# ---- hsiao_64_scrub_ctrl ----
hsiao_64_scrub_ctrl/layer_met3.png
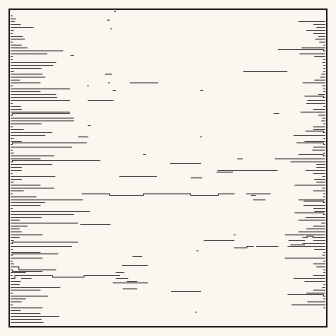

===== src/rtl/hsiao_64_scrub_ctrl.sv =====
// Background ECC scrubber: reads each 72-bit word, decodes it, writes back corrected words and counts errors.
// Latency: INTERVAL idle cycles, one read cycle, at least two decode cycles, then writeback until ack, then one NEXT cycle.
// Backpressure: waits while i_mem_busy is high, waits for i_dec_valid, and holds writeback until i_wb_ack.
// Optional macro SCRUB_FATAL_LOG_EN: latch the first fatal address on o_fatal_addr (otherwise o_fatal_addr is tied to 0).
module hsiao_64_scrub_ctrl #(
  parameter int ADDR_W   = 10,
  parameter int DEPTH    = 1024,
  parameter int INTERVAL = 256
) (
  input  logic              clk,
  input  logic              reset,
  input  logic              enable,
  input  logic              i_mem_busy,
  output logic              o_mem_rd,
  output logic [ADDR_W-1:0] o_mem_addr,
  input  logic [71:0]       i_mem_rdata,
  output logic              o_dec_en,
  output logic [71:0]       o_dec_code,
  input  logic              i_dec_valid,
  input  logic [63:0]       i_dec_data,
  input  logic              i_dec_err_corr,
  input  logic              i_dec_err_detec,
  input  logic              i_dec_err_fatal,
  output logic              o_wb_req,
  output logic [63:0]       o_wb_data,
  input  logic              i_wb_ack,
  output logic [15:0]       o_corr_cnt,
  output logic [15:0]       o_fatal_cnt,
  output logic [ADDR_W-1:0] o_fatal_addr,
  output logic              o_busy,
  output logic              o_pass_done
);

  localparam int CNT_W = (INTERVAL > 1) ? $clog2(INTERVAL) : 1;
  localparam logic [CNT_W-1:0]  CNT_LOAD  = CNT_W'(INTERVAL - 1);
  localparam logic [ADDR_W-1:0] LAST_ADDR = ADDR_W'(DEPTH - 1);

  typedef enum logic [2:0] {IDLE, WAIT, READ, DECODE, WB, NEXT} state_t;

  state_t           state;
  logic [CNT_W-1:0] cnt;
  logic             fatal_hit;

  // A decoder result is only taken once the codeword has been presented (o_dec_en high).
  // Fatal wins over correctable so an uncorrectable word is never written back.
  assign fatal_hit = (state == DECODE) && o_dec_en && i_dec_valid &&
                     (i_dec_err_fatal || (i_dec_err_detec && !i_dec_err_corr));

  // Scrub FSM with registered outputs; o_mem_addr doubles as the scrub address register.
  always_ff @(posedge clk) begin
    if (reset) begin
      state       <= IDLE;
      cnt         <= '0;
      o_mem_rd    <= 1'b0;
      o_mem_addr  <= '0;
      o_dec_en    <= 1'b0;
      o_dec_code  <= '0;
      o_wb_req    <= 1'b0;
      o_wb_data   <= '0;
      o_corr_cnt  <= '0;
      o_fatal_cnt <= '0;
      o_busy      <= 1'b0;
      o_pass_done <= 1'b0;
    end else begin
      o_mem_rd    <= 1'b0;
      o_pass_done <= 1'b0;
      case (state)
        IDLE: begin
          if (enable) begin
            state <= WAIT;
            cnt   <= CNT_LOAD;
          end
        end
        WAIT: begin
          if (!enable) begin
            state <= IDLE;
          end else if (cnt != '0) begin
            cnt <= cnt - 1'b1;
          end else if (!i_mem_busy) begin
            state    <= READ;
            o_mem_rd <= 1'b1;
            o_busy   <= 1'b1;
          end
        end
        READ: begin
          state <= DECODE;
        end
        DECODE: begin
          if (!o_dec_en) begin
            // Read data is valid in the first DECODE cycle; capture it and present it.
            o_dec_code <= i_mem_rdata;
            o_dec_en   <= 1'b1;
          end else if (i_dec_valid) begin
            o_dec_en <= 1'b0;
            if (fatal_hit) begin
              if (o_fatal_cnt != 16'hFFFF) o_fatal_cnt <= o_fatal_cnt + 16'd1;
              state <= NEXT;
            end else if (i_dec_err_corr) begin
              if (o_corr_cnt != 16'hFFFF) o_corr_cnt <= o_corr_cnt + 16'd1;
              o_wb_data <= i_dec_data;
              o_wb_req  <= 1'b1;
              state     <= WB;
            end else begin
              state <= NEXT;
            end
          end
        end
        WB: begin
          if (i_wb_ack) begin
            o_wb_req <= 1'b0;
            state    <= NEXT;
          end
        end
        NEXT: begin
          if (o_mem_addr == LAST_ADDR) begin
            o_mem_addr  <= '0;
            o_pass_done <= 1'b1;
          end else begin
            o_mem_addr <= o_mem_addr + 1'b1;
          end
          o_busy <= 1'b0;
          if (enable) begin
            state <= WAIT;
            cnt   <= CNT_LOAD;
          end else begin
            state <= IDLE;
          end
        end
        default: begin
          state  <= IDLE;
          o_busy <= 1'b0;
        end
      endcase
    end
  end

`ifdef SCRUB_FATAL_LOG_EN
  logic fatal_seen;

  // Keep the address of the first fatal word since reset; later fatals leave it alone.
  always_ff @(posedge clk) begin
    if (reset) begin
      fatal_seen   <= 1'b0;
      o_fatal_addr <= '0;
    end else if (fatal_hit && !fatal_seen) begin
      fatal_seen   <= 1'b1;
      o_fatal_addr <= o_mem_addr;
    end
  end
`else
  assign o_fatal_addr = '0;
`endif

endmodule


===== config.mk =====
export PLATFORM = sky130hd
export DESIGN_NAME = hsiao_64_scrub_ctrl
export DESIGN_NICKNAME = d
export VERILOG_FILES = /design/src/rtl/hsiao_64_scrub_ctrl.sv
export SDC_FILE = /design/constraint.sdc
export NUM_CORES = 1
export LEC_CHECK = 0
export CAP_MARGIN = 20
export CORE_MARGIN = 4
export CORE_UTILIZATION = 40
export DETAILED_ROUTE_END_ITERATION = 12
export HOLD_SLACK_MARGIN = 0.08
export PLACE_DENSITY = 0.78
export SYNTH_ARGS = -nofsm -noshare
export SYNTH_HDL_FRONTEND = slang
export SYNTH_SLANG_ARGS = --single-unit

===== constraint.sdc =====
create_clock -name clk -period 2.3 [get_ports clk]
set_input_delay 0.46 -clock clk [delete_from_list [all_inputs] [get_ports clk]]
set_output_delay 0.46 -clock clk [all_outputs]
set_load 0.02 [all_outputs]

# ---- mod_mul_fold_2957 ----
<file path="src/rtl/mod_mul_fold_2957.sv">
// mod_mul_fold_2957: two-stage pipelined modular-multiply front end for Q = 2957.
// Stage 1 registers the 24-bit product a*b. Stage 2 registers that product
// folded by 0, K or 2K (K = Q << FOLD_SHIFT). The 23-bit result stays
// congruent to a*b mod Q and feeds the downstream Barrett reducer.
// Optional build macro MOD_MUL_RANGE_CHECK_EN adds the err / err_sticky
// outputs. They flag operands that are not reduced residues (a >= Q or b >= Q).
module mod_mul_fold_2957 #(
  parameter int Q          = 2957,
  parameter int FOLD_SHIFT = 11,
  parameter int OUT_W      = 23
) (
  input  logic             clk,
  input  logic             rst,
  input  logic             in_valid,
  output logic             in_ready,
  input  logic [11:0]      a,
  input  logic [11:0]      b,
  output logic             out_valid,
  input  logic             out_ready,
  output logic [OUT_W-1:0] dout
`ifdef MOD_MUL_RANGE_CHECK_EN
  ,
  output logic             err,
  output logic             err_sticky
`endif
);

  localparam logic [23:0] K   = 24'(Q) << FOLD_SHIFT;
  localparam logic [23:0] K2  = K << 1;
  localparam logic [11:0] Q12 = 12'(Q);

  logic             s1_valid;
  logic             s2_valid;
  logic [23:0]      p1;
  logic [OUT_W-1:0] d2;
  logic [OUT_W-1:0] fold_val;
  logic             s2_take;
  logic             s1_take;

  // Each stage frees up when it is empty or when its item moves on this cycle
  always_comb begin
    s2_take  = !s2_valid || out_ready;
    s1_take  = !s1_valid || s2_take;
    in_ready = s1_take;
  end

  // Subtract the largest of 2K, K or 0 that does not exceed the product
  always_comb begin
    fold_val = OUT_W'(p1);
    if (p1 >= K2) begin
      fold_val = OUT_W'(p1 - K2);
    end else if (p1 >= K) begin
      fold_val = OUT_W'(p1 - K);
    end
  end

  // Pipeline registers: a stage loads only when it can pass its current item on
  always_ff @(posedge clk) begin
    if (rst) begin
      s1_valid <= 1'b0;
      s2_valid <= 1'b0;
      p1       <= '0;
      d2       <= '0;
    end else begin
      if (s1_take) begin
        s1_valid <= in_valid;
        if (in_valid) begin
          p1 <= {12'd0, a} * {12'd0, b};
        end
      end
      if (s2_take) begin
        s2_valid <= s1_valid;
        if (s1_valid) begin
          d2 <= fold_val;
        end
      end
    end
  end

  assign out_valid = s2_valid;
  assign dout      = d2;

`ifdef MOD_MUL_RANGE_CHECK_EN
  logic in_err;
  logic s1_err;
  logic s2_err;
  logic sticky_q;

  assign in_err = (a >= Q12) || (b >= Q12);

  // The range flag moves through the pipeline with its item. The sticky bit latches any flagged accept
  always_ff @(posedge clk) begin
    if (rst) begin
      s1_err   <= 1'b0;
      s2_err   <= 1'b0;
      sticky_q <= 1'b0;
    end else begin
      if (s1_take && in_valid) begin
        s1_err <= in_err;
        if (in_err) begin
          sticky_q <= 1'b1;
        end
      end
      if (s2_take && s1_valid) begin
        s2_err <= s1_err;
      end
    end
  end

  assign err        = s2_valid && s2_err;
  assign err_sticky = sticky_q;
`endif

endmodule
</file>
<file path="config.mk">
export PLATFORM = sky130hd
export DESIGN_NAME = mod_mul_fold_2957
export DESIGN_NICKNAME = d
export VERILOG_FILES = /design/src/rtl/mod_mul_fold_2957.sv
export SDC_FILE = /design/constraint.sdc
export NUM_CORES = 1
export LEC_CHECK = 0
export CAP_MARGIN = 20
export CORE_ASPECT_RATIO = 1.25
export CORE_MARGIN = 3
export CORE_UTILIZATION = 45
export CTS_CLUSTER_SIZE = 24
export DETAILED_ROUTE_END_ITERATION = 16
export GPL_TIMING_DRIVEN = 0
export PLACE_DENSITY = 0.71
export SLEW_MARGIN = 20
export SYNTH_ARGS = -nofsm -noshare
export SYNTH_HDL_FRONTEND = slang
export SYNTH_SLANG_ARGS = --single-unit
</file>
<file path="constraint.sdc">
create_clock -name clk -period 8.97 [get_ports clk]
set_input_delay 2.691 -clock clk [delete_from_list [all_inputs] [get_ports clk]]
set_output_delay 2.691 -clock clk [all_outputs]
set_load 0.1 [all_outputs]
</file>
hsiao_64_scrub_ctrl/layer_met2.png
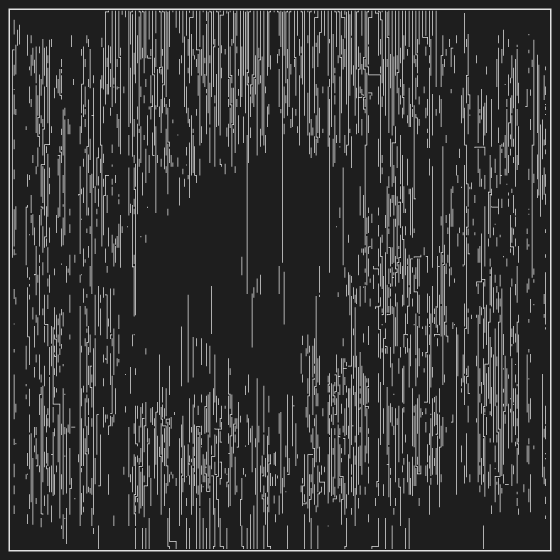
nets with wire on the layer: 1170
main direction: vertical
wire length on this layer: 11900 um
grt met2 use: 0.371
vias post-DR: 7812
Total Wirelength: 24000 um

Notes on hsiao_64_scrub_ctrl/layer_met3.png above:
nets with wire on the layer: 231
main direction: horizontal
longest straight run: 40.7 um
share of all routed wire: 9.7%

==> CHANGELOG.md, hsiao_64_scrub_ctrl <==
### Physical design

- Yosys Chip Area: roughly 0.0078 mm^2
- Routing usage on met3: 0.0913
- Final Max Tran Viols: 0
- Total GRT Usage: 0.211
- CP Launch Point: o_corr_cnt[4]
- Status: finished clean
- Number of warnings in the stage logs: 27
- Ant diodes: 0
- Slowest cell on crit path: clkdlybuf4s50_1
- Reg2Reg Depth: 5
- Setup ws final: between 200 and 300 ps
- Clk_buf instances: 18
- Post-placement cell count: about 1500
- Critical path depth: 1
- Crit path cell chain: clkdlybuf4s50_1
- Final Critical Period: roughly 2000 ps
- Slowest stage delay, CP: around 700 ps
- Area leader share: 0.501
- NonClk Buf Share: 0.299
-- hsiao_64_scrub_ctrl: power groups by stage --
stage,sequential [W],combinational (W),clock (W)
floorplan,0.00354,0.000238,0
global placement,0.00351,0.000619,0
detailed placement,0.00352,0.000627,0
CTS,0.00344,0.000631,0.00314
global route,0.00344,0.000676,0.00328
finish,0.00344,0.000628,0.00305
-- hsiao_64_scrub_ctrl: cells in the final DEF (no fill, tap or decap), types with 13 or more instances in the layout --
cell,instances
clkdlybuf4s50_1,326
nand2_1,292
dfxtp_1,194
a21oi_1,161
nor2_1,27
buf_4,27
nor3_1,22
inv_1,17
clkbuf_16,17
or4_1,13
mod_mul_fold_2957/layer_met4.png
The bar under the picture is 20 um long. Supply wires on this layer in gray.
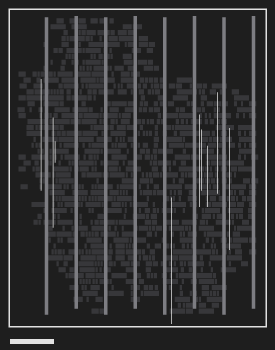
main direction: vertical
share of all routed wire: 2.4%
vias post-DR: 5602
Total Wirelength: 15600 um

==> CHANGELOG.md, mod_mul_fold_2957 <==
### Physical design

- Flop count: 49
- Maximum clock frequency: between 0.1 and 0.15 GHz
- Global route overflow: 0
- XOR/XNOR Area Share: 0.0289
- I/O Buffers: about 52
- Maxcap violations: 0
- Final Core Density: 0.523
- Crit Path Category: in2reg
- DR top layer: met4
- Sw Share: 0.502
- Setup ws final: around 600 ps
- Worst skew pair latency: between 200 and 300 ps
- Register area share after synthesis: 0.141
- Number of detailed-route iterations in the first pass: 4
- Slew HR: 0.347
- RSZ-0062 raised after global routing: false
- Routing usage on met3: 0.0213
- Most common cell in the netlist: nand2_1
- Most used cell, CP: fa_1
- FA/HA/MAJ Cells, Area Fraction: 0.410
- Final-report hold violation count: 0
- NonClk Buf Share: 0.0889
- # nets final: 1083
- Initial drt markers: 266
- First-pass GRT wire length: 26800 um
- Ant diodes: 0
- # rows: around 50
- Synth async-reset ratio: 0
- Arr. time, crit path: about 8500 ps
- Pwr/cell area: between 200 and 300 mW/mm^2
- Commonest non-fill, non-tap cells in the layout: nand2_1, inv_1, fa_1
- CTS root buffer: clkbuf_16
- Area leader share: 0.288
- Residual DRC: 0
- Slowest stage delay, CP: about 560 ps
- Logic pwr share: 0.765
- Total GRT Usage: 0.192
- Setup TNS: 0 ps
- Synth Flop Type: dfxtp_1
- Yosys cell count: roughly 830
- Least-Margin Pin Slew: between 900 and 1000 ps
- TritonCTS clock tree: built
- Status: finished clean
- Plain + repair buffers: approximately 96
- Grt peak-use layer: met2
- Grt met2 use: 0.344
- Clk_buf instances: 6
- Clk buf depth: 2
- Area Overhead vs Synth: 13.3%
- Clock network power share: 0.090
- Post-cts sizing count: 0
- Share of post-route cells with drive strength above 1: 0.0293
[mod_mul_fold_2957: state kept, by name, summed over array words and instances, names as in the netlist]
name and flops:
p1 24, dout 23, out_valid 1, s1_valid 1
[mod_mul_fold_2957: worst paths after layout]
path                   end  cells past startpoint
setup / recovery    p1[22]                     19
hold reg to reg   dout[15]                      2
hold / removal    dout[15]                      2
setup reg to reg  dout[17]                      9
[mod_mul_fold_2957: critical path: cells and delay by family]
kind                       cells  cell delay (ps)
and+or+nand+nor                1              140
AOI/OAI and AO/OA              5             1370
xor gates and xnor gates       1              100
adders and majority gates      6             2970
buffers and inverters          6             1270

# ---- button_conditioner ----
<file path="config.mk">
export PLATFORM = sky130hd
export DESIGN_NAME = button_conditioner
export DESIGN_NICKNAME = d
export VERILOG_FILES = /design/src/rtl/bj_pkg.sv /design/src/rtl/tick_divider.sv /design/src/rtl/button_conditioner.sv
export SDC_FILE = /design/constraint.sdc
export NUM_CORES = 1
export LEC_CHECK = 0
export CAP_MARGIN = 20
export CORE_ASPECT_RATIO = 0.5
export CORE_UTILIZATION = 40
export DETAILED_ROUTE_END_ITERATION = 10
export PLACE_DENSITY = 0.57
export SLEW_MARGIN = 20
export SYNTH_ARGS = -nofsm -noshare
export SYNTH_HDL_FRONTEND = slang
export SYNTH_SLANG_ARGS = --single-unit
</file>
<file path="constraint.sdc">
create_clock -name CLOCK_50 -period 2.24 [get_ports CLOCK_50]
set_input_delay 0.448 -clock CLOCK_50 [delete_from_list [all_inputs] [get_ports CLOCK_50]]
set_output_delay 0.448 -clock CLOCK_50 [all_outputs]
set_load 0.005 [all_outputs]
</file>
<file path="src/rtl/bj_pkg.sv">
// Shared constants for the blackjack front end: clock rate, sample tick and
// default debounce/auto-repeat settings.
package bj_pkg;

    localparam int CLK_HZ           = 50_000_000;
    localparam int TICK_1MS         = CLK_HZ / 1000;
    localparam int DEF_STABLE_TICKS = 10;
    localparam int DEF_REPEAT_DELAY = 500;
    localparam int DEF_REPEAT_RATE  = 100;

    // Counter width able to hold 0..n-1, never narrower than one bit.
    function automatic int width_of(input int n);
        return (n <= 1) ? 1 : $clog2(n);
    endfunction

endpackage

</file>
<file path="src/rtl/tick_divider.sv">
// Free-running divider producing a one-cycle tick every DIV clocks
// (permanently high when DIV is 1).
module tick_divider
    import bj_pkg::*;
#(
    parameter int DIV = TICK_1MS
) (
    input  logic CLOCK_50,
    input  logic reset,
    output logic tick
);

    localparam int CW = width_of(DIV);
    localparam logic [CW-1:0] LAST = CW'(DIV - 1);

    logic [CW-1:0] count_reg;

    assign tick = (count_reg == LAST);

    always_ff @(posedge CLOCK_50) begin
        if (reset) begin
            count_reg <= '0;
        end else if (tick) begin
            count_reg <= '0;
        end else begin
            count_reg <= count_reg + 1'b1;
        end
    end

endmodule

</file>
<file path="src/rtl/button_conditioner.sv">
// Multi-channel push-button front end: synchroniser, tick-sampled debounce and
// single-cycle press/release/auto-repeat pulses per channel.
module button_conditioner
    import bj_pkg::*;
#(
    parameter int NUM_BTN      = 4,
    parameter int TICK_DIV     = TICK_1MS,
    parameter int STABLE_TICKS = DEF_STABLE_TICKS,
    parameter bit ACTIVE_LOW   = 1'b1,
    parameter bit REPEAT_EN    = 1'b0,
    parameter int REPEAT_DELAY = DEF_REPEAT_DELAY,
    parameter int REPEAT_RATE  = DEF_REPEAT_RATE
) (
    input  logic               CLOCK_50,
    input  logic               reset,
    input  logic [NUM_BTN-1:0] btn_raw,
    output logic [NUM_BTN-1:0] btn_level,
    output logic [NUM_BTN-1:0] btn_press,
    output logic [NUM_BTN-1:0] btn_release,
    output logic [NUM_BTN-1:0] btn_repeat
);

    localparam int CW = width_of(STABLE_TICKS);
    localparam logic [CW-1:0] CNT_LAST = CW'(STABLE_TICKS - 1);

    logic               tick;
    logic [NUM_BTN-1:0] sync1_reg;
    logic [NUM_BTN-1:0] sync2_reg;

    tick_divider #(.DIV(TICK_DIV)) u_tick (
        .CLOCK_50 (CLOCK_50),
        .reset    (reset),
        .tick     (tick)
    );

    // Polarity is folded in before the first flop so everything after it reads 1 = pressed.
    always_ff @(posedge CLOCK_50) begin
        if (reset) begin
            sync1_reg <= '0;
            sync2_reg <= '0;
        end else begin
            sync1_reg <= btn_raw ^ {NUM_BTN{ACTIVE_LOW}};
            sync2_reg <= sync1_reg;
        end
    end

    genvar gi;
    generate
        for (gi = 0; gi < NUM_BTN; gi++) begin : g_ch
            logic [CW-1:0] cnt_reg;
            logic          level_reg;
            logic          press_reg;
            logic          release_reg;
            logic          accept;

            // Level flips on the tick that sees the last required differing sample.
            assign accept = tick && (sync2_reg[gi] != level_reg) && (cnt_reg == CNT_LAST);

            always_ff @(posedge CLOCK_50) begin
                if (reset) begin
                    cnt_reg     <= '0;
                    level_reg   <= 1'b0;
                    press_reg   <= 1'b0;
                    release_reg <= 1'b0;
                end else begin
                    press_reg   <= accept && sync2_reg[gi];
                    release_reg <= accept && !sync2_reg[gi];
                    if (tick) begin
                        if (sync2_reg[gi] == level_reg) begin
                            cnt_reg <= '0;
                        end else if (accept) begin
                            level_reg <= sync2_reg[gi];
                            cnt_reg   <= '0;
                        end else begin
                            cnt_reg <= cnt_reg + 1'b1;
                        end
                    end
                end
            end

            assign btn_level[gi]   = level_reg;
            assign btn_press[gi]   = press_reg;
            assign btn_release[gi] = release_reg;

            if (REPEAT_EN) begin : g_rep
                localparam int HW = $clog2(REPEAT_DELAY + REPEAT_RATE) + 1;
                localparam logic [HW-1:0] HC_FIRST = HW'(REPEAT_DELAY);
                localparam logic [HW-1:0] HC_WRAP  = HW'(REPEAT_DELAY + REPEAT_RATE);

                logic [HW-1:0] hc_reg;
                logic [HW-1:0] hc_inc;
                logic          repeat_reg;

                assign hc_inc = hc_reg + 1'b1;

                // After the first repeat the counter folds back to DELAY, so it
                // never grows past DELAY+RATE. A tick that accepts a release
                // fires nothing.
                always_ff @(posedge CLOCK_50) begin
                    if (reset) begin
                        hc_reg     <= '0;
                        repeat_reg <= 1'b0;
                    end else begin
                        repeat_reg <= 1'b0;
                        if (!level_reg || press_reg) begin
                            hc_reg <= '0;
                        end else if (tick && !accept) begin
                            if (hc_inc == HC_WRAP) begin
                                hc_reg     <= HC_FIRST;
                                repeat_reg <= 1'b1;
                            end else begin
                                hc_reg     <= hc_inc;
                                repeat_reg <= (hc_inc == HC_FIRST);
                            end
                        end
                    end
                end

                assign btn_repeat[gi] = repeat_reg;
            end else begin : g_norep
                assign btn_repeat[gi] = 1'b0;
            end
        end
    endgenerate

endmodule
</file>
# ---- vcm_focus_sweep ----
File: config.mk
export PLATFORM = sky130hd
export DESIGN_NAME = vcm_focus_sweep
export DESIGN_NICKNAME = d
export VERILOG_FILES = /design/src/rtl/vcm_focus_sweep.sv
export SDC_FILE = /design/constraint.sdc
export NUM_CORES = 1
export LEC_CHECK = 0
export ABC_AREA = 1
export CORE_MARGIN = 2
export CORE_UTILIZATION = 49
export CTS_BUF_LIST = sky130_fd_sc_hd__clkbuf_2
export DETAILED_ROUTE_END_ITERATION = 12
export PLACE_DENSITY = 0.77
export SLEW_MARGIN = 10
export SYNTH_ARGS = -nofsm -noshare
export SYNTH_HDL_FRONTEND = slang
export SYNTH_SLANG_ARGS = --single-unit
File: constraint.sdc
create_clock -name CLK_400K -period 1.7 [get_ports CLK_400K]
set_input_delay 0.255 -clock CLK_400K [delete_from_list [all_inputs] [get_ports CLK_400K]]
set_output_delay 0.255 -clock CLK_400K [all_outputs]
set_load 0.1 [all_outputs]
File: src/rtl/vcm_focus_sweep.sv
// ---------------------------------------------------------------------------
// vcm_focus_sweep
// Contrast-autofocus sequencer feeding the VCM I2C writer. Steps the lens
// code across [POS_START, POS_END] in POS_STEP increments. Each code is
// presented on VCM_DATA with a TR strobe. After each step the block waits for
// mechanical settling, discards FRAMES_SKIP frames, then takes one sharpness
// score. At the end of the sweep it parks the lens on the best-scoring code.
//
// state        | meaning
// -------------+---------------------------------------------------------
// S_IDLE       | waiting for START; outputs hold the last sweep result
// S_LOAD       | place the current code on VCM_DATA
// S_TRIG       | raise TR for one cycle, arm the settle timer
// S_SETTLE     | lens settling; focus strobes ignored
// S_SKIP       | discard FRAMES_SKIP focus strobes (stale frames)
// S_MEAS       | take one score, update best on strictly greater
// S_NEXT       | advance code, or pick the park position when out of range
// S_PARK_LOAD  | place the best code on VCM_DATA
// S_PARK_TRIG  | raise TR for the park move, arm the settle timer
// S_PARK_SETTLE| wait for the park move, then pulse DONE
// ---------------------------------------------------------------------------
module vcm_focus_sweep #(
    parameter logic [9:0] POS_START   = 10'd0,
    parameter logic [9:0] POS_END     = 10'd1020,
    parameter logic [9:0] POS_STEP    = 10'd32,
    parameter int         SETTLE_CYC  = 4000,
    parameter int         FRAMES_SKIP = 1,
    parameter logic [3:0] SLEW        = 4'h0
) (
    input  logic        CLK_400K,
    input  logic        RESET_N,
    input  logic        START,
    input  logic [17:0] FOCUS_VALUE,
    input  logic        FOCUS_VALID,
    output logic [15:0] VCM_DATA,
    output logic        TR,
    output logic        BUSY,
    output logic        DONE,
    output logic [9:0]  CUR_POS,
    output logic [9:0]  BEST_POS,
    output logic [17:0] BEST_VAL
);

    // Settle timer is a down-counter loaded with SETTLE_CYC-1; zero is terminal.
    localparam int SCW = (SETTLE_CYC > 1) ? $clog2(SETTLE_CYC) : 1;
    localparam logic [SCW-1:0] SETTLE_LAST = SCW'(SETTLE_CYC - 1);

    // Skip counter counts discarded frames up to FRAMES_SKIP-1.
    localparam int SKW = (FRAMES_SKIP > 1) ? $clog2(FRAMES_SKIP) : 1;
    localparam logic [SKW-1:0] SKIP_LAST = SKW'(FRAMES_SKIP - 1);

    typedef enum logic [3:0] {
        S_IDLE,
        S_LOAD,
        S_TRIG,
        S_SETTLE,
        S_SKIP,
        S_MEAS,
        S_NEXT,
        S_PARK_LOAD,
        S_PARK_TRIG,
        S_PARK_SETTLE
    } state_t;

    state_t           state_q;
    logic [15:0]      vcm_data_q;
    logic             tr_q;
    logic             busy_q;
    logic             done_q;
    logic [9:0]       cur_pos_q;
    logic [9:0]       best_pos_q;
    logic [17:0]      best_val_q;
    logic             first_q;
    logic [SCW-1:0]   settle_cnt_q;
    logic [SKW-1:0]   skip_cnt_q;

    // The step sum is one bit wider so codes near the top cannot wrap to 0.
    logic [10:0]      next_pos_d;
    logic             next_in_range_d;

    function automatic logic [15:0] payload(input logic [9:0] pos);
        return {2'b00, pos, SLEW};
    endfunction

    // Candidate next lens code and its range test.
    always_comb begin
        next_pos_d      = {1'b0, cur_pos_q} + {1'b0, POS_STEP};
        next_in_range_d = (next_pos_d <= {1'b0, POS_END});
    end

    // Sweep sequencer with registered outputs; TR and DONE are single-cycle.
    always_ff @(posedge CLK_400K or negedge RESET_N) begin
        if (!RESET_N) begin
            state_q      <= S_IDLE;
            vcm_data_q   <= 16'h0000;
            tr_q         <= 1'b0;
            busy_q       <= 1'b0;
            done_q       <= 1'b0;
            cur_pos_q    <= 10'd0;
            best_pos_q   <= 10'd0;
            best_val_q   <= 18'd0;
            first_q      <= 1'b0;
            settle_cnt_q <= '0;
            skip_cnt_q   <= '0;
        end else begin
            tr_q   <= 1'b0;
            done_q <= 1'b0;
            case (state_q)
                S_IDLE: begin
                    if (START) begin
                        busy_q     <= 1'b1;
                        cur_pos_q  <= POS_START;
                        best_pos_q <= POS_START;
                        best_val_q <= 18'd0;
                        first_q    <= 1'b1;
                        state_q    <= S_LOAD;
                    end
                end
                S_LOAD: begin
                    // Payload lands one cycle ahead of TR so the writer sees stable data.
                    vcm_data_q <= payload(cur_pos_q);
                    state_q    <= S_TRIG;
                end
                S_TRIG: begin
                    tr_q         <= 1'b1;
                    settle_cnt_q <= SETTLE_LAST;
                    skip_cnt_q   <= '0;
                    state_q      <= S_SETTLE;
                end
                S_SETTLE: begin
                    if (settle_cnt_q == '0) begin
                        state_q <= S_SKIP;
                    end else begin
                        settle_cnt_q <= settle_cnt_q - 1'b1;
                    end
                end
                S_SKIP: begin
                    if (FRAMES_SKIP == 0) begin
                        state_q <= S_MEAS;
                    end else if (FOCUS_VALID) begin
                        if (skip_cnt_q == SKIP_LAST) begin
                            skip_cnt_q <= '0;
                            state_q    <= S_MEAS;
                        end else begin
                            skip_cnt_q <= skip_cnt_q + 1'b1;
                        end
                    end
                end
                S_MEAS: begin
                    if (FOCUS_VALID) begin
                        // Strictly greater keeps the lowest code on ties.
                        if (first_q || (FOCUS_VALUE > best_val_q)) begin
                            best_val_q <= FOCUS_VALUE;
                            best_pos_q <= cur_pos_q;
                        end
                        first_q <= 1'b0;
                        state_q <= S_NEXT;
                    end
                end
                S_NEXT: begin
                    if (next_in_range_d) begin
                        cur_pos_q <= next_pos_d[9:0];
                        state_q   <= S_LOAD;
                    end else begin
                        cur_pos_q <= best_pos_q;
                        state_q   <= S_PARK_LOAD;
                    end
                end
                S_PARK_LOAD: begin
                    vcm_data_q <= payload(best_pos_q);
                    state_q    <= S_PARK_TRIG;
                end
                S_PARK_TRIG: begin
                    tr_q         <= 1'b1;
                    settle_cnt_q <= SETTLE_LAST;
                    state_q      <= S_PARK_SETTLE;
                end
                S_PARK_SETTLE: begin
                    if (settle_cnt_q == '0) begin
                        done_q  <= 1'b1;
                        busy_q  <= 1'b0;
                        state_q <= S_IDLE;
                    end else begin
                        settle_cnt_q <= settle_cnt_q - 1'b1;
                    end
                end
                default: begin
                    state_q <= S_IDLE;
                end
            endcase
        end
    end

    assign VCM_DATA = vcm_data_q;
    assign TR       = tr_q;
    assign BUSY     = busy_q;
    assign DONE     = done_q;
    assign CUR_POS  = cur_pos_q;
    assign BEST_POS = best_pos_q;
    assign BEST_VAL = best_val_q;

endmodule

# ---- stupidrv_memarb ----
===== src/rtl/stupidrv_pkg.sv =====
// Shared types for the stupidrv memory arbiter.
// State and last-op encodings plus the memory latency constant.
package stupidrv_pkg;

    typedef enum logic {
        IDLE,
        FETCH2
    } state_t;

    typedef enum logic [1:0] {
        OP_NONE,
        OP_FETCH,
        OP_DATA
    } last_op_t;

    localparam int MEM_LATENCY = 1;

endpackage


===== src/rtl/stupidrv_memarb.sv =====
// Single-port memory arbiter: data access first, then fetch.
// Tracks the previous memory op to steer read data to the right port.
module stupidrv_memarb
    import stupidrv_pkg::*;
#(
    parameter int MEM_ADDR_WIDTH = 10
) (
    input  logic                      clock,
    input  logic                      reset,
    input  logic [31:0]               imem_addr,
    output logic [31:0]               imem_data,
    input  logic                      dmem_valid,
    input  logic [31:0]               dmem_addr,
    input  logic [3:0]                dmem_wstrb,
    input  logic [31:0]               dmem_wdata,
    output logic [31:0]               dmem_rdata,
    output logic                      stall,
    output logic                      mem_en,
    output logic [MEM_ADDR_WIDTH-1:0] mem_addr,
    output logic [3:0]                mem_wstrb,
    output logic [31:0]               mem_wdata,
    input  logic [31:0]               mem_rdata,
    output logic [31:0]               stall_cycles
);

    state_t      state_q, state_d;
    last_op_t    last_op_q, last_op_d;
    logic [31:0] fetch_hold_q;
    logic [31:0] data_hold_q;
    logic [31:0] stall_cnt_q;

    // Address bits outside the word index are intentionally dropped.
    logic unused_addr_bits;
    assign unused_addr_bits = ^{imem_addr[31:MEM_ADDR_WIDTH+2],
                                imem_addr[1:0],
                                dmem_addr[31:MEM_ADDR_WIDTH+2],
                                dmem_addr[1:0]};

    // Next state and memory-port steering; reset forces a stalled idle port.
    always_comb begin
        state_d   = state_q;
        last_op_d = OP_NONE;
        stall     = 1'b1;
        mem_en    = 1'b0;
        mem_addr  = imem_addr[MEM_ADDR_WIDTH+1:2];
        mem_wstrb = 4'b0000;
        mem_wdata = dmem_wdata;
        if (reset) begin
            unique case (state_q)
                IDLE: begin
                    mem_en = 1'b1;
                    if (dmem_valid) begin
                        stall     = 1'b1;
                        mem_addr  = dmem_addr[MEM_ADDR_WIDTH+1:2];
                        mem_wstrb = dmem_wstrb;
                        last_op_d = OP_DATA;
                        state_d   = FETCH2;
                    end else begin
                        stall     = 1'b0;
                        last_op_d = OP_FETCH;
                    end
                end
                FETCH2: begin
                    mem_en    = 1'b1;
                    stall     = 1'b0;
                    last_op_d = OP_FETCH;
                    state_d   = IDLE;
                end
                default: state_d = IDLE;
            endcase
        end
    end

    // Fresh fetch data passes straight through; otherwise the held word.
    always_comb begin
        imem_data = (last_op_q == OP_FETCH) ? mem_rdata : fetch_hold_q;
    end

    assign dmem_rdata   = data_hold_q;
    assign stall_cycles = stall_cnt_q;

    // State, hold registers and the free-running stall counter.
    always_ff @(posedge clock or negedge reset) begin
        if (!reset) begin
            state_q      <= IDLE;
            last_op_q    <= OP_NONE;
            fetch_hold_q <= 32'd0;
            data_hold_q  <= 32'd0;
            stall_cnt_q  <= 32'd0;
        end else begin
            state_q   <= state_d;
            last_op_q <= last_op_d;
            if (last_op_q == OP_FETCH) begin
                fetch_hold_q <= mem_rdata;
            end
            if (state_q == FETCH2) begin
                data_hold_q <= mem_rdata;
            end
            if (stall) begin
                stall_cnt_q <= stall_cnt_q + 32'd1;
            end
        end
    end

endmodule


===== config.mk =====
export PLATFORM = sky130hd
export DESIGN_NAME = stupidrv_memarb
export DESIGN_NICKNAME = d
export VERILOG_FILES = /design/src/rtl/stupidrv_pkg.sv /design/src/rtl/stupidrv_memarb.sv
export SDC_FILE = /design/constraint.sdc
export NUM_CORES = 1
export LEC_CHECK = 0
export ABC_CLOCK_PERIOD_IN_PS = 4500
export CORE_MARGIN = 3
export CORE_UTILIZATION = 40
export DETAILED_ROUTE_END_ITERATION = 8
export HOLD_SLACK_MARGIN = 0.12
export PLACE_DENSITY = 0.87
export SLEW_MARGIN = 20
export SYNTH_ARGS = -nofsm -noshare
export SYNTH_HDL_FRONTEND = slang
export SYNTH_SLANG_ARGS = --single-unit

===== constraint.sdc =====
create_clock -name clock -period 4.5 [get_ports clock]
set_input_delay 1.35 -clock clock [delete_from_list [all_inputs] [get_ports clock]]
set_output_delay 1.35 -clock clock [all_outputs]
set_load 0.01 [all_outputs]

# ---- hazard_forward_ctrl ----
==> config.mk <==
export PLATFORM = sky130hd
export DESIGN_NAME = hazard_forward_ctrl
export DESIGN_NICKNAME = d
export VERILOG_FILES = /design/src/rtl/hazard_forward_ctrl.sv
export SDC_FILE = /design/constraint.sdc
export NUM_CORES = 1
export LEC_CHECK = 0
export CAP_MARGIN = 5
export CORE_MARGIN = 10
export CORE_UTILIZATION = 53
export CTS_BUF_LIST = sky130_fd_sc_hd__clkbuf_4 sky130_fd_sc_hd__clkbuf_8
export CTS_CLUSTER_DIAMETER = 60
export DETAILED_ROUTE_END_ITERATION = 8
export PLACE_DENSITY = 0.83
export SYNTH_ARGS = -nofsm -noshare
export SYNTH_HDL_FRONTEND = slang
export SYNTH_SLANG_ARGS = --single-unit
==> constraint.sdc <==
create_clock -name clk_100MHz -period 2.5 [get_ports clk_100MHz]
set_input_delay 0.25 -clock clk_100MHz [delete_from_list [all_inputs] [get_ports clk_100MHz]]
set_output_delay 0.25 -clock clk_100MHz [all_outputs]
set_load 0.1 [all_outputs]
==> src/rtl/hazard_forward_ctrl.sv <==
// ============================================================================
// Module      : hazard_forward_ctrl
// Description : RV32I EX/MEM/WB destination scoreboard producing registered
//               forward selects, load-use stall/bubble and a bubble counter.
// Revision    : 1.0 - initial release
// ============================================================================
`default_nettype none

module hazard_forward_ctrl #(
    parameter int REG_AW = 5,
    parameter int CNT_W  = 16
) (
    input  logic              clk_100MHz,
    input  logic              reset,
    input  logic              id_valid,
    input  logic [REG_AW-1:0] id_rs1,
    input  logic [REG_AW-1:0] id_rs2,
    input  logic              id_use_rs1,
    input  logic              id_use_rs2,
    input  logic [REG_AW-1:0] id_rd,
    input  logic              id_wr_rd,
    input  logic              id_is_load,
    input  logic              flush,
    input  logic              mem_hold,
    output logic              stall_id,
    output logic              ex_valid,
    output logic [1:0]        fwd_sel_rs1,
    output logic [1:0]        fwd_sel_rs2,
    output logic [CNT_W-1:0]  bubble_cnt
);

    localparam logic [1:0]       c_SEL_RF  = 2'd0;
    localparam logic [1:0]       c_SEL_EX  = 2'd1;
    localparam logic [1:0]       c_SEL_MEM = 2'd2;
    localparam logic [1:0]       c_SEL_WB  = 2'd3;
    localparam logic [CNT_W-1:0] c_CNT_ONE = {{(CNT_W-1){1'b0}}, 1'b1};

    // Scoreboard slots: {valid, rd, wr, is_load} per stage.
    logic              r_ex_v,  r_mem_v,  r_wb_v;
    logic [REG_AW-1:0] r_ex_rd, r_mem_rd, r_wb_rd;
    logic              r_ex_wr, r_mem_wr, r_wb_wr;
    logic              r_ex_ld, r_mem_ld, r_wb_ld;

    logic [1:0]        r_sel_rs1;
    logic [1:0]        r_sel_rs2;
    logic [CNT_W-1:0]  r_cnt;

    logic              w_ex_m1,  w_ex_m2;
    logic              w_mem_m1, w_mem_m2;
    logic              w_wb_m1,  w_wb_m2;
    logic              w_load_use;
    logic              w_issue;
    logic              w_cnt_inc;
    logic [1:0]        w_sel_rs1;
    logic [1:0]        w_sel_rs2;

    // x0 is hard-wired zero, so it never needs forwarding.
    function automatic logic f_match(input logic v, input logic wr,
                                     input logic [REG_AW-1:0] rd,
                                     input logic [REG_AW-1:0] rs,
                                     input logic use_rs);
        return v && wr && (rd == rs) && (rs != '0) && use_rs;
    endfunction

    function automatic logic [1:0] f_sel(input logic m_ex, input logic m_mem,
                                         input logic m_wb);
        if (m_ex)       return c_SEL_EX;
        else if (m_mem) return c_SEL_MEM;
        else if (m_wb)  return c_SEL_WB;
        else            return c_SEL_RF;
    endfunction

    always_comb begin
        w_ex_m1    = f_match(r_ex_v,  r_ex_wr,  r_ex_rd,  id_rs1, id_use_rs1);
        w_ex_m2    = f_match(r_ex_v,  r_ex_wr,  r_ex_rd,  id_rs2, id_use_rs2);
        w_mem_m1   = f_match(r_mem_v, r_mem_wr, r_mem_rd, id_rs1, id_use_rs1);
        w_mem_m2   = f_match(r_mem_v, r_mem_wr, r_mem_rd, id_rs2, id_use_rs2);
        w_wb_m1    = f_match(r_wb_v,  r_wb_wr,  r_wb_rd,  id_rs1, id_use_rs1);
        w_wb_m2    = f_match(r_wb_v,  r_wb_wr,  r_wb_rd,  id_rs2, id_use_rs2);
        w_sel_rs1  = f_sel(w_ex_m1, w_mem_m1, w_wb_m1);
        w_sel_rs2  = f_sel(w_ex_m2, w_mem_m2, w_wb_m2);
        w_load_use = id_valid && r_ex_ld && (w_ex_m1 || w_ex_m2);
        w_issue    = id_valid && !flush && !w_load_use;
        w_cnt_inc  = !flush && w_load_use;
        stall_id   = mem_hold || w_cnt_inc;
    end

    always_ff @(posedge clk_100MHz or posedge reset) begin
        if (reset) begin
            r_ex_v    <= 1'b0;
            r_ex_rd   <= '0;
            r_ex_wr   <= 1'b0;
            r_ex_ld   <= 1'b0;
            r_mem_v   <= 1'b0;
            r_mem_rd  <= '0;
            r_mem_wr  <= 1'b0;
            r_mem_ld  <= 1'b0;
            r_wb_v    <= 1'b0;
            r_wb_rd   <= '0;
            r_wb_wr   <= 1'b0;
            r_wb_ld   <= 1'b0;
            r_sel_rs1 <= c_SEL_RF;
            r_sel_rs2 <= c_SEL_RF;
            r_cnt     <= '0;
        end else if (!mem_hold) begin
            r_mem_v  <= r_ex_v;
            r_mem_rd <= r_ex_rd;
            r_mem_wr <= r_ex_wr;
            r_mem_ld <= r_ex_ld;
            r_wb_v   <= r_mem_v;
            r_wb_rd  <= r_mem_rd;
            r_wb_wr  <= r_mem_wr;
            r_wb_ld  <= r_mem_ld;
            if (w_issue) begin
                r_ex_v    <= 1'b1;
                r_ex_rd   <= id_rd;
                r_ex_wr   <= id_wr_rd;
                r_ex_ld   <= id_is_load;
                r_sel_rs1 <= w_sel_rs1;
                r_sel_rs2 <= w_sel_rs2;
            end else begin
                r_ex_v    <= 1'b0;
                r_ex_rd   <= '0;
                r_ex_wr   <= 1'b0;
                r_ex_ld   <= 1'b0;
                r_sel_rs1 <= c_SEL_RF;
                r_sel_rs2 <= c_SEL_RF;
            end
            if (w_cnt_inc && (r_cnt != '1)) begin
                r_cnt <= r_cnt + c_CNT_ONE;
            end
        end
    end

    assign ex_valid    = r_ex_v;
    assign fwd_sel_rs1 = r_sel_rs1;
    assign fwd_sel_rs2 = r_sel_rs2;
    assign bubble_cnt  = r_cnt;

endmodule

`default_nettype wire

button_conditioner/layer_met3.png
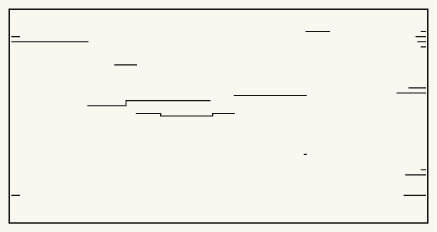
main direction: horizontal
share of all routed wire: 3.4%
nets with wire on the layer: 13
wire length on this layer: 148 um

==> CHANGELOG.md, button_conditioner <==
### Physical design

- Clock network power share: 0.464
- Clk sinks: 52
- Hold path start: sync1_reg[0]
- Ant diodes: 0
- Finished Layout Cells: 334
- CP max FO: 9
- Number of warnings in the stage logs: 30
- Yosys top cell by area: dfxtp_1
- Grt peak-use layer: met2
- Synth warnings: 0
- Worst Skew: around 4.4 ps
- Area Overhead vs Synth: 11.9%
- Crit path cell chain: ha_1 > and4_4 > and4_1 > nand2_2 > nor4b_1
- Status: finished clean
- CTS root buffer: clkbuf_16
- Final hold slack: around 440 ps
button_conditioner: placed cells by master (no fill, tap or decap), types with 3 or more instances in the layout:
master / n
dfxtp_1: 52
nor2_1: 25
nand2_1: 19
clkdlybuf4s50_1: 17
nand3_1: 14
inv_1: 10
xor2_1: 10
ha_1: 9
xnor2_1: 8
a32o_1: 8
or3_1: 8
a21oi_1: 8
nand4_1: 6
nor3_1: 6
nor4_1: 5
clkbuf_16: 5
nor2b_1: 4
nand3b_1: 4
o211ai_1: 4
o41ai_1: 4
nor4b_1: 4
o21ai_0: 4
nor3b_1: 4
conb_1: 4
and4_1: 3
and3_1: 3
buf_4: 3
stupidrv_memarb/layer_met4.png
The bar under the picture is 20 um long. Supply wires on this layer in gray.
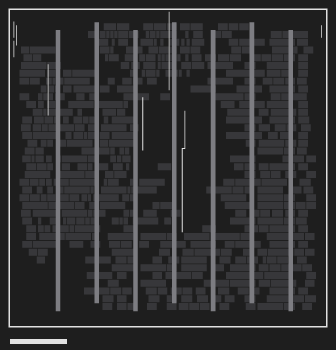
wire length on this layer: 128 um
share of all routed wire: 1.2%
longest straight run: 29.1 um
vias post-DR: 3063
Total Wirelength: 10600 um

stupidrv_memarb/layer_met1.png
Supply wires on this layer in gray.
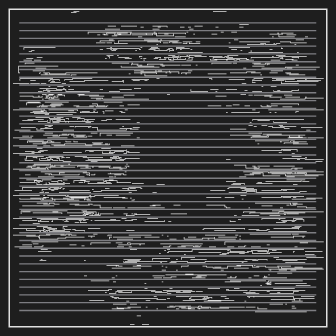
nets with wire on the layer: 484
main direction: horizontal
share of all routed wire: 40%
longest straight run: 34.5 um

==> CHANGELOG.md, stupidrv_memarb <==
### Physical design

- CORE AREA: roughly 0.010 mm^2
- Dominant comb cell: multiplexers
- P_sw: just over 0.0007 W
- Logic area: around 0.0016 mm^2
- Die Area: about 0.012 mm^2
- Combinational power: 0.000816 W
- Yosys Chip Area: between 0.004 and 0.005 mm^2
- Largest net degree at the start of global routing: between 70 and 80
- Residual DRC: 0
- Num tapcells: approximately 140
- Routing usage on met3: 0.0937
- Worst setup SP type: primary input
- Leak: 2.70 nW
- Syn Std Cell Area: 0.00437 mm^2
- NonClk Buf Share: 0.290
- Initial antenna violation count: 1
- Area Overhead vs Synth: 42.3%
- Setup crit end: mem_addr[6]
- HPWL Detailed: about 8000 um
- Hold Path Class: reg2reg
- XOR/XNOR Area Share: 0.0621
- Yosys cell count: 344
- Finished Layout Cells: between 600 and 700
- Yosys cell types: 28
- Status: finished clean
## stupidrv_memarb: synth_stat cells (all sizes together)
| cell | count |
|---|---|
| dfrtp | 99 |
| nor2 | 2 |
| nand4b | 2 |
| a21o | 1 |
| nand2 | 41 |
| and3 | 5 |
| nor2b | 1 |
| inv | 5 |
| buf | 40 |
| xnor2 | 27 |
| and2 | 7 |
| nand3 | 11 |
| a2111oi | 2 |
| ha | 1 |
| a21oi | 3 |
| nand4 | 16 |
| nor3 | 3 |
| nand2b | 1 |
| nor4 | 2 |
| xor2 | 4 |
| or2 | 1 |
| mux2 | 65 |
| clkbuf | 5 |
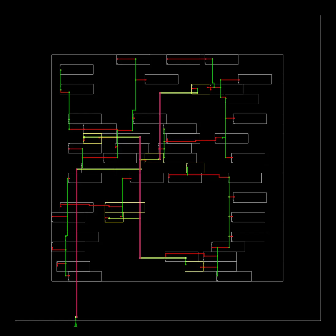
hazard_forward_ctrl/clocks.png
CTS buffer count: 5
flop count: 42
clk_buf instances: 6

==> CHANGELOG.md, hazard_forward_ctrl <==
### Physical design

- Max reg flops: 16
- H-tree depth: 2
- Status: finished clean
- Vias post-DR: 1657
- Seq/total area: 0.367
- Yosys cell count: roughly 200
- Mean post-synth cell area: 11.0 um^2
- Arr. time, crit path: ~2200 ps
- Post-cts sizing count: 0
- Residual DRC: 0
- Maxcap violations: 0
- Leak: 1.33 nW
- CTS root buffer: clkbuf_8
- Synth async-reset ratio: 1.00
- Commonest non-fill, non-tap cells in the layout: dfrtp_1, buf_4, xnor2_1
- TritonCTS clock tree: built
- Final Core Density: 0.716
- Worst skew pair latency: about 300 ps
- Total GRT Usage: 0.144
- First-pass GRT wire length: 8540 um
==> hazard_forward_ctrl: cells by family after synthesis <==
logic type | count (synthesis) | share of synthesized area
and+or+nand+nor | 73 | 0.181
xor gates and xnor gates | 44 | 0.175
DFF | 42 | 0.478
AOI/OAI and AO/OA | 19 | 0.0706
muxes | 15 | 0.0785
buffers and inverters | 6 | 0.0108
adders and majority gates | 1 | 0.00569
==> hazard_forward_ctrl: per-layer routing <==
layer	GRT usage	up-vias	wire length (um)
li1	-	829	-
met1	0.171	784	2250
met2	0.235	34	2370
met3	0.0444	10	245
met4	0.0629	0	107
met5	0	-	0
vcm_focus_sweep/clocks.png
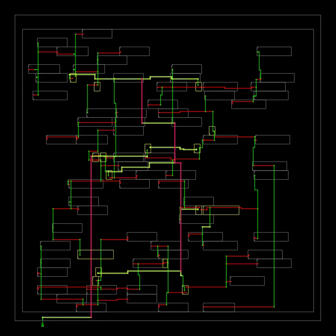
CTS buffer count: 9
Worst Skew: 48.4 ps
worst skew pair latency: 590 ps
clk sinks: 68
clk_buf instances: 10

==> CHANGELOG.md, vcm_focus_sweep <==
### Physical design

- Least-Margin Pin Slew: 584 ps
- Plain + repair buffers: around 140
- First-pass GRT wire length: approximately 20000 um
- CTS clock-pin slew for the worst setup and hold paths: approximately 250 ps
- Status: finished with violations
- Synth warnings: 0
- DR vias/cell: between 6 and 7
- Die width: 94.2 um
- # nets final: roughly 720
- FILL cells: 369
- Mean post-synth cell area: around 7.4 um^2
- Post-place instance area: 0.00572 mm^2
- Clk buf depth: 2
- Final hold slack: approximately 170 ps
- Design Power: between 0.01 and 0.015 W
- Clock network power share: 0.095
- CP max FO: 7
- Detail Route met2 WL: ~8000 um
- Setup ws final: -551 ps
- NonClk Buf Share: 0.279
- Area leader share: 0.427
- Pwr/cell area: approximately 1800 mW/mm^2
- Post-synth top cells: nand2_1, inv_1, dfrtp_1
- Flop pwr share: 0.207
- Yosys Chip Area: 0.00398 mm^2
- Ant diodes: 0
- Worst EP required: roughly 2200 ps
- Met1 Use GR: 0.354
- Residual DRC: 0
- Setup crit end: BEST_POS[6]
- Maximum clock frequency: roughly 0.44 GHz
- Clock Power: between 0.001 and 0.0015 W
- CTS root buffer: clkbuf_2
- Setup violators final: between 50 and 60
- CORE AREA: between 0.007 and 0.008 mm^2
- Sequential power: about 0.0025 W
- Reg2Reg Setup Slack: -550 ps
- Seq/total area: 0.267
- Area-dominant class: multi-input combinational cells
- Largest net degree at the start of global routing: 69
- Reg2reg end: BEST_POS[6]
- TritonCTS clock tree: built
- I/O pins: about 79
- FF-to-FF Start: BEST_VAL[12]
- Yosys simple share: 0.311
- Synth area leaders: dfrtp_1, nand2_1, inv_1
- Failing checks: negative setup slack
==> vcm_focus_sweep: sequential cells by signal (all words and copies together) (netlist names) <==
signal	flops
BUSY	1
DONE	1
VCM_DATA	10
BEST_VAL	18
TR	1
settle_cnt_q	12
BEST_POS	10
state_q	4
CUR_POS	10
first_q	1
==> vcm_focus_sweep: critical path, delay by kind of cell (launching register included) <==
kind                       cells  cell delay [ps]
adders and majority gates      1              310
and+or+nand+nor                9             1190
DFF                            1              470
buffers and inverters          2              200

# ---- prog_sequencer ----
File: src/rtl/prog_sequencer.sv
`default_nettype none
// ============================================================================
// Module      : prog_sequencer
// Description : PLC program sequencer. Owns the program counter and the
//               call/return stack, fetches one ROM word per instruction and
//               resolves JMP/JMA/CLL/RET/RST locally.
//               Optional build macro: SEQ_STACK_GUARD_EN (stack over/underflow
//               traps into a sticky FAULT state instead of wrapping).
//               Opcode encoding (opcode field = rom_data[WORD_WIDTH-1:16]):
//               NOP=0x00 JMP=0x10 JMA=0x11 CLL=0x12 RET=0x13 RST=0x14
// Revision    : 1.0 - initial release
// ============================================================================
module prog_sequencer #(
  parameter int ADDR_BITS   = 8,
  parameter int WORD_WIDTH  = 24,
  parameter int STACK_DEPTH = 8
) (
  input  logic                           clk,
  input  logic                           rst,
  output logic [ADDR_BITS-1:0]           rom_addr,
  input  logic [WORD_WIDTH-1:0]          rom_data,
  input  logic                           stall,
  input  logic                           acu_nz,
  output logic [WORD_WIDTH-17:0]         instr_op,
  output logic [15:0]                    instr_arg,
  output logic                           instr_valid,
  output logic [$clog2(STACK_DEPTH):0]   stack_level,
  output logic                           fault
);

  localparam int OP_W  = WORD_WIDTH - 16;
  localparam int SP_W  = $clog2(STACK_DEPTH);
  localparam int LVL_W = SP_W + 1;

  localparam logic [OP_W-1:0]  OP_JMP   = OP_W'(8'h10);
  localparam logic [OP_W-1:0]  OP_JMA   = OP_W'(8'h11);
  localparam logic [OP_W-1:0]  OP_CLL   = OP_W'(8'h12);
  localparam logic [OP_W-1:0]  OP_RET   = OP_W'(8'h13);
  localparam logic [OP_W-1:0]  OP_RST   = OP_W'(8'h14);
  localparam logic [LVL_W-1:0] LVL_FULL = LVL_W'(STACK_DEPTH);

  typedef enum logic [1:0] {
    S_FETCH = 2'd0,
    S_EXEC  = 2'd1,
    S_FAULT = 2'd2
  } state_t;

  state_t                 state, state_nx;
  logic [ADDR_BITS-1:0]   pc, pc_nx, pc_inc, target, top_entry;
  logic [SP_W-1:0]        sp, sp_nx;
  logic [LVL_W-1:0]       level, level_nx;
  logic [OP_W-1:0]        op_nx;
  logic [15:0]            arg_nx;
  logic                   push_en;
  logic                   ovf_trap, udf_trap;
  logic [ADDR_BITS-1:0]   stack_mem [STACK_DEPTH];

  assign pc_inc    = pc + ADDR_BITS'(1);
  assign target    = instr_arg[ADDR_BITS-1:0];
  // sp points at the next free slot, so the top of stack is one below it
  assign top_entry = stack_mem[sp - SP_W'(1)];

`ifdef SEQ_STACK_GUARD_EN
  assign ovf_trap = (level == LVL_FULL);
  assign udf_trap = (level == '0);
  assign fault    = (state == S_FAULT);
`else
  assign ovf_trap = 1'b0;
  assign udf_trap = 1'b0;
  assign fault    = 1'b0;
`endif

  assign rom_addr    = pc;
  assign instr_valid = (state == S_EXEC);
  assign stack_level = level;

  // Next-state, next-pc and stack control; everything holds unless changed
  always_comb begin
    state_nx = state;
    pc_nx    = pc;
    sp_nx    = sp;
    level_nx = level;
    op_nx    = instr_op;
    arg_nx   = instr_arg;
    push_en  = 1'b0;
    case (state)
      S_FETCH: begin
        op_nx    = rom_data[WORD_WIDTH-1:16];
        arg_nx   = rom_data[15:0];
        state_nx = S_EXEC;
      end
      S_EXEC: begin
        if (!stall) begin
          state_nx = S_FETCH;
          pc_nx    = pc_inc;
          case (instr_op)
            OP_JMP: pc_nx = target;
            OP_JMA: if (acu_nz) pc_nx = target;
            OP_CLL: begin
              if (ovf_trap) begin
                state_nx = S_FAULT;
                pc_nx    = pc;
              end else begin
                push_en = 1'b1;
                sp_nx   = sp + SP_W'(1);
                pc_nx   = target;
                // overflow overwrites the oldest slot; occupancy saturates
                if (level != LVL_FULL) level_nx = level + LVL_W'(1);
              end
            end
            OP_RET: begin
              if (udf_trap) begin
                state_nx = S_FAULT;
                pc_nx    = pc;
              end else begin
                pc_nx = top_entry;
                sp_nx = sp - SP_W'(1);
                if (level != '0) level_nx = level - LVL_W'(1);
              end
            end
            OP_RST: begin
              pc_nx    = '0;
              sp_nx    = '0;
              level_nx = '0;
              op_nx    = '0;
              arg_nx   = '0;
            end
            default: ;
          endcase
        end
      end
      S_FAULT: state_nx = S_FAULT;
      default: state_nx = S_FETCH;
    endcase
  end

  // State register plus pc, stack pointer, occupancy and latched instruction
  always_ff @(posedge clk or posedge rst) begin
    if (rst) begin
      state     <= S_FETCH;
      pc        <= '0;
      sp        <= '0;
      level     <= '0;
      instr_op  <= '0;
      instr_arg <= '0;
    end else begin
      state     <= state_nx;
      pc        <= pc_nx;
      sp        <= sp_nx;
      level     <= level_nx;
      instr_op  <= op_nx;
      instr_arg <= arg_nx;
    end
  end

  // Return-stack storage; reset forces FETCH so no push can land during rst
  always_ff @(posedge clk) begin
    if (push_en) stack_mem[sp] <= pc_inc;
  end

endmodule
`default_nettype wire
File: config.mk
export PLATFORM = sky130hd
export DESIGN_NAME = prog_sequencer
export DESIGN_NICKNAME = d
export VERILOG_FILES = /design/src/rtl/prog_sequencer.sv
export SDC_FILE = /design/constraint.sdc
export NUM_CORES = 1
export LEC_CHECK = 0
export ABC_AREA = 1
export CORE_MARGIN = 8
export CORE_UTILIZATION = 50
export DETAILED_ROUTE_END_ITERATION = 6
export PLACE_DENSITY_LB_ADDON = 0.05
export SETUP_SLACK_MARGIN = 0.5
export SLEW_MARGIN = 20
export SYNTH_ARGS = -nofsm -noshare
export SYNTH_HDL_FRONTEND = slang
export SYNTH_SLANG_ARGS = --single-unit
File: constraint.sdc
create_clock -name clk -period 5.2 [get_ports clk]
set_clock_uncertainty 0.2 [all_clocks]
set_input_delay 1.04 -clock clk [delete_from_list [all_inputs] [get_ports clk]]
set_output_delay 1.04 -clock clk [all_outputs]
set_load 0.01 [all_outputs]
# ---- ai_bus_ctrl_flat ----
[src/rtl/ai_bus_ctrl_if.sv]
// uart2bus internal bus between the text-command core (master) and ai_bus_ctrl (slave).
interface ai_bus_ctrl_if #(
  parameter int unsigned AW = 16
) ();

  logic [AW-1:0] int_address;
  logic [7:0]    int_wr_data;
  logic          int_write;
  logic          int_read;
  logic          int_req;
  logic          int_gnt;
  logic [7:0]    int_rd_data;

  modport master (
    output int_address, int_wr_data, int_write, int_read, int_req,
    input  int_gnt, int_rd_data
  );

  modport slave (
    input  int_address, int_wr_data, int_write, int_read, int_req,
    output int_gnt, int_rd_data
  );

endinterface

[src/rtl/ai_bus_ctrl.sv]
// Bus-side controller for the 2048 AI search engine: board/depth registers, start/done/timeout FSM.
// Optional macro AI_RESULT_AUTOCLR_EN: a RESULT read in DONE clears done/tmo and returns to IDLE.
module ai_bus_ctrl #(
  parameter int unsigned AW             = 16,
  parameter int unsigned TIMEOUT_CYCLES = 1000000,
  parameter int unsigned DEF_DEPTH      = 3
) (
  input  logic                clock,
  input  logic                reset,
  ai_bus_ctrl_if.slave        bus,
  output logic [63:0]         eng_board,
  output logic [2:0]          eng_depth,
  output logic                eng_start,
  output logic                eng_abort,
  input  logic                eng_done,
  input  logic [1:0]          eng_dir
);

  localparam int unsigned CW = $clog2(TIMEOUT_CYCLES + 1);

  typedef enum logic [1:0] {StIdle, StLoad, StRun, StDone} state_e;

  state_e        state_q;
  logic [3:0]    cell_q [16];
  logic [2:0]    depth_q;
  logic [1:0]    dir_q;
  logic          done_q;
  logic          tmo_q;
  logic [CW-1:0] cnt_q;
  logic          gnt_q;
  logic [7:0]    rd_data_q;

  logic [AW-1:0] addr;
  logic          is_cell, is_ctrl, is_depth, is_result;
  logic          busy, wr_en, rd_en, start_req, clear_req;
  logic [7:0]    rd_mux;
  logic [63:0]   board_img;
  logic [2:0]    depth_wr;

  assign addr      = bus.int_address;
  assign is_cell   = (addr >> 4) == '0;
  assign is_ctrl   = addr == AW'(8'h10);
  assign is_depth  = addr == AW'(8'h11);
  assign is_result = addr == AW'(8'h13);

  assign busy      = (state_q == StLoad) || (state_q == StRun);
  assign wr_en     = bus.int_write && gnt_q;
  assign rd_en     = bus.int_read && gnt_q;
  assign start_req = wr_en && is_ctrl && bus.int_wr_data[0] &&
                     ((state_q == StIdle) || (state_q == StDone));
  assign clear_req = wr_en && is_ctrl && (bus.int_wr_data == 8'h00) && (state_q == StDone);
  assign depth_wr  = (bus.int_wr_data[2:0] == 3'd0) ? 3'd1 : bus.int_wr_data[2:0];

  always_comb begin
    board_img = '0;
    for (int i = 0; i < 16; i++) begin
      board_img[4*i +: 4] = cell_q[i];
    end
  end

  always_comb begin
    rd_mux = 8'h00;
    if (is_cell) begin
      rd_mux = {4'h0, cell_q[addr[3:0]]};
    end else if (is_ctrl) begin
      rd_mux = {6'b0, busy, done_q};
    end else if (is_depth) begin
      rd_mux = {5'b0, depth_q};
    end else if (is_result) begin
      rd_mux = {busy, done_q, tmo_q, 3'b0, dir_q};
    end
  end

  assign bus.int_gnt     = gnt_q;
  assign bus.int_rd_data = rd_data_q;

  always_ff @(posedge clock) begin
    if (reset) begin
      state_q   <= StIdle;
      for (int i = 0; i < 16; i++) begin
        cell_q[i] <= '0;
      end
      depth_q   <= 3'(DEF_DEPTH);
      dir_q     <= '0;
      done_q    <= 1'b0;
      tmo_q     <= 1'b0;
      cnt_q     <= '0;
      gnt_q     <= 1'b0;
      rd_data_q <= '0;
      eng_board <= '0;
      eng_depth <= 3'(DEF_DEPTH);
      eng_start <= 1'b0;
      eng_abort <= 1'b0;
    end else begin
      eng_start <= 1'b0;
      eng_abort <= 1'b0;

      // Once granted the bus stays granted through LOAD; a new grant is never issued in LOAD.
      if (!bus.int_req) begin
        gnt_q <= 1'b0;
      end else if (state_q != StLoad) begin
        gnt_q <= 1'b1;
      end

      if (rd_en) begin
        rd_data_q <= rd_mux;
      end
      if (wr_en && is_cell && !busy) begin
        cell_q[addr[3:0]] <= bus.int_wr_data[3:0];
      end
      if (wr_en && is_depth && !busy) begin
        depth_q <= depth_wr;
      end

      if (start_req) begin
        // Snapshot on the launch edge so eng_board/eng_depth are stable while eng_start is high.
        state_q   <= StLoad;
        eng_start <= 1'b1;
        eng_board <= board_img;
        eng_depth <= depth_q;
        cnt_q     <= '0;
        done_q    <= 1'b0;
        tmo_q     <= 1'b0;
      end else begin
        unique case (state_q)
          StIdle: state_q <= StIdle;
          StLoad: begin
            cnt_q   <= cnt_q + CW'(1);
            state_q <= StRun;
          end
          StRun: begin
            // cnt_q counts cycles since eng_start; eng_done wins a tie with expiry.
            if (eng_done) begin
              dir_q   <= eng_dir;
              done_q  <= 1'b1;
              state_q <= StDone;
            end else if (cnt_q + CW'(1) == CW'(TIMEOUT_CYCLES)) begin
              eng_abort <= 1'b1;
              tmo_q     <= 1'b1;
              done_q    <= 1'b1;
              dir_q     <= '0;
              state_q   <= StDone;
            end else begin
              cnt_q <= cnt_q + CW'(1);
            end
          end
          StDone: begin
            if (clear_req) begin
              done_q  <= 1'b0;
              tmo_q   <= 1'b0;
              state_q <= StIdle;
            end
`ifdef AI_RESULT_AUTOCLR_EN
            else if (rd_en && is_result) begin
              done_q  <= 1'b0;
              tmo_q   <= 1'b0;
              state_q <= StIdle;
            end
`endif
          end
          default: state_q <= StIdle;
        endcase
      end
    end
  end

endmodule

[src/flat_wrapper.sv]
// flat-port wrapper written by rule: the top's interface ports become plain ports
module ai_bus_ctrl_flat 
#(
  parameter int unsigned AW             = 16,
  parameter int unsigned TIMEOUT_CYCLES = 1000000,
  parameter int unsigned DEF_DEPTH      = 3
)
  (clock, reset, eng_board, eng_depth, eng_start, eng_abort, eng_done, eng_dir, bus_int_address, bus_int_wr_data, bus_int_write, bus_int_read, bus_int_req, bus_int_gnt, bus_int_rd_data);
  ai_bus_ctrl_if #(.AW(AW)) bus_i ();
  input  logic clock;
  input  logic reset;
  output logic [63:0] eng_board;
  output logic [2:0] eng_depth;
  output logic eng_start;
  output logic eng_abort;
  input  logic eng_done;
  input  logic [1:0] eng_dir;
  input wire logic [$bits(bus_i.int_address)-1:0] bus_int_address;
  input wire logic [$bits(bus_i.int_wr_data)-1:0] bus_int_wr_data;
  input wire logic [$bits(bus_i.int_write)-1:0] bus_int_write;
  input wire logic [$bits(bus_i.int_read)-1:0] bus_int_read;
  input wire logic [$bits(bus_i.int_req)-1:0] bus_int_req;
  output wire logic [$bits(bus_i.int_gnt)-1:0] bus_int_gnt;
  output wire logic [$bits(bus_i.int_rd_data)-1:0] bus_int_rd_data;
  assign bus_i.int_address = bus_int_address;
  assign bus_i.int_wr_data = bus_int_wr_data;
  assign bus_i.int_write = bus_int_write;
  assign bus_i.int_read = bus_int_read;
  assign bus_i.int_req = bus_int_req;
  assign bus_int_gnt = bus_i.int_gnt;
  assign bus_int_rd_data = bus_i.int_rd_data;
  ai_bus_ctrl #(.AW(AW), .TIMEOUT_CYCLES(TIMEOUT_CYCLES), .DEF_DEPTH(DEF_DEPTH)) u_core (.clock(clock), .reset(reset), .bus(bus_i), .eng_board(eng_board), .eng_depth(eng_depth), .eng_start(eng_start), .eng_abort(eng_abort), .eng_done(eng_done), .eng_dir(eng_dir));
endmodule
[config.mk]
export PLATFORM = sky130hd
export DESIGN_NAME = ai_bus_ctrl_flat
export DESIGN_NICKNAME = d
export VERILOG_FILES = /design/src/rtl/ai_bus_ctrl_if.sv /design/src/rtl/ai_bus_ctrl.sv /design/src/flat_wrapper.sv
export SDC_FILE = /design/constraint.sdc
export NUM_CORES = 1
export LEC_CHECK = 0
export CORE_MARGIN = 2
export CORE_UTILIZATION = 49
export CTS_CLUSTER_DIAMETER = 40
export DETAILED_ROUTE_END_ITERATION = 16
export PLACE_DENSITY = 0.8
export SLEW_MARGIN = 15
export SYNTH_ARGS = -nofsm -noshare
export SYNTH_HDL_FRONTEND = slang
export SYNTH_SLANG_ARGS = --single-unit
[constraint.sdc]
create_clock -name clock -period 4.8 [get_ports clock]
set_input_delay 0.96 -clock clock [delete_from_list [all_inputs] [get_ports clock]]
set_output_delay 0.96 -clock clock [all_outputs]
set_load 0.03 [all_outputs]
# ---- div_share_arbiter ----
--- config.mk ---
export PLATFORM = sky130hd
export DESIGN_NAME = div_share_arbiter
export DESIGN_NICKNAME = d
export VERILOG_FILES = /design/src/rtl/div_share_arbiter.sv
export SDC_FILE = /design/constraint.sdc
export NUM_CORES = 1
export LEC_CHECK = 0
export CAP_MARGIN = 10
export CORE_MARGIN = 1.5
export CORE_UTILIZATION = 40
export DETAILED_ROUTE_END_ITERATION = 8
export GPL_ROUTABILITY_DRIVEN = 0
export HOLD_SLACK_MARGIN = 0.03
export MAX_ROUTING_LAYER = met4
export PLACE_DENSITY_LB_ADDON = 0.12
export SETUP_SLACK_MARGIN = 0.4
export SLEW_MARGIN = 10
export SYNTH_ARGS = -nofsm -noshare
export SYNTH_HDL_FRONTEND = slang
export SYNTH_SLANG_ARGS = --single-unit
--- constraint.sdc ---
create_clock -name clock -period 2.9 [get_ports clock]
set_clock_uncertainty 0.05 [all_clocks]
set_input_delay 0.725 -clock clock [delete_from_list [all_inputs] [get_ports clock]]
set_output_delay 0.725 -clock clock [all_outputs]
set_load 0.01 [all_outputs]
--- src/rtl/div_share_arbiter.sv ---
// Round-robin arbiter that time-shares one iterative divider between NUM_REQ requesters.
// Optional WAIT watchdog: define DIV_ARB_TIMEOUT_EN to bound the wait to TIMEOUT_CYCLES.
module div_share_arbiter #(
    parameter int unsigned NUM_REQ        = 2,
    parameter int unsigned DATA_WIDTH     = 32,
    parameter int unsigned TIMEOUT_CYCLES = 80
) (
    input  logic                          clock,
    input  logic                          reset,
    input  logic [NUM_REQ-1:0]            req,
    input  logic [NUM_REQ*DATA_WIDTH-1:0] req_dividend,
    input  logic [NUM_REQ*DATA_WIDTH-1:0] req_divisor,
    output logic [NUM_REQ-1:0]            gnt,
    output logic [NUM_REQ-1:0]            resp_valid,
    output logic [DATA_WIDTH-1:0]         resp_quotient,
    output logic                          resp_err,
    output logic                          div_start,
    output logic [DATA_WIDTH-1:0]         div_dividend,
    output logic [DATA_WIDTH-1:0]         div_divisor,
    input  logic                          div_done,
    input  logic [DATA_WIDTH-1:0]         div_quotient
);

    localparam int unsigned IdxW = $clog2(NUM_REQ);

    if (NUM_REQ < 2 || NUM_REQ > 4 || TIMEOUT_CYCLES == 0) begin : gen_bad_cfg
        $error("div_share_arbiter: unsupported parameter values");
    end

    typedef enum logic [1:0] {StIdle, StIssue, StWait, StResp} state_e;

    state_e                  state_q, state_d;
    logic [IdxW-1:0]         ptr_q, ptr_d;
    logic [IdxW-1:0]         gidx_q, gidx_d;
    logic [NUM_REQ-1:0]      gnt_q, gnt_d;
    logic [NUM_REQ-1:0]      rv_q, rv_d;
    logic [DATA_WIDTH-1:0]   quot_q, quot_d;
    logic                    start_q, start_d;
    logic [DATA_WIDTH-1:0]   dvd_q, dvd_d;
    logic [DATA_WIDTH-1:0]   dvs_q, dvs_d;

`ifdef DIV_ARB_TIMEOUT_EN
    localparam int unsigned CntW = $clog2(TIMEOUT_CYCLES + 1);
    logic [CntW-1:0] cnt_q, cnt_d;
    logic            err_q, err_d;
`endif

    logic                  hi_found, lo_found, win_found;
    logic [IdxW-1:0]       hi_idx, lo_idx, win_idx;
    logic [NUM_REQ-1:0]    win_onehot;
    logic [DATA_WIDTH-1:0] win_dvd, win_dvs;

    // Winner is the first request at or above ptr; failing that, wrap to the lowest request.
    always_comb begin
        hi_found   = 1'b0;
        lo_found   = 1'b0;
        hi_idx     = '0;
        lo_idx     = '0;
        win_onehot = '0;
        win_dvd    = '0;
        win_dvs    = '0;
        for (int k = 0; k < NUM_REQ; k++) begin
            if (req[k]) begin
                if (!hi_found && k >= int'(ptr_q)) begin
                    hi_found = 1'b1;
                    hi_idx   = IdxW'(k);
                end
                if (!lo_found) begin
                    lo_found = 1'b1;
                    lo_idx   = IdxW'(k);
                end
            end
        end
        win_found = lo_found;
        win_idx   = hi_found ? hi_idx : lo_idx;
        for (int k = 0; k < NUM_REQ; k++) begin
            if (IdxW'(k) == win_idx) begin
                win_onehot[k] = 1'b1;
                win_dvd       = req_dividend[k*DATA_WIDTH +: DATA_WIDTH];
                win_dvs       = req_divisor[k*DATA_WIDTH +: DATA_WIDTH];
            end
        end
    end

    always_comb begin
        state_d = state_q;
        ptr_d   = ptr_q;
        gidx_d  = gidx_q;
        gnt_d   = gnt_q;
        rv_d    = '0;
        quot_d  = quot_q;
        start_d = 1'b0;
        dvd_d   = dvd_q;
        dvs_d   = dvs_q;
`ifdef DIV_ARB_TIMEOUT_EN
        cnt_d   = cnt_q;
        err_d   = err_q;
`endif
        unique case (state_q)
            StIdle: begin
                if (win_found) begin
                    gidx_d  = win_idx;
                    gnt_d   = win_onehot;
                    dvd_d   = win_dvd;
                    dvs_d   = win_dvs;
                    start_d = 1'b1;
                    state_d = StIssue;
                end
            end
            StIssue: begin
`ifdef DIV_ARB_TIMEOUT_EN
                cnt_d   = '0;
`endif
                state_d = StWait;
            end
            StWait: begin
                if (div_done) begin
                    quot_d  = div_quotient;
                    rv_d    = gnt_q;
                    state_d = StResp;
`ifdef DIV_ARB_TIMEOUT_EN
                    err_d   = 1'b0;
                end else if (cnt_q == CntW'(TIMEOUT_CYCLES - 1)) begin
                    quot_d  = '0;
                    rv_d    = gnt_q;
                    err_d   = 1'b1;
                    state_d = StResp;
                end else begin
                    cnt_d   = cnt_q + CntW'(1);
`endif
                end
            end
            StResp: begin
                gnt_d   = '0;
                ptr_d   = (gidx_q == IdxW'(NUM_REQ - 1)) ? '0 : gidx_q + IdxW'(1);
                state_d = StIdle;
            end
            default: state_d = StIdle;
        endcase
    end

    always_ff @(posedge clock or negedge reset) begin
        if (!reset) begin
            state_q <= StIdle;
            ptr_q   <= '0;
            gidx_q  <= '0;
            gnt_q   <= '0;
            rv_q    <= '0;
            quot_q  <= '0;
            start_q <= 1'b0;
            dvd_q   <= '0;
            dvs_q   <= '0;
`ifdef DIV_ARB_TIMEOUT_EN
            cnt_q   <= '0;
            err_q   <= 1'b0;
`endif
        end else begin
            state_q <= state_d;
            ptr_q   <= ptr_d;
            gidx_q  <= gidx_d;
            gnt_q   <= gnt_d;
            rv_q    <= rv_d;
            quot_q  <= quot_d;
            start_q <= start_d;
            dvd_q   <= dvd_d;
            dvs_q   <= dvs_d;
`ifdef DIV_ARB_TIMEOUT_EN
            cnt_q   <= cnt_d;
            err_q   <= err_d;
`endif
        end
    end

    assign gnt           = gnt_q;
    assign resp_valid    = rv_q;
    assign resp_quotient = quot_q;
    assign div_start     = start_q;
    assign div_dividend  = dvd_q;
    assign div_divisor   = dvs_q;
`ifdef DIV_ARB_TIMEOUT_EN
    assign resp_err      = err_q;
`else
    assign resp_err      = 1'b0;
`endif

endmodule

# ---- regfile_wr_arbiter ----
[config.mk]
export PLATFORM = sky130hd
export DESIGN_NAME = regfile_wr_arbiter
export DESIGN_NICKNAME = d
export VERILOG_FILES = /design/src/rtl/regfile_pkg.sv /design/src/rtl/regfile_wr_arbiter_sva.sv /design/src/rtl/regfile_wr_buf.sv /design/src/rtl/regfile_wr_arbiter.sv
export SDC_FILE = /design/constraint.sdc
export NUM_CORES = 1
export LEC_CHECK = 0
export CAP_MARGIN = 20
export CORE_MARGIN = 5
export CORE_UTILIZATION = 55
export CTS_BUF_LIST = sky130_fd_sc_hd__clkbuf_8
export DETAILED_ROUTE_END_ITERATION = 6
export PLACE_DENSITY_LB_ADDON = 0.12
export RECOVER_POWER = 100
export SYNTH_ARGS = -nofsm -noshare
export SYNTH_HDL_FRONTEND = slang
export SYNTH_HIERARCHICAL = 1
export SYNTH_SLANG_ARGS = --single-unit
[constraint.sdc]
create_clock -name clk -period 4.3 [get_ports clk]
set_input_delay 0.86 -clock clk [delete_from_list [all_inputs] [get_ports clk]]
set_output_delay 0.86 -clock clk [all_outputs]
set_load 0.01 [all_outputs]
[src/rtl/regfile_pkg.sv]
// Shared types and defaults for the register-file write path.
package regfile_pkg;

  localparam int RF_DATA_W = 32;
  localparam int RF_ADDR_W = 5;

  localparam logic [RF_ADDR_W-1:0] REG_ZERO = {RF_ADDR_W{1'b0}};

  typedef struct packed {
    logic [RF_ADDR_W-1:0] addr;
    logic [RF_DATA_W-1:0] data;
  } rf_wr_t;

endpackage

[src/rtl/regfile_wr_arbiter_sva.sv]
// Protocol checks on the pipeline and MD interfaces of the write arbiter.
module regfile_wr_arbiter_sva #(
  parameter int DATA_W = 32,
  parameter int ADDR_W = 5
) (
  input logic              clk,
  input logic              rst,
  input logic              wb_hold,
  input logic              wb_we,
  input logic              md_valid,
  input logic              md_ready,
  input logic [ADDR_W-1:0] md_addr,
  input logic [DATA_W-1:0] md_data
);

  a_hold_blocks_wb: assert property (@(posedge clk) disable iff (rst)
    wb_hold |-> !wb_we);

  a_hold_single: assert property (@(posedge clk) disable iff (rst)
    wb_hold |=> !wb_hold);

  a_md_stable: assert property (@(posedge clk) disable iff (rst)
    (md_valid && !md_ready) |=> (md_valid && $stable(md_addr) && $stable(md_data)));

endmodule

[src/rtl/regfile_wr_buf.sv]
// Circular buffer of pending MD register writes with per-entry valid bits,
// address-matched kill and source-register pending lookup.
module regfile_wr_buf
  import regfile_pkg::*;
#(
  parameter int DEPTH = 2,
  parameter int CNT_W = $clog2(DEPTH + 1)
) (
  input  logic                 clk,
  input  logic                 rst,
  input  logic                 push,
  input  rf_wr_t               push_ent,
  input  logic                 pop,
  input  logic                 kill,
  input  logic [RF_ADDR_W-1:0] kill_addr,
  input  logic [RF_ADDR_W-1:0] chk_rs,
  input  logic [RF_ADDR_W-1:0] chk_rt,
  output logic                 pend_rs,
  output logic                 pend_rt,
  output rf_wr_t               head,
  output logic                 head_valid,
  output logic                 full,
  output logic                 empty,
  output logic [CNT_W-1:0]     count
);

  localparam int PTR_W = (DEPTH > 1) ? $clog2(DEPTH) : 1;

  rf_wr_t           ent_r [DEPTH];
  logic [DEPTH-1:0] vld_r;
  logic [PTR_W-1:0] wr_ptr_r;
  logic [PTR_W-1:0] rd_ptr_r;
  logic [CNT_W-1:0] cnt_r;
  logic             push_s;
  logic             pop_s;

  assign full    = (cnt_r == CNT_W'(DEPTH));
  assign empty   = (cnt_r == {CNT_W{1'b0}});
  assign count   = cnt_r;
  assign push_s  = push && !full;
  assign pop_s   = pop && !empty;

  assign head       = ent_r[rd_ptr_r];
  assign head_valid = vld_r[rd_ptr_r] && !empty;

  // Storage, valid bits and pointers; kill only touches entries already held
  always_ff @(posedge clk or posedge rst) begin
    if (rst) begin
      wr_ptr_r <= {PTR_W{1'b0}};
      rd_ptr_r <= {PTR_W{1'b0}};
      cnt_r    <= {CNT_W{1'b0}};
      vld_r    <= {DEPTH{1'b0}};
      for (int i = 0; i < DEPTH; i++) begin
        ent_r[i] <= '0;
      end
    end else begin
      for (int i = 0; i < DEPTH; i++) begin
        if (kill && vld_r[i] && (ent_r[i].addr == kill_addr)) begin
          vld_r[i] <= 1'b0;
        end
      end
      if (pop_s) begin
        vld_r[rd_ptr_r] <= 1'b0;
        rd_ptr_r        <= rd_ptr_r + PTR_W'(1);
      end
      if (push_s) begin
        ent_r[wr_ptr_r] <= push_ent;
        vld_r[wr_ptr_r] <= 1'b1;
        wr_ptr_r        <= wr_ptr_r + PTR_W'(1);
      end
      case ({push_s, pop_s})
        2'b10:   cnt_r <= cnt_r + CNT_W'(1);
        2'b01:   cnt_r <= cnt_r - CNT_W'(1);
        default: cnt_r <= cnt_r;
      endcase
    end
  end

  // Pending lookup over live entries; register zero is never pending
  always_comb begin
    pend_rs = 1'b0;
    pend_rt = 1'b0;
    for (int i = 0; i < DEPTH; i++) begin
      pend_rs = pend_rs | (vld_r[i] && (ent_r[i].addr == chk_rs));
      pend_rt = pend_rt | (vld_r[i] && (ent_r[i].addr == chk_rt));
    end
    pend_rs = pend_rs && (chk_rs != REG_ZERO);
    pend_rt = pend_rt && (chk_rt != REG_ZERO);
  end

endmodule

[src/rtl/regfile_wr_arbiter.sv]
// Arbitrates the single register-file write port between in-order writeback
// and buffered multiply/divide results, with starvation hold and hazard hints.
module regfile_wr_arbiter
  import regfile_pkg::*;
#(
  parameter int DATA_W     = RF_DATA_W,
  parameter int ADDR_W     = RF_ADDR_W,
  parameter int DEPTH      = 2,
  parameter int STARVE_MAX = 4
) (
  input  logic              clk,
  input  logic              rst,
  input  logic              wb_we,
  input  logic [ADDR_W-1:0] wb_addr,
  input  logic [DATA_W-1:0] wb_data,
  input  logic              md_valid,
  input  logic [ADDR_W-1:0] md_addr,
  input  logic [DATA_W-1:0] md_data,
  output logic              md_ready,
  output logic              rf_we,
  output logic [ADDR_W-1:0] rf_addr,
  output logic [DATA_W-1:0] rf_data,
  output logic              wb_hold,
  input  logic [ADDR_W-1:0] chk_rs,
  input  logic [ADDR_W-1:0] chk_rt,
  output logic              pend_rs,
  output logic              pend_rt
);

  localparam int CNT_W = $clog2(DEPTH + 1);
  localparam int AGE_W = $clog2(STARVE_MAX + 1);

  logic             wb_act_s;
  logic             pop_s;
  logic             push_s;
  logic             full_s;
  logic             empty_s;
  logic [CNT_W-1:0] count_s;
  rf_wr_t           push_ent_s;
  rf_wr_t           head_s;
  logic             head_valid_s;
  logic [AGE_W-1:0] age_r;
  logic [AGE_W-1:0] age_nxt_s;
  logic             hold_set_s;
  logic             wb_hold_r;

  // A WB write to register zero is treated as an idle WB slot
  assign wb_act_s = !rst && wb_we && (wb_addr != REG_ZERO);
  assign pop_s    = !wb_act_s && !empty_s;
  assign md_ready = !rst && !full_s;
  assign push_s   = md_valid && md_ready && (md_addr != REG_ZERO);

  assign push_ent_s.addr = md_addr;
  assign push_ent_s.data = md_data;

  regfile_wr_buf #(
    .DEPTH (DEPTH),
    .CNT_W (CNT_W)
  ) u_buf (
    .clk        (clk),
    .rst        (rst),
    .push       (push_s),
    .push_ent   (push_ent_s),
    .pop        (pop_s),
    .kill       (wb_act_s),
    .kill_addr  (wb_addr),
    .chk_rs     (chk_rs),
    .chk_rt     (chk_rt),
    .pend_rs    (pend_rs),
    .pend_rt    (pend_rt),
    .head       (head_s),
    .head_valid (head_valid_s),
    .full       (full_s),
    .empty      (empty_s),
    .count      (count_s)
  );

  // Write-port grant: WB first, otherwise drain the head (killed head writes nothing)
  always_comb begin
    rf_we   = 1'b0;
    rf_addr = {ADDR_W{1'b0}};
    rf_data = {DATA_W{1'b0}};
    if (wb_act_s) begin
      rf_we   = 1'b1;
      rf_addr = wb_addr;
      rf_data = wb_data;
    end else if (pop_s) begin
      rf_we   = head_valid_s;
      rf_addr = head_s.addr;
      rf_data = head_s.data;
    end else begin
      rf_we   = 1'b0;
      rf_addr = {ADDR_W{1'b0}};
      rf_data = {DATA_W{1'b0}};
    end
  end

  // Head age, saturating; any pop or an empty buffer restarts it
  always_comb begin
    age_nxt_s = age_r;
    if (pop_s || empty_s) begin
      age_nxt_s = {AGE_W{1'b0}};
    end else if (age_r < AGE_W'(STARVE_MAX)) begin
      age_nxt_s = age_r + AGE_W'(1);
    end else begin
      age_nxt_s = age_r;
    end
  end

  // One hold pulse per starvation episode; the hold cycle itself drains the head
  assign hold_set_s = (age_r == AGE_W'(STARVE_MAX)) && !pop_s && !empty_s && !wb_hold_r;

  // Age and hold registers
  always_ff @(posedge clk or posedge rst) begin
    if (rst) begin
      age_r     <= {AGE_W{1'b0}};
      wb_hold_r <= 1'b0;
    end else begin
      age_r     <= age_nxt_s;
      wb_hold_r <= hold_set_s;
    end
  end

  assign wb_hold = wb_hold_r;

  regfile_wr_arbiter_sva #(
    .DATA_W (DATA_W),
    .ADDR_W (ADDR_W)
  ) u_sva (
    .clk      (clk),
    .rst      (rst),
    .wb_hold  (wb_hold_r),
    .wb_we    (wb_we),
    .md_valid (md_valid),
    .md_ready (md_ready),
    .md_addr  (md_addr),
    .md_data  (md_data)
  );

endmodule
regfile_wr_arbiter/metal_density.png
The bar under the picture is 20 um long. 21 x 21 tiles, from dark purple (low) to yellow (high), scaled to the fullest tile. Values are wire area over tile area, all layers added.
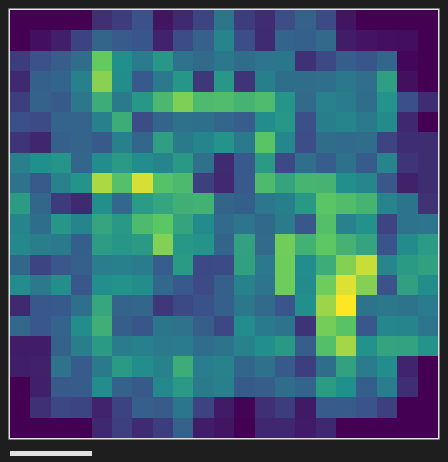
mean over tiles: 0.16
densest ninth of the die: right middle
tiles over half the peak: 22%
emptiest ninth of the die: top right
nearly empty tiles: 7.0%
fullest tile: 0.44

==> CHANGELOG.md, regfile_wr_arbiter <==
### Physical design

- Combinational power: 0.00224 W
- Fp util: 0.565
- Synth warnings: 6
- Crit. End Element: output port
- First-pass GRT wire length: roughly 19000 um
- Flops after synth: approximately 84
- Fin crit share: 0.951
- Initial drt markers: approximately 110
- Clock-cell share of area: 0.0329
- Logic area: around 0.0025 mm^2
- I/O pins: between 100 and 150
- Clk sinks: 84
- Multi-In Gates: 267
- Worst path top cell family by delay: buffers and inverters
- CP max FO: between 40 and 50
- Share of post-route cells with drive strength above 1: 0.292
- CTS root buffer: clkbuf_8
- Worst skew pair latency: 360 ps
- Hold_buf cts: 0
- XOR/XNOR Area Share: 0.0640
- Residual DRC: 0
- Post-place instance area: about 0.0062 mm^2
- Num tapcells: around 110
- Gpl congestion: around 0.85
- Mean post-synth cell area: about 13 um^2
- Flop pwr share: 0.343
- Maxcap violations: 2
- Status: finished with violations
- Inverters: 8
- Crit Path Category: in2out
- FILL cells: between 600 and 700
- Worst EP required: 3440 ps
- Setup TNS: 0 ps
- Most common cell in the netlist: mux2_2
- Final Max Tran Viols: between 80 and 90
- FF-to-FF Start: u_buf/count[0]
- Total Wirelength: 11000 um
- # nets final: 596
- Failing checks: max-capacitance violations, max-slew violations
- TritonCTS clock tree: built
- I/O Buffers: 129
- Crit path cell chain: clkdlybuf4s50_1 > or3_1 > o31ai_4 > buf_12 > inv_1 > a21o_1 > dlygate4sd3_1
- CORE AREA: between 0.008 and 0.009 mm^2
- Design Power: about 0.0043 W
- Yosys cell types: 39
- Buffers and inverters on the worst path: 4
- Post-cts sizing count: 0
- Final-report hold violation count: 0
- Final ANT Viol Nets: 0
- Final Critical Period: approximately 4100 ps
[regfile_wr_arbiter: state kept, by name, summed over array words and instances (netlist names)]
name and cells:
u_buf/vld_r 2, u_buf/ent_r 74, age_r 3, u_buf/rd_ptr_r 1, u_buf/count 2, wb_hold 1
u_buf/wr_ptr_r 1
[regfile_wr_arbiter: metal layers]
metal	share of wire	vias to the layer above	GRT usage	routed length, um
met5	0	-	0	0
met4	0.0099	0	0.0603	108
met3	0.064	7	0.0697	699
met2	0.49	88	0.340	5330
met1	0.44	1702	0.264	4820
li1	-	1587	-	-
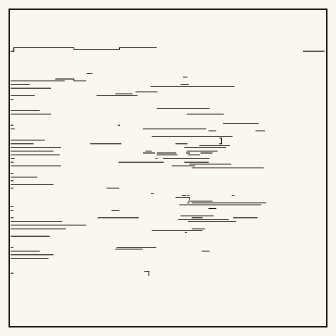
prog_sequencer/layer_met3.png
wire length on this layer: 952 um
longest straight run: 30.6 um
nets with wire on the layer: 76
share of all routed wire: 7.7%

prog_sequencer/layer_met2.png
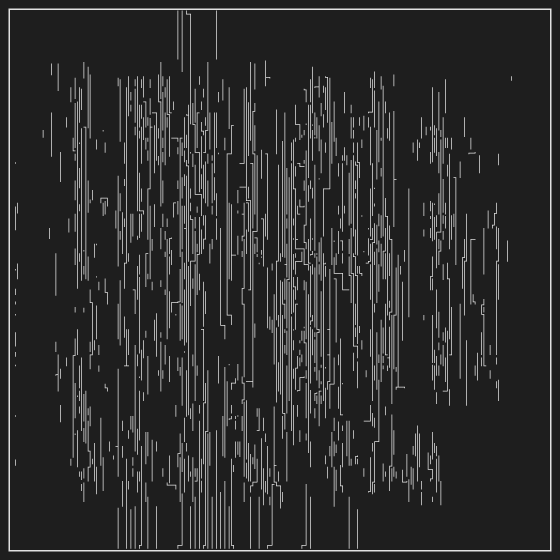
wire length on this layer: 5580 um
longest straight run: 40.1 um
grt met2 use: 0.283
Total Wirelength: 12400 um
vias post-DR: 3873

==> CHANGELOG.md, prog_sequencer <==
### Physical design

- Status: finished clean
- Fin crit share: 0.682
- Commonest non-fill, non-tap cells in the layout: nand2_1, nand3_1, clkdlybuf4s50_1, edfxtp_1, nor2_1
- Fp util: 0.513
- Worst setup SP type: primary input
- Initial drt markers: roughly 290
- Most common cell in the netlist: nand2_1
- Mapped Cells: around 530
- # nets final: roughly 630
- Final Critical Period: between 3000 and 4000 ps
- Synth async-reset ratio: 0.390
- Yosys simple share: 0.232
- Number of detailed-route iterations in the first pass: 5
- Slew HR: 0.256
- CTS clock-pin slew for the worst setup and hold paths: around 90 ps
- Logic area: approximately 0.0018 mm^2
- Total GRT Usage: 0.192
- CTS buffer count: 9
- Detail Route met2 WL: roughly 5600 um
- Reg2reg end: stack_mem[2][0]
- Multi-In Gates: about 350
- Setup ws final: approximately 1700 ps
- FA/HA/MAJ Cells, Area Fraction: 0.0125
- Crit path cell chain: clkdlybuf4s50_1 > nor2_4 > nand3_1 > inv_1 > nand2_1 > nor3_1
- RSZ-0062 raised after global routing: false
- Peak VDD IR: 0.000196 V
- Seq/total area: 0.495
- Setup TNS: 0 ps
- Ant diodes: 0
- Global route overflow: 0
- Ao+oa area frac: 0.0881
- I/O Buffers: around 64
- Least-Margin Pin Slew: between 1000 and 1500 ps
- Crit. End Element: register
- Yosys cell count: about 530
- DR vias/cell: 5.30
- Share of post-route cells with drive strength above 1: 0.0970
- Yosys top cell by area: edfxtp_1
- Register area share after synthesis: 0.588
- Hold endpoint: state[0]
- Reg2Reg Depth: 7
- Hold depth: 1
- CP max FO: 17
- CP Launch Point: stall
- Plain + repair buffers: slightly below 70
- Metal-1 WL: 5620 um
- Hold_buf cts: 0
## prog_sequencer: power breakdown
group          total (W)  switching [W]  internal (W)
clock network   0.000492       0.000270      0.000223
registers        0.00113      0.0000814       0.00105
logic           0.000946       0.000608      0.000338
## prog_sequencer: stage by stage
stage	hold WS, ps	instances	area (um^2)	utilization
floorplan	223	534	5010	-
global placement	228	715	5740	0.587
detailed placement	239	715	5740	0.587
CTS	251	731	5930	0.606
global route	259	731	5950	0.609
finish	248	731	5950	0.609
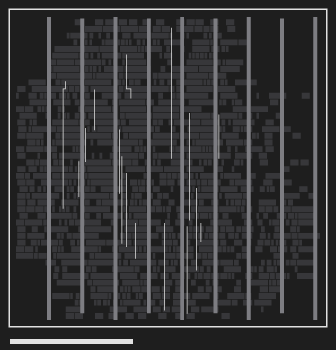
ai_bus_ctrl_flat/layer_met4.png
The bar under the picture is 50 um long. Supply wires on this layer in gray.
share of all routed wire: 2.4%
wire length on this layer: 448 um

ai_bus_ctrl_flat/layer_met3.png
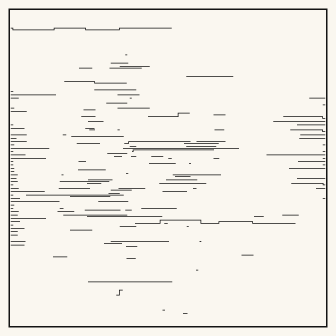
share of all routed wire: 7.2%
nets with wire on the layer: 114
vias post-DR: 5940
Total Wirelength: 18300 um

==> CHANGELOG.md, ai_bus_ctrl_flat <==
### Physical design

- Status: finished clean
- Hold_buf cts: 0
- Mux cell area share: 0.0672
- Pwr/cell area: ~330 mW/mm^2
- Comb/total area: 0.357
- Total GRT Usage: 0.231
- Final Max Tran Viols: 0
- Clock-cell share of area: 0.0587
- Slowest cell on crit path: a21oi_4
- Peak VDD IR: 0.000276 V
- Worst skew pair latency: ~430 ps
- Hold path start: eng_board[11]
- Slowest stage delay, CP: about 730 ps
- P_sw: between 0.0007 and 0.0008 W
- Logic area: between 0.003 and 0.004 mm^2
- CTS clock-pin slew for the worst setup and hold paths: 60 ps
- RSZ-0062 raised after global routing: false
- Synth area leaders: dfxtp_1, edfxtp_1, nand2_1
- Clk sinks: ~170
- I/O Buffers: around 110
- Crit path cell chain: ha_1 > nand3_1 > nor4_1 > and4b_1 > nor3_1 > o41a_1 > a21oi_4 > mux2i_1 > nor2_1
- Commonest non-fill, non-tap cells in the layout: nand2_1, clkdlybuf4s50_1, dfxtp_1
- Worst EP required: between 5000 and 6000 ps
- Synth Flop Type: dfxtp_1
- Inverters: 6
- CP Launch Point: u_core.cnt_q[0]
- Least-Margin Pin Slew: 971 ps
- Num tapcells: 188
- Final Critical Period: 3700 ps
- Crit. End Element: register
- Internal Power: 0.00233 W
- Register area share after synthesis: 0.530
- Post-cts sizing count: 0
==> ai_bus_ctrl_flat: per-stage QoR <==
stage	worst slack (ps)	util	instance area, um^2	hold slack (ps)
floorplan	1600	-	7630	433
global placement	899	0.578	8790	442
detailed placement	922	0.578	8790	448
CTS	1110	0.614	9340	457
global route	853	0.614	9340	475
finish	1100	0.614	9340	453
==> ai_bus_ctrl_flat: metal layers <==
metal / track usage / share of wire / vias up
li1: - / - / 2887
met5: 0 / 0 / -
met3: 0.0590 / 0.072 / 36
met2: 0.352 / 0.46 / 211
met4: 0.100 / 0.024 / 0
met1: 0.313 / 0.44 / 2806
div_share_arbiter/layer_met1.png
Supply wires on this layer in gray.
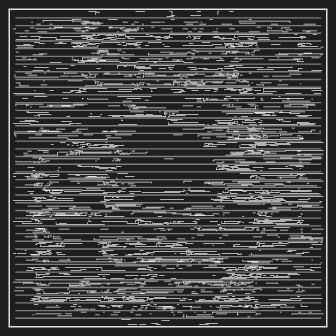
wire length on this layer: 6100 um
share of all routed wire: 40%
nets with wire on the layer: 766
longest straight run: 38.2 um
Total Wirelength: 15400 um
met1 Use GR: 0.305
vias post-DR: 4672

div_share_arbiter/layer_met2.png
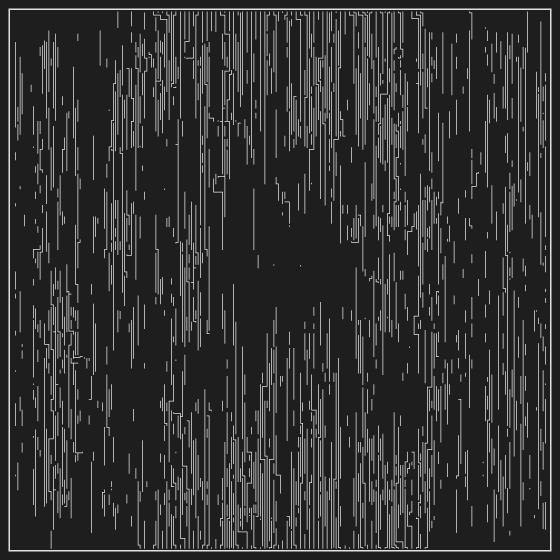
nets with wire on the layer: 765
share of all routed wire: 49%
main direction: vertical
longest straight run: 46.9 um
wire length on this layer: 7590 um
grt met2 use: 0.420

==> CHANGELOG.md, div_share_arbiter <==
### Physical design

- Status: finished clean
- Ao+oa area frac: 0.164
- Seq/total area: 0.341
- Chip height: ~110 um
- Mapped Cells: approximately 470
- Synth area leaders: dfrtp_1, a31oi_1, mux2_2
- Grt peak-use layer: met2
- Logic area: about 0.0019 mm^2
- NonClk Buf Share: 0.361
- Pwr/cell area: 950 mW/mm^2
- Flop count: around 110
- Least-Margin Pin Slew: approximately 690 ps
- Number of detailed-route iterations in the first pass: 4
- Total GRT Usage: 0.256
- Hold_buf cts: 0
- Clk sinks: 105
- Post-cts sizing count: 0
- DR top layer: met4
- Worst setup SP type: register
- Mux cell area share: 0.0809
- FA/HA/MAJ Cells, Area Fraction: 0.0106
- First-pass GRT wire length: ~24000 um
- Detail Route met2 WL: approximately 7600 um
- # rows: 39
- Arr. time, crit path: roughly 1300 ps
- XOR/XNOR Area Share: 0
- Synth warnings: 0
- I/O Buffers: roughly 270
- Ant diodes: 0
- Maxcap violations: 0
- Peak VDD IR: 0.000566 V
- CP max FO: 4
- HPWL Detailed: approximately 11000 um
[div_share_arbiter: Yosys cell counts (all sizes together) (2+ instances only)]
library cell / n
a21oi: 2
a31oi: 65
and3: 2
buf: 32
clkbuf: 15
dfrtp: 105
ha: 4
inv: 6
mux2: 33
nand2: 2
nand3: 65
nor2: 66
nor2b: 2
o21ai: 66
[div_share_arbiter: power by group]
part | total [W] | internal [W] | switching [W]
Clock | 0.00108 | 0.000573 | 0.000504
Combinational | 0.00367 | 0.00207 | 0.00161
Sequential | 0.00258 | 0.00220 | 0.000374


==> layout pictures side by side <==
Clock wiring as the flow saved it.
picture 1
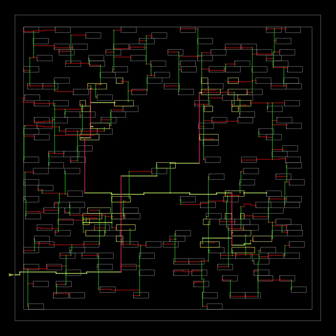
picture 2
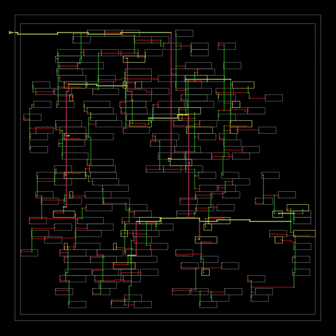
picture 3
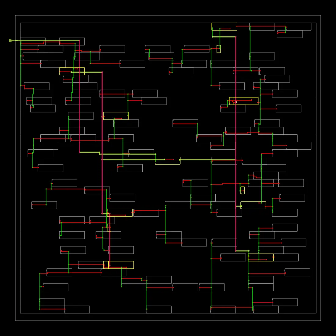
picture 4
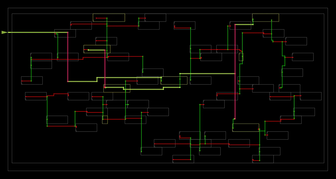
picture 5
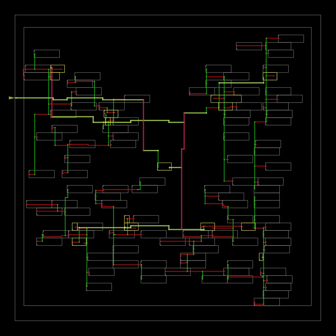
picture 6
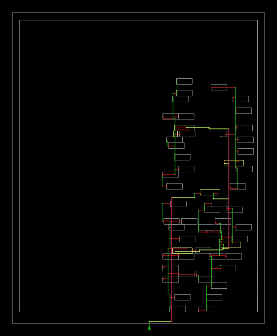
For stupidrv_memarb, see picture 5.
For hsiao_64_scrub_ctrl, see picture 1.
For mod_mul_fold_2957, see picture 6.
For ai_bus_ctrl_flat, see picture 2.
For div_share_arbiter, see picture 3.
For button_conditioner, see picture 4.


==> layout pictures side by side <==
The metal 1 layer.
Supply wires on this layer in gray.
(a)
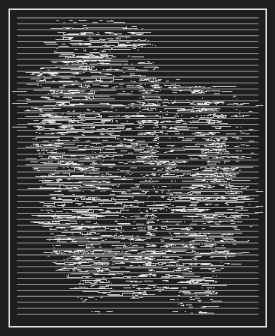
(b)
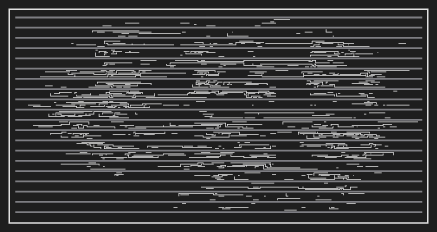
(c)
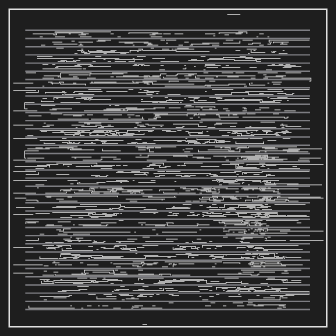
(d)
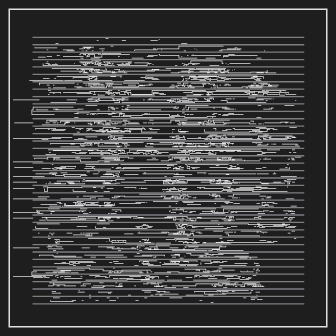
(e)
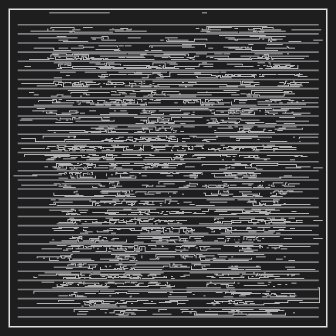
(f)
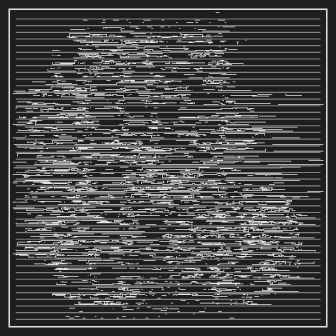
mod_mul_fold_2957: (a)
vcm_focus_sweep: (e)
regfile_wr_arbiter: (c)
button_conditioner: (b)
prog_sequencer: (d)
ai_bus_ctrl_flat: (f)

Key to (c):
nets with wire on the layer: 535
longest straight run: 34.5 um
main direction: horizontal

No activity file was given, so power comes from the tool's default toggle rates.
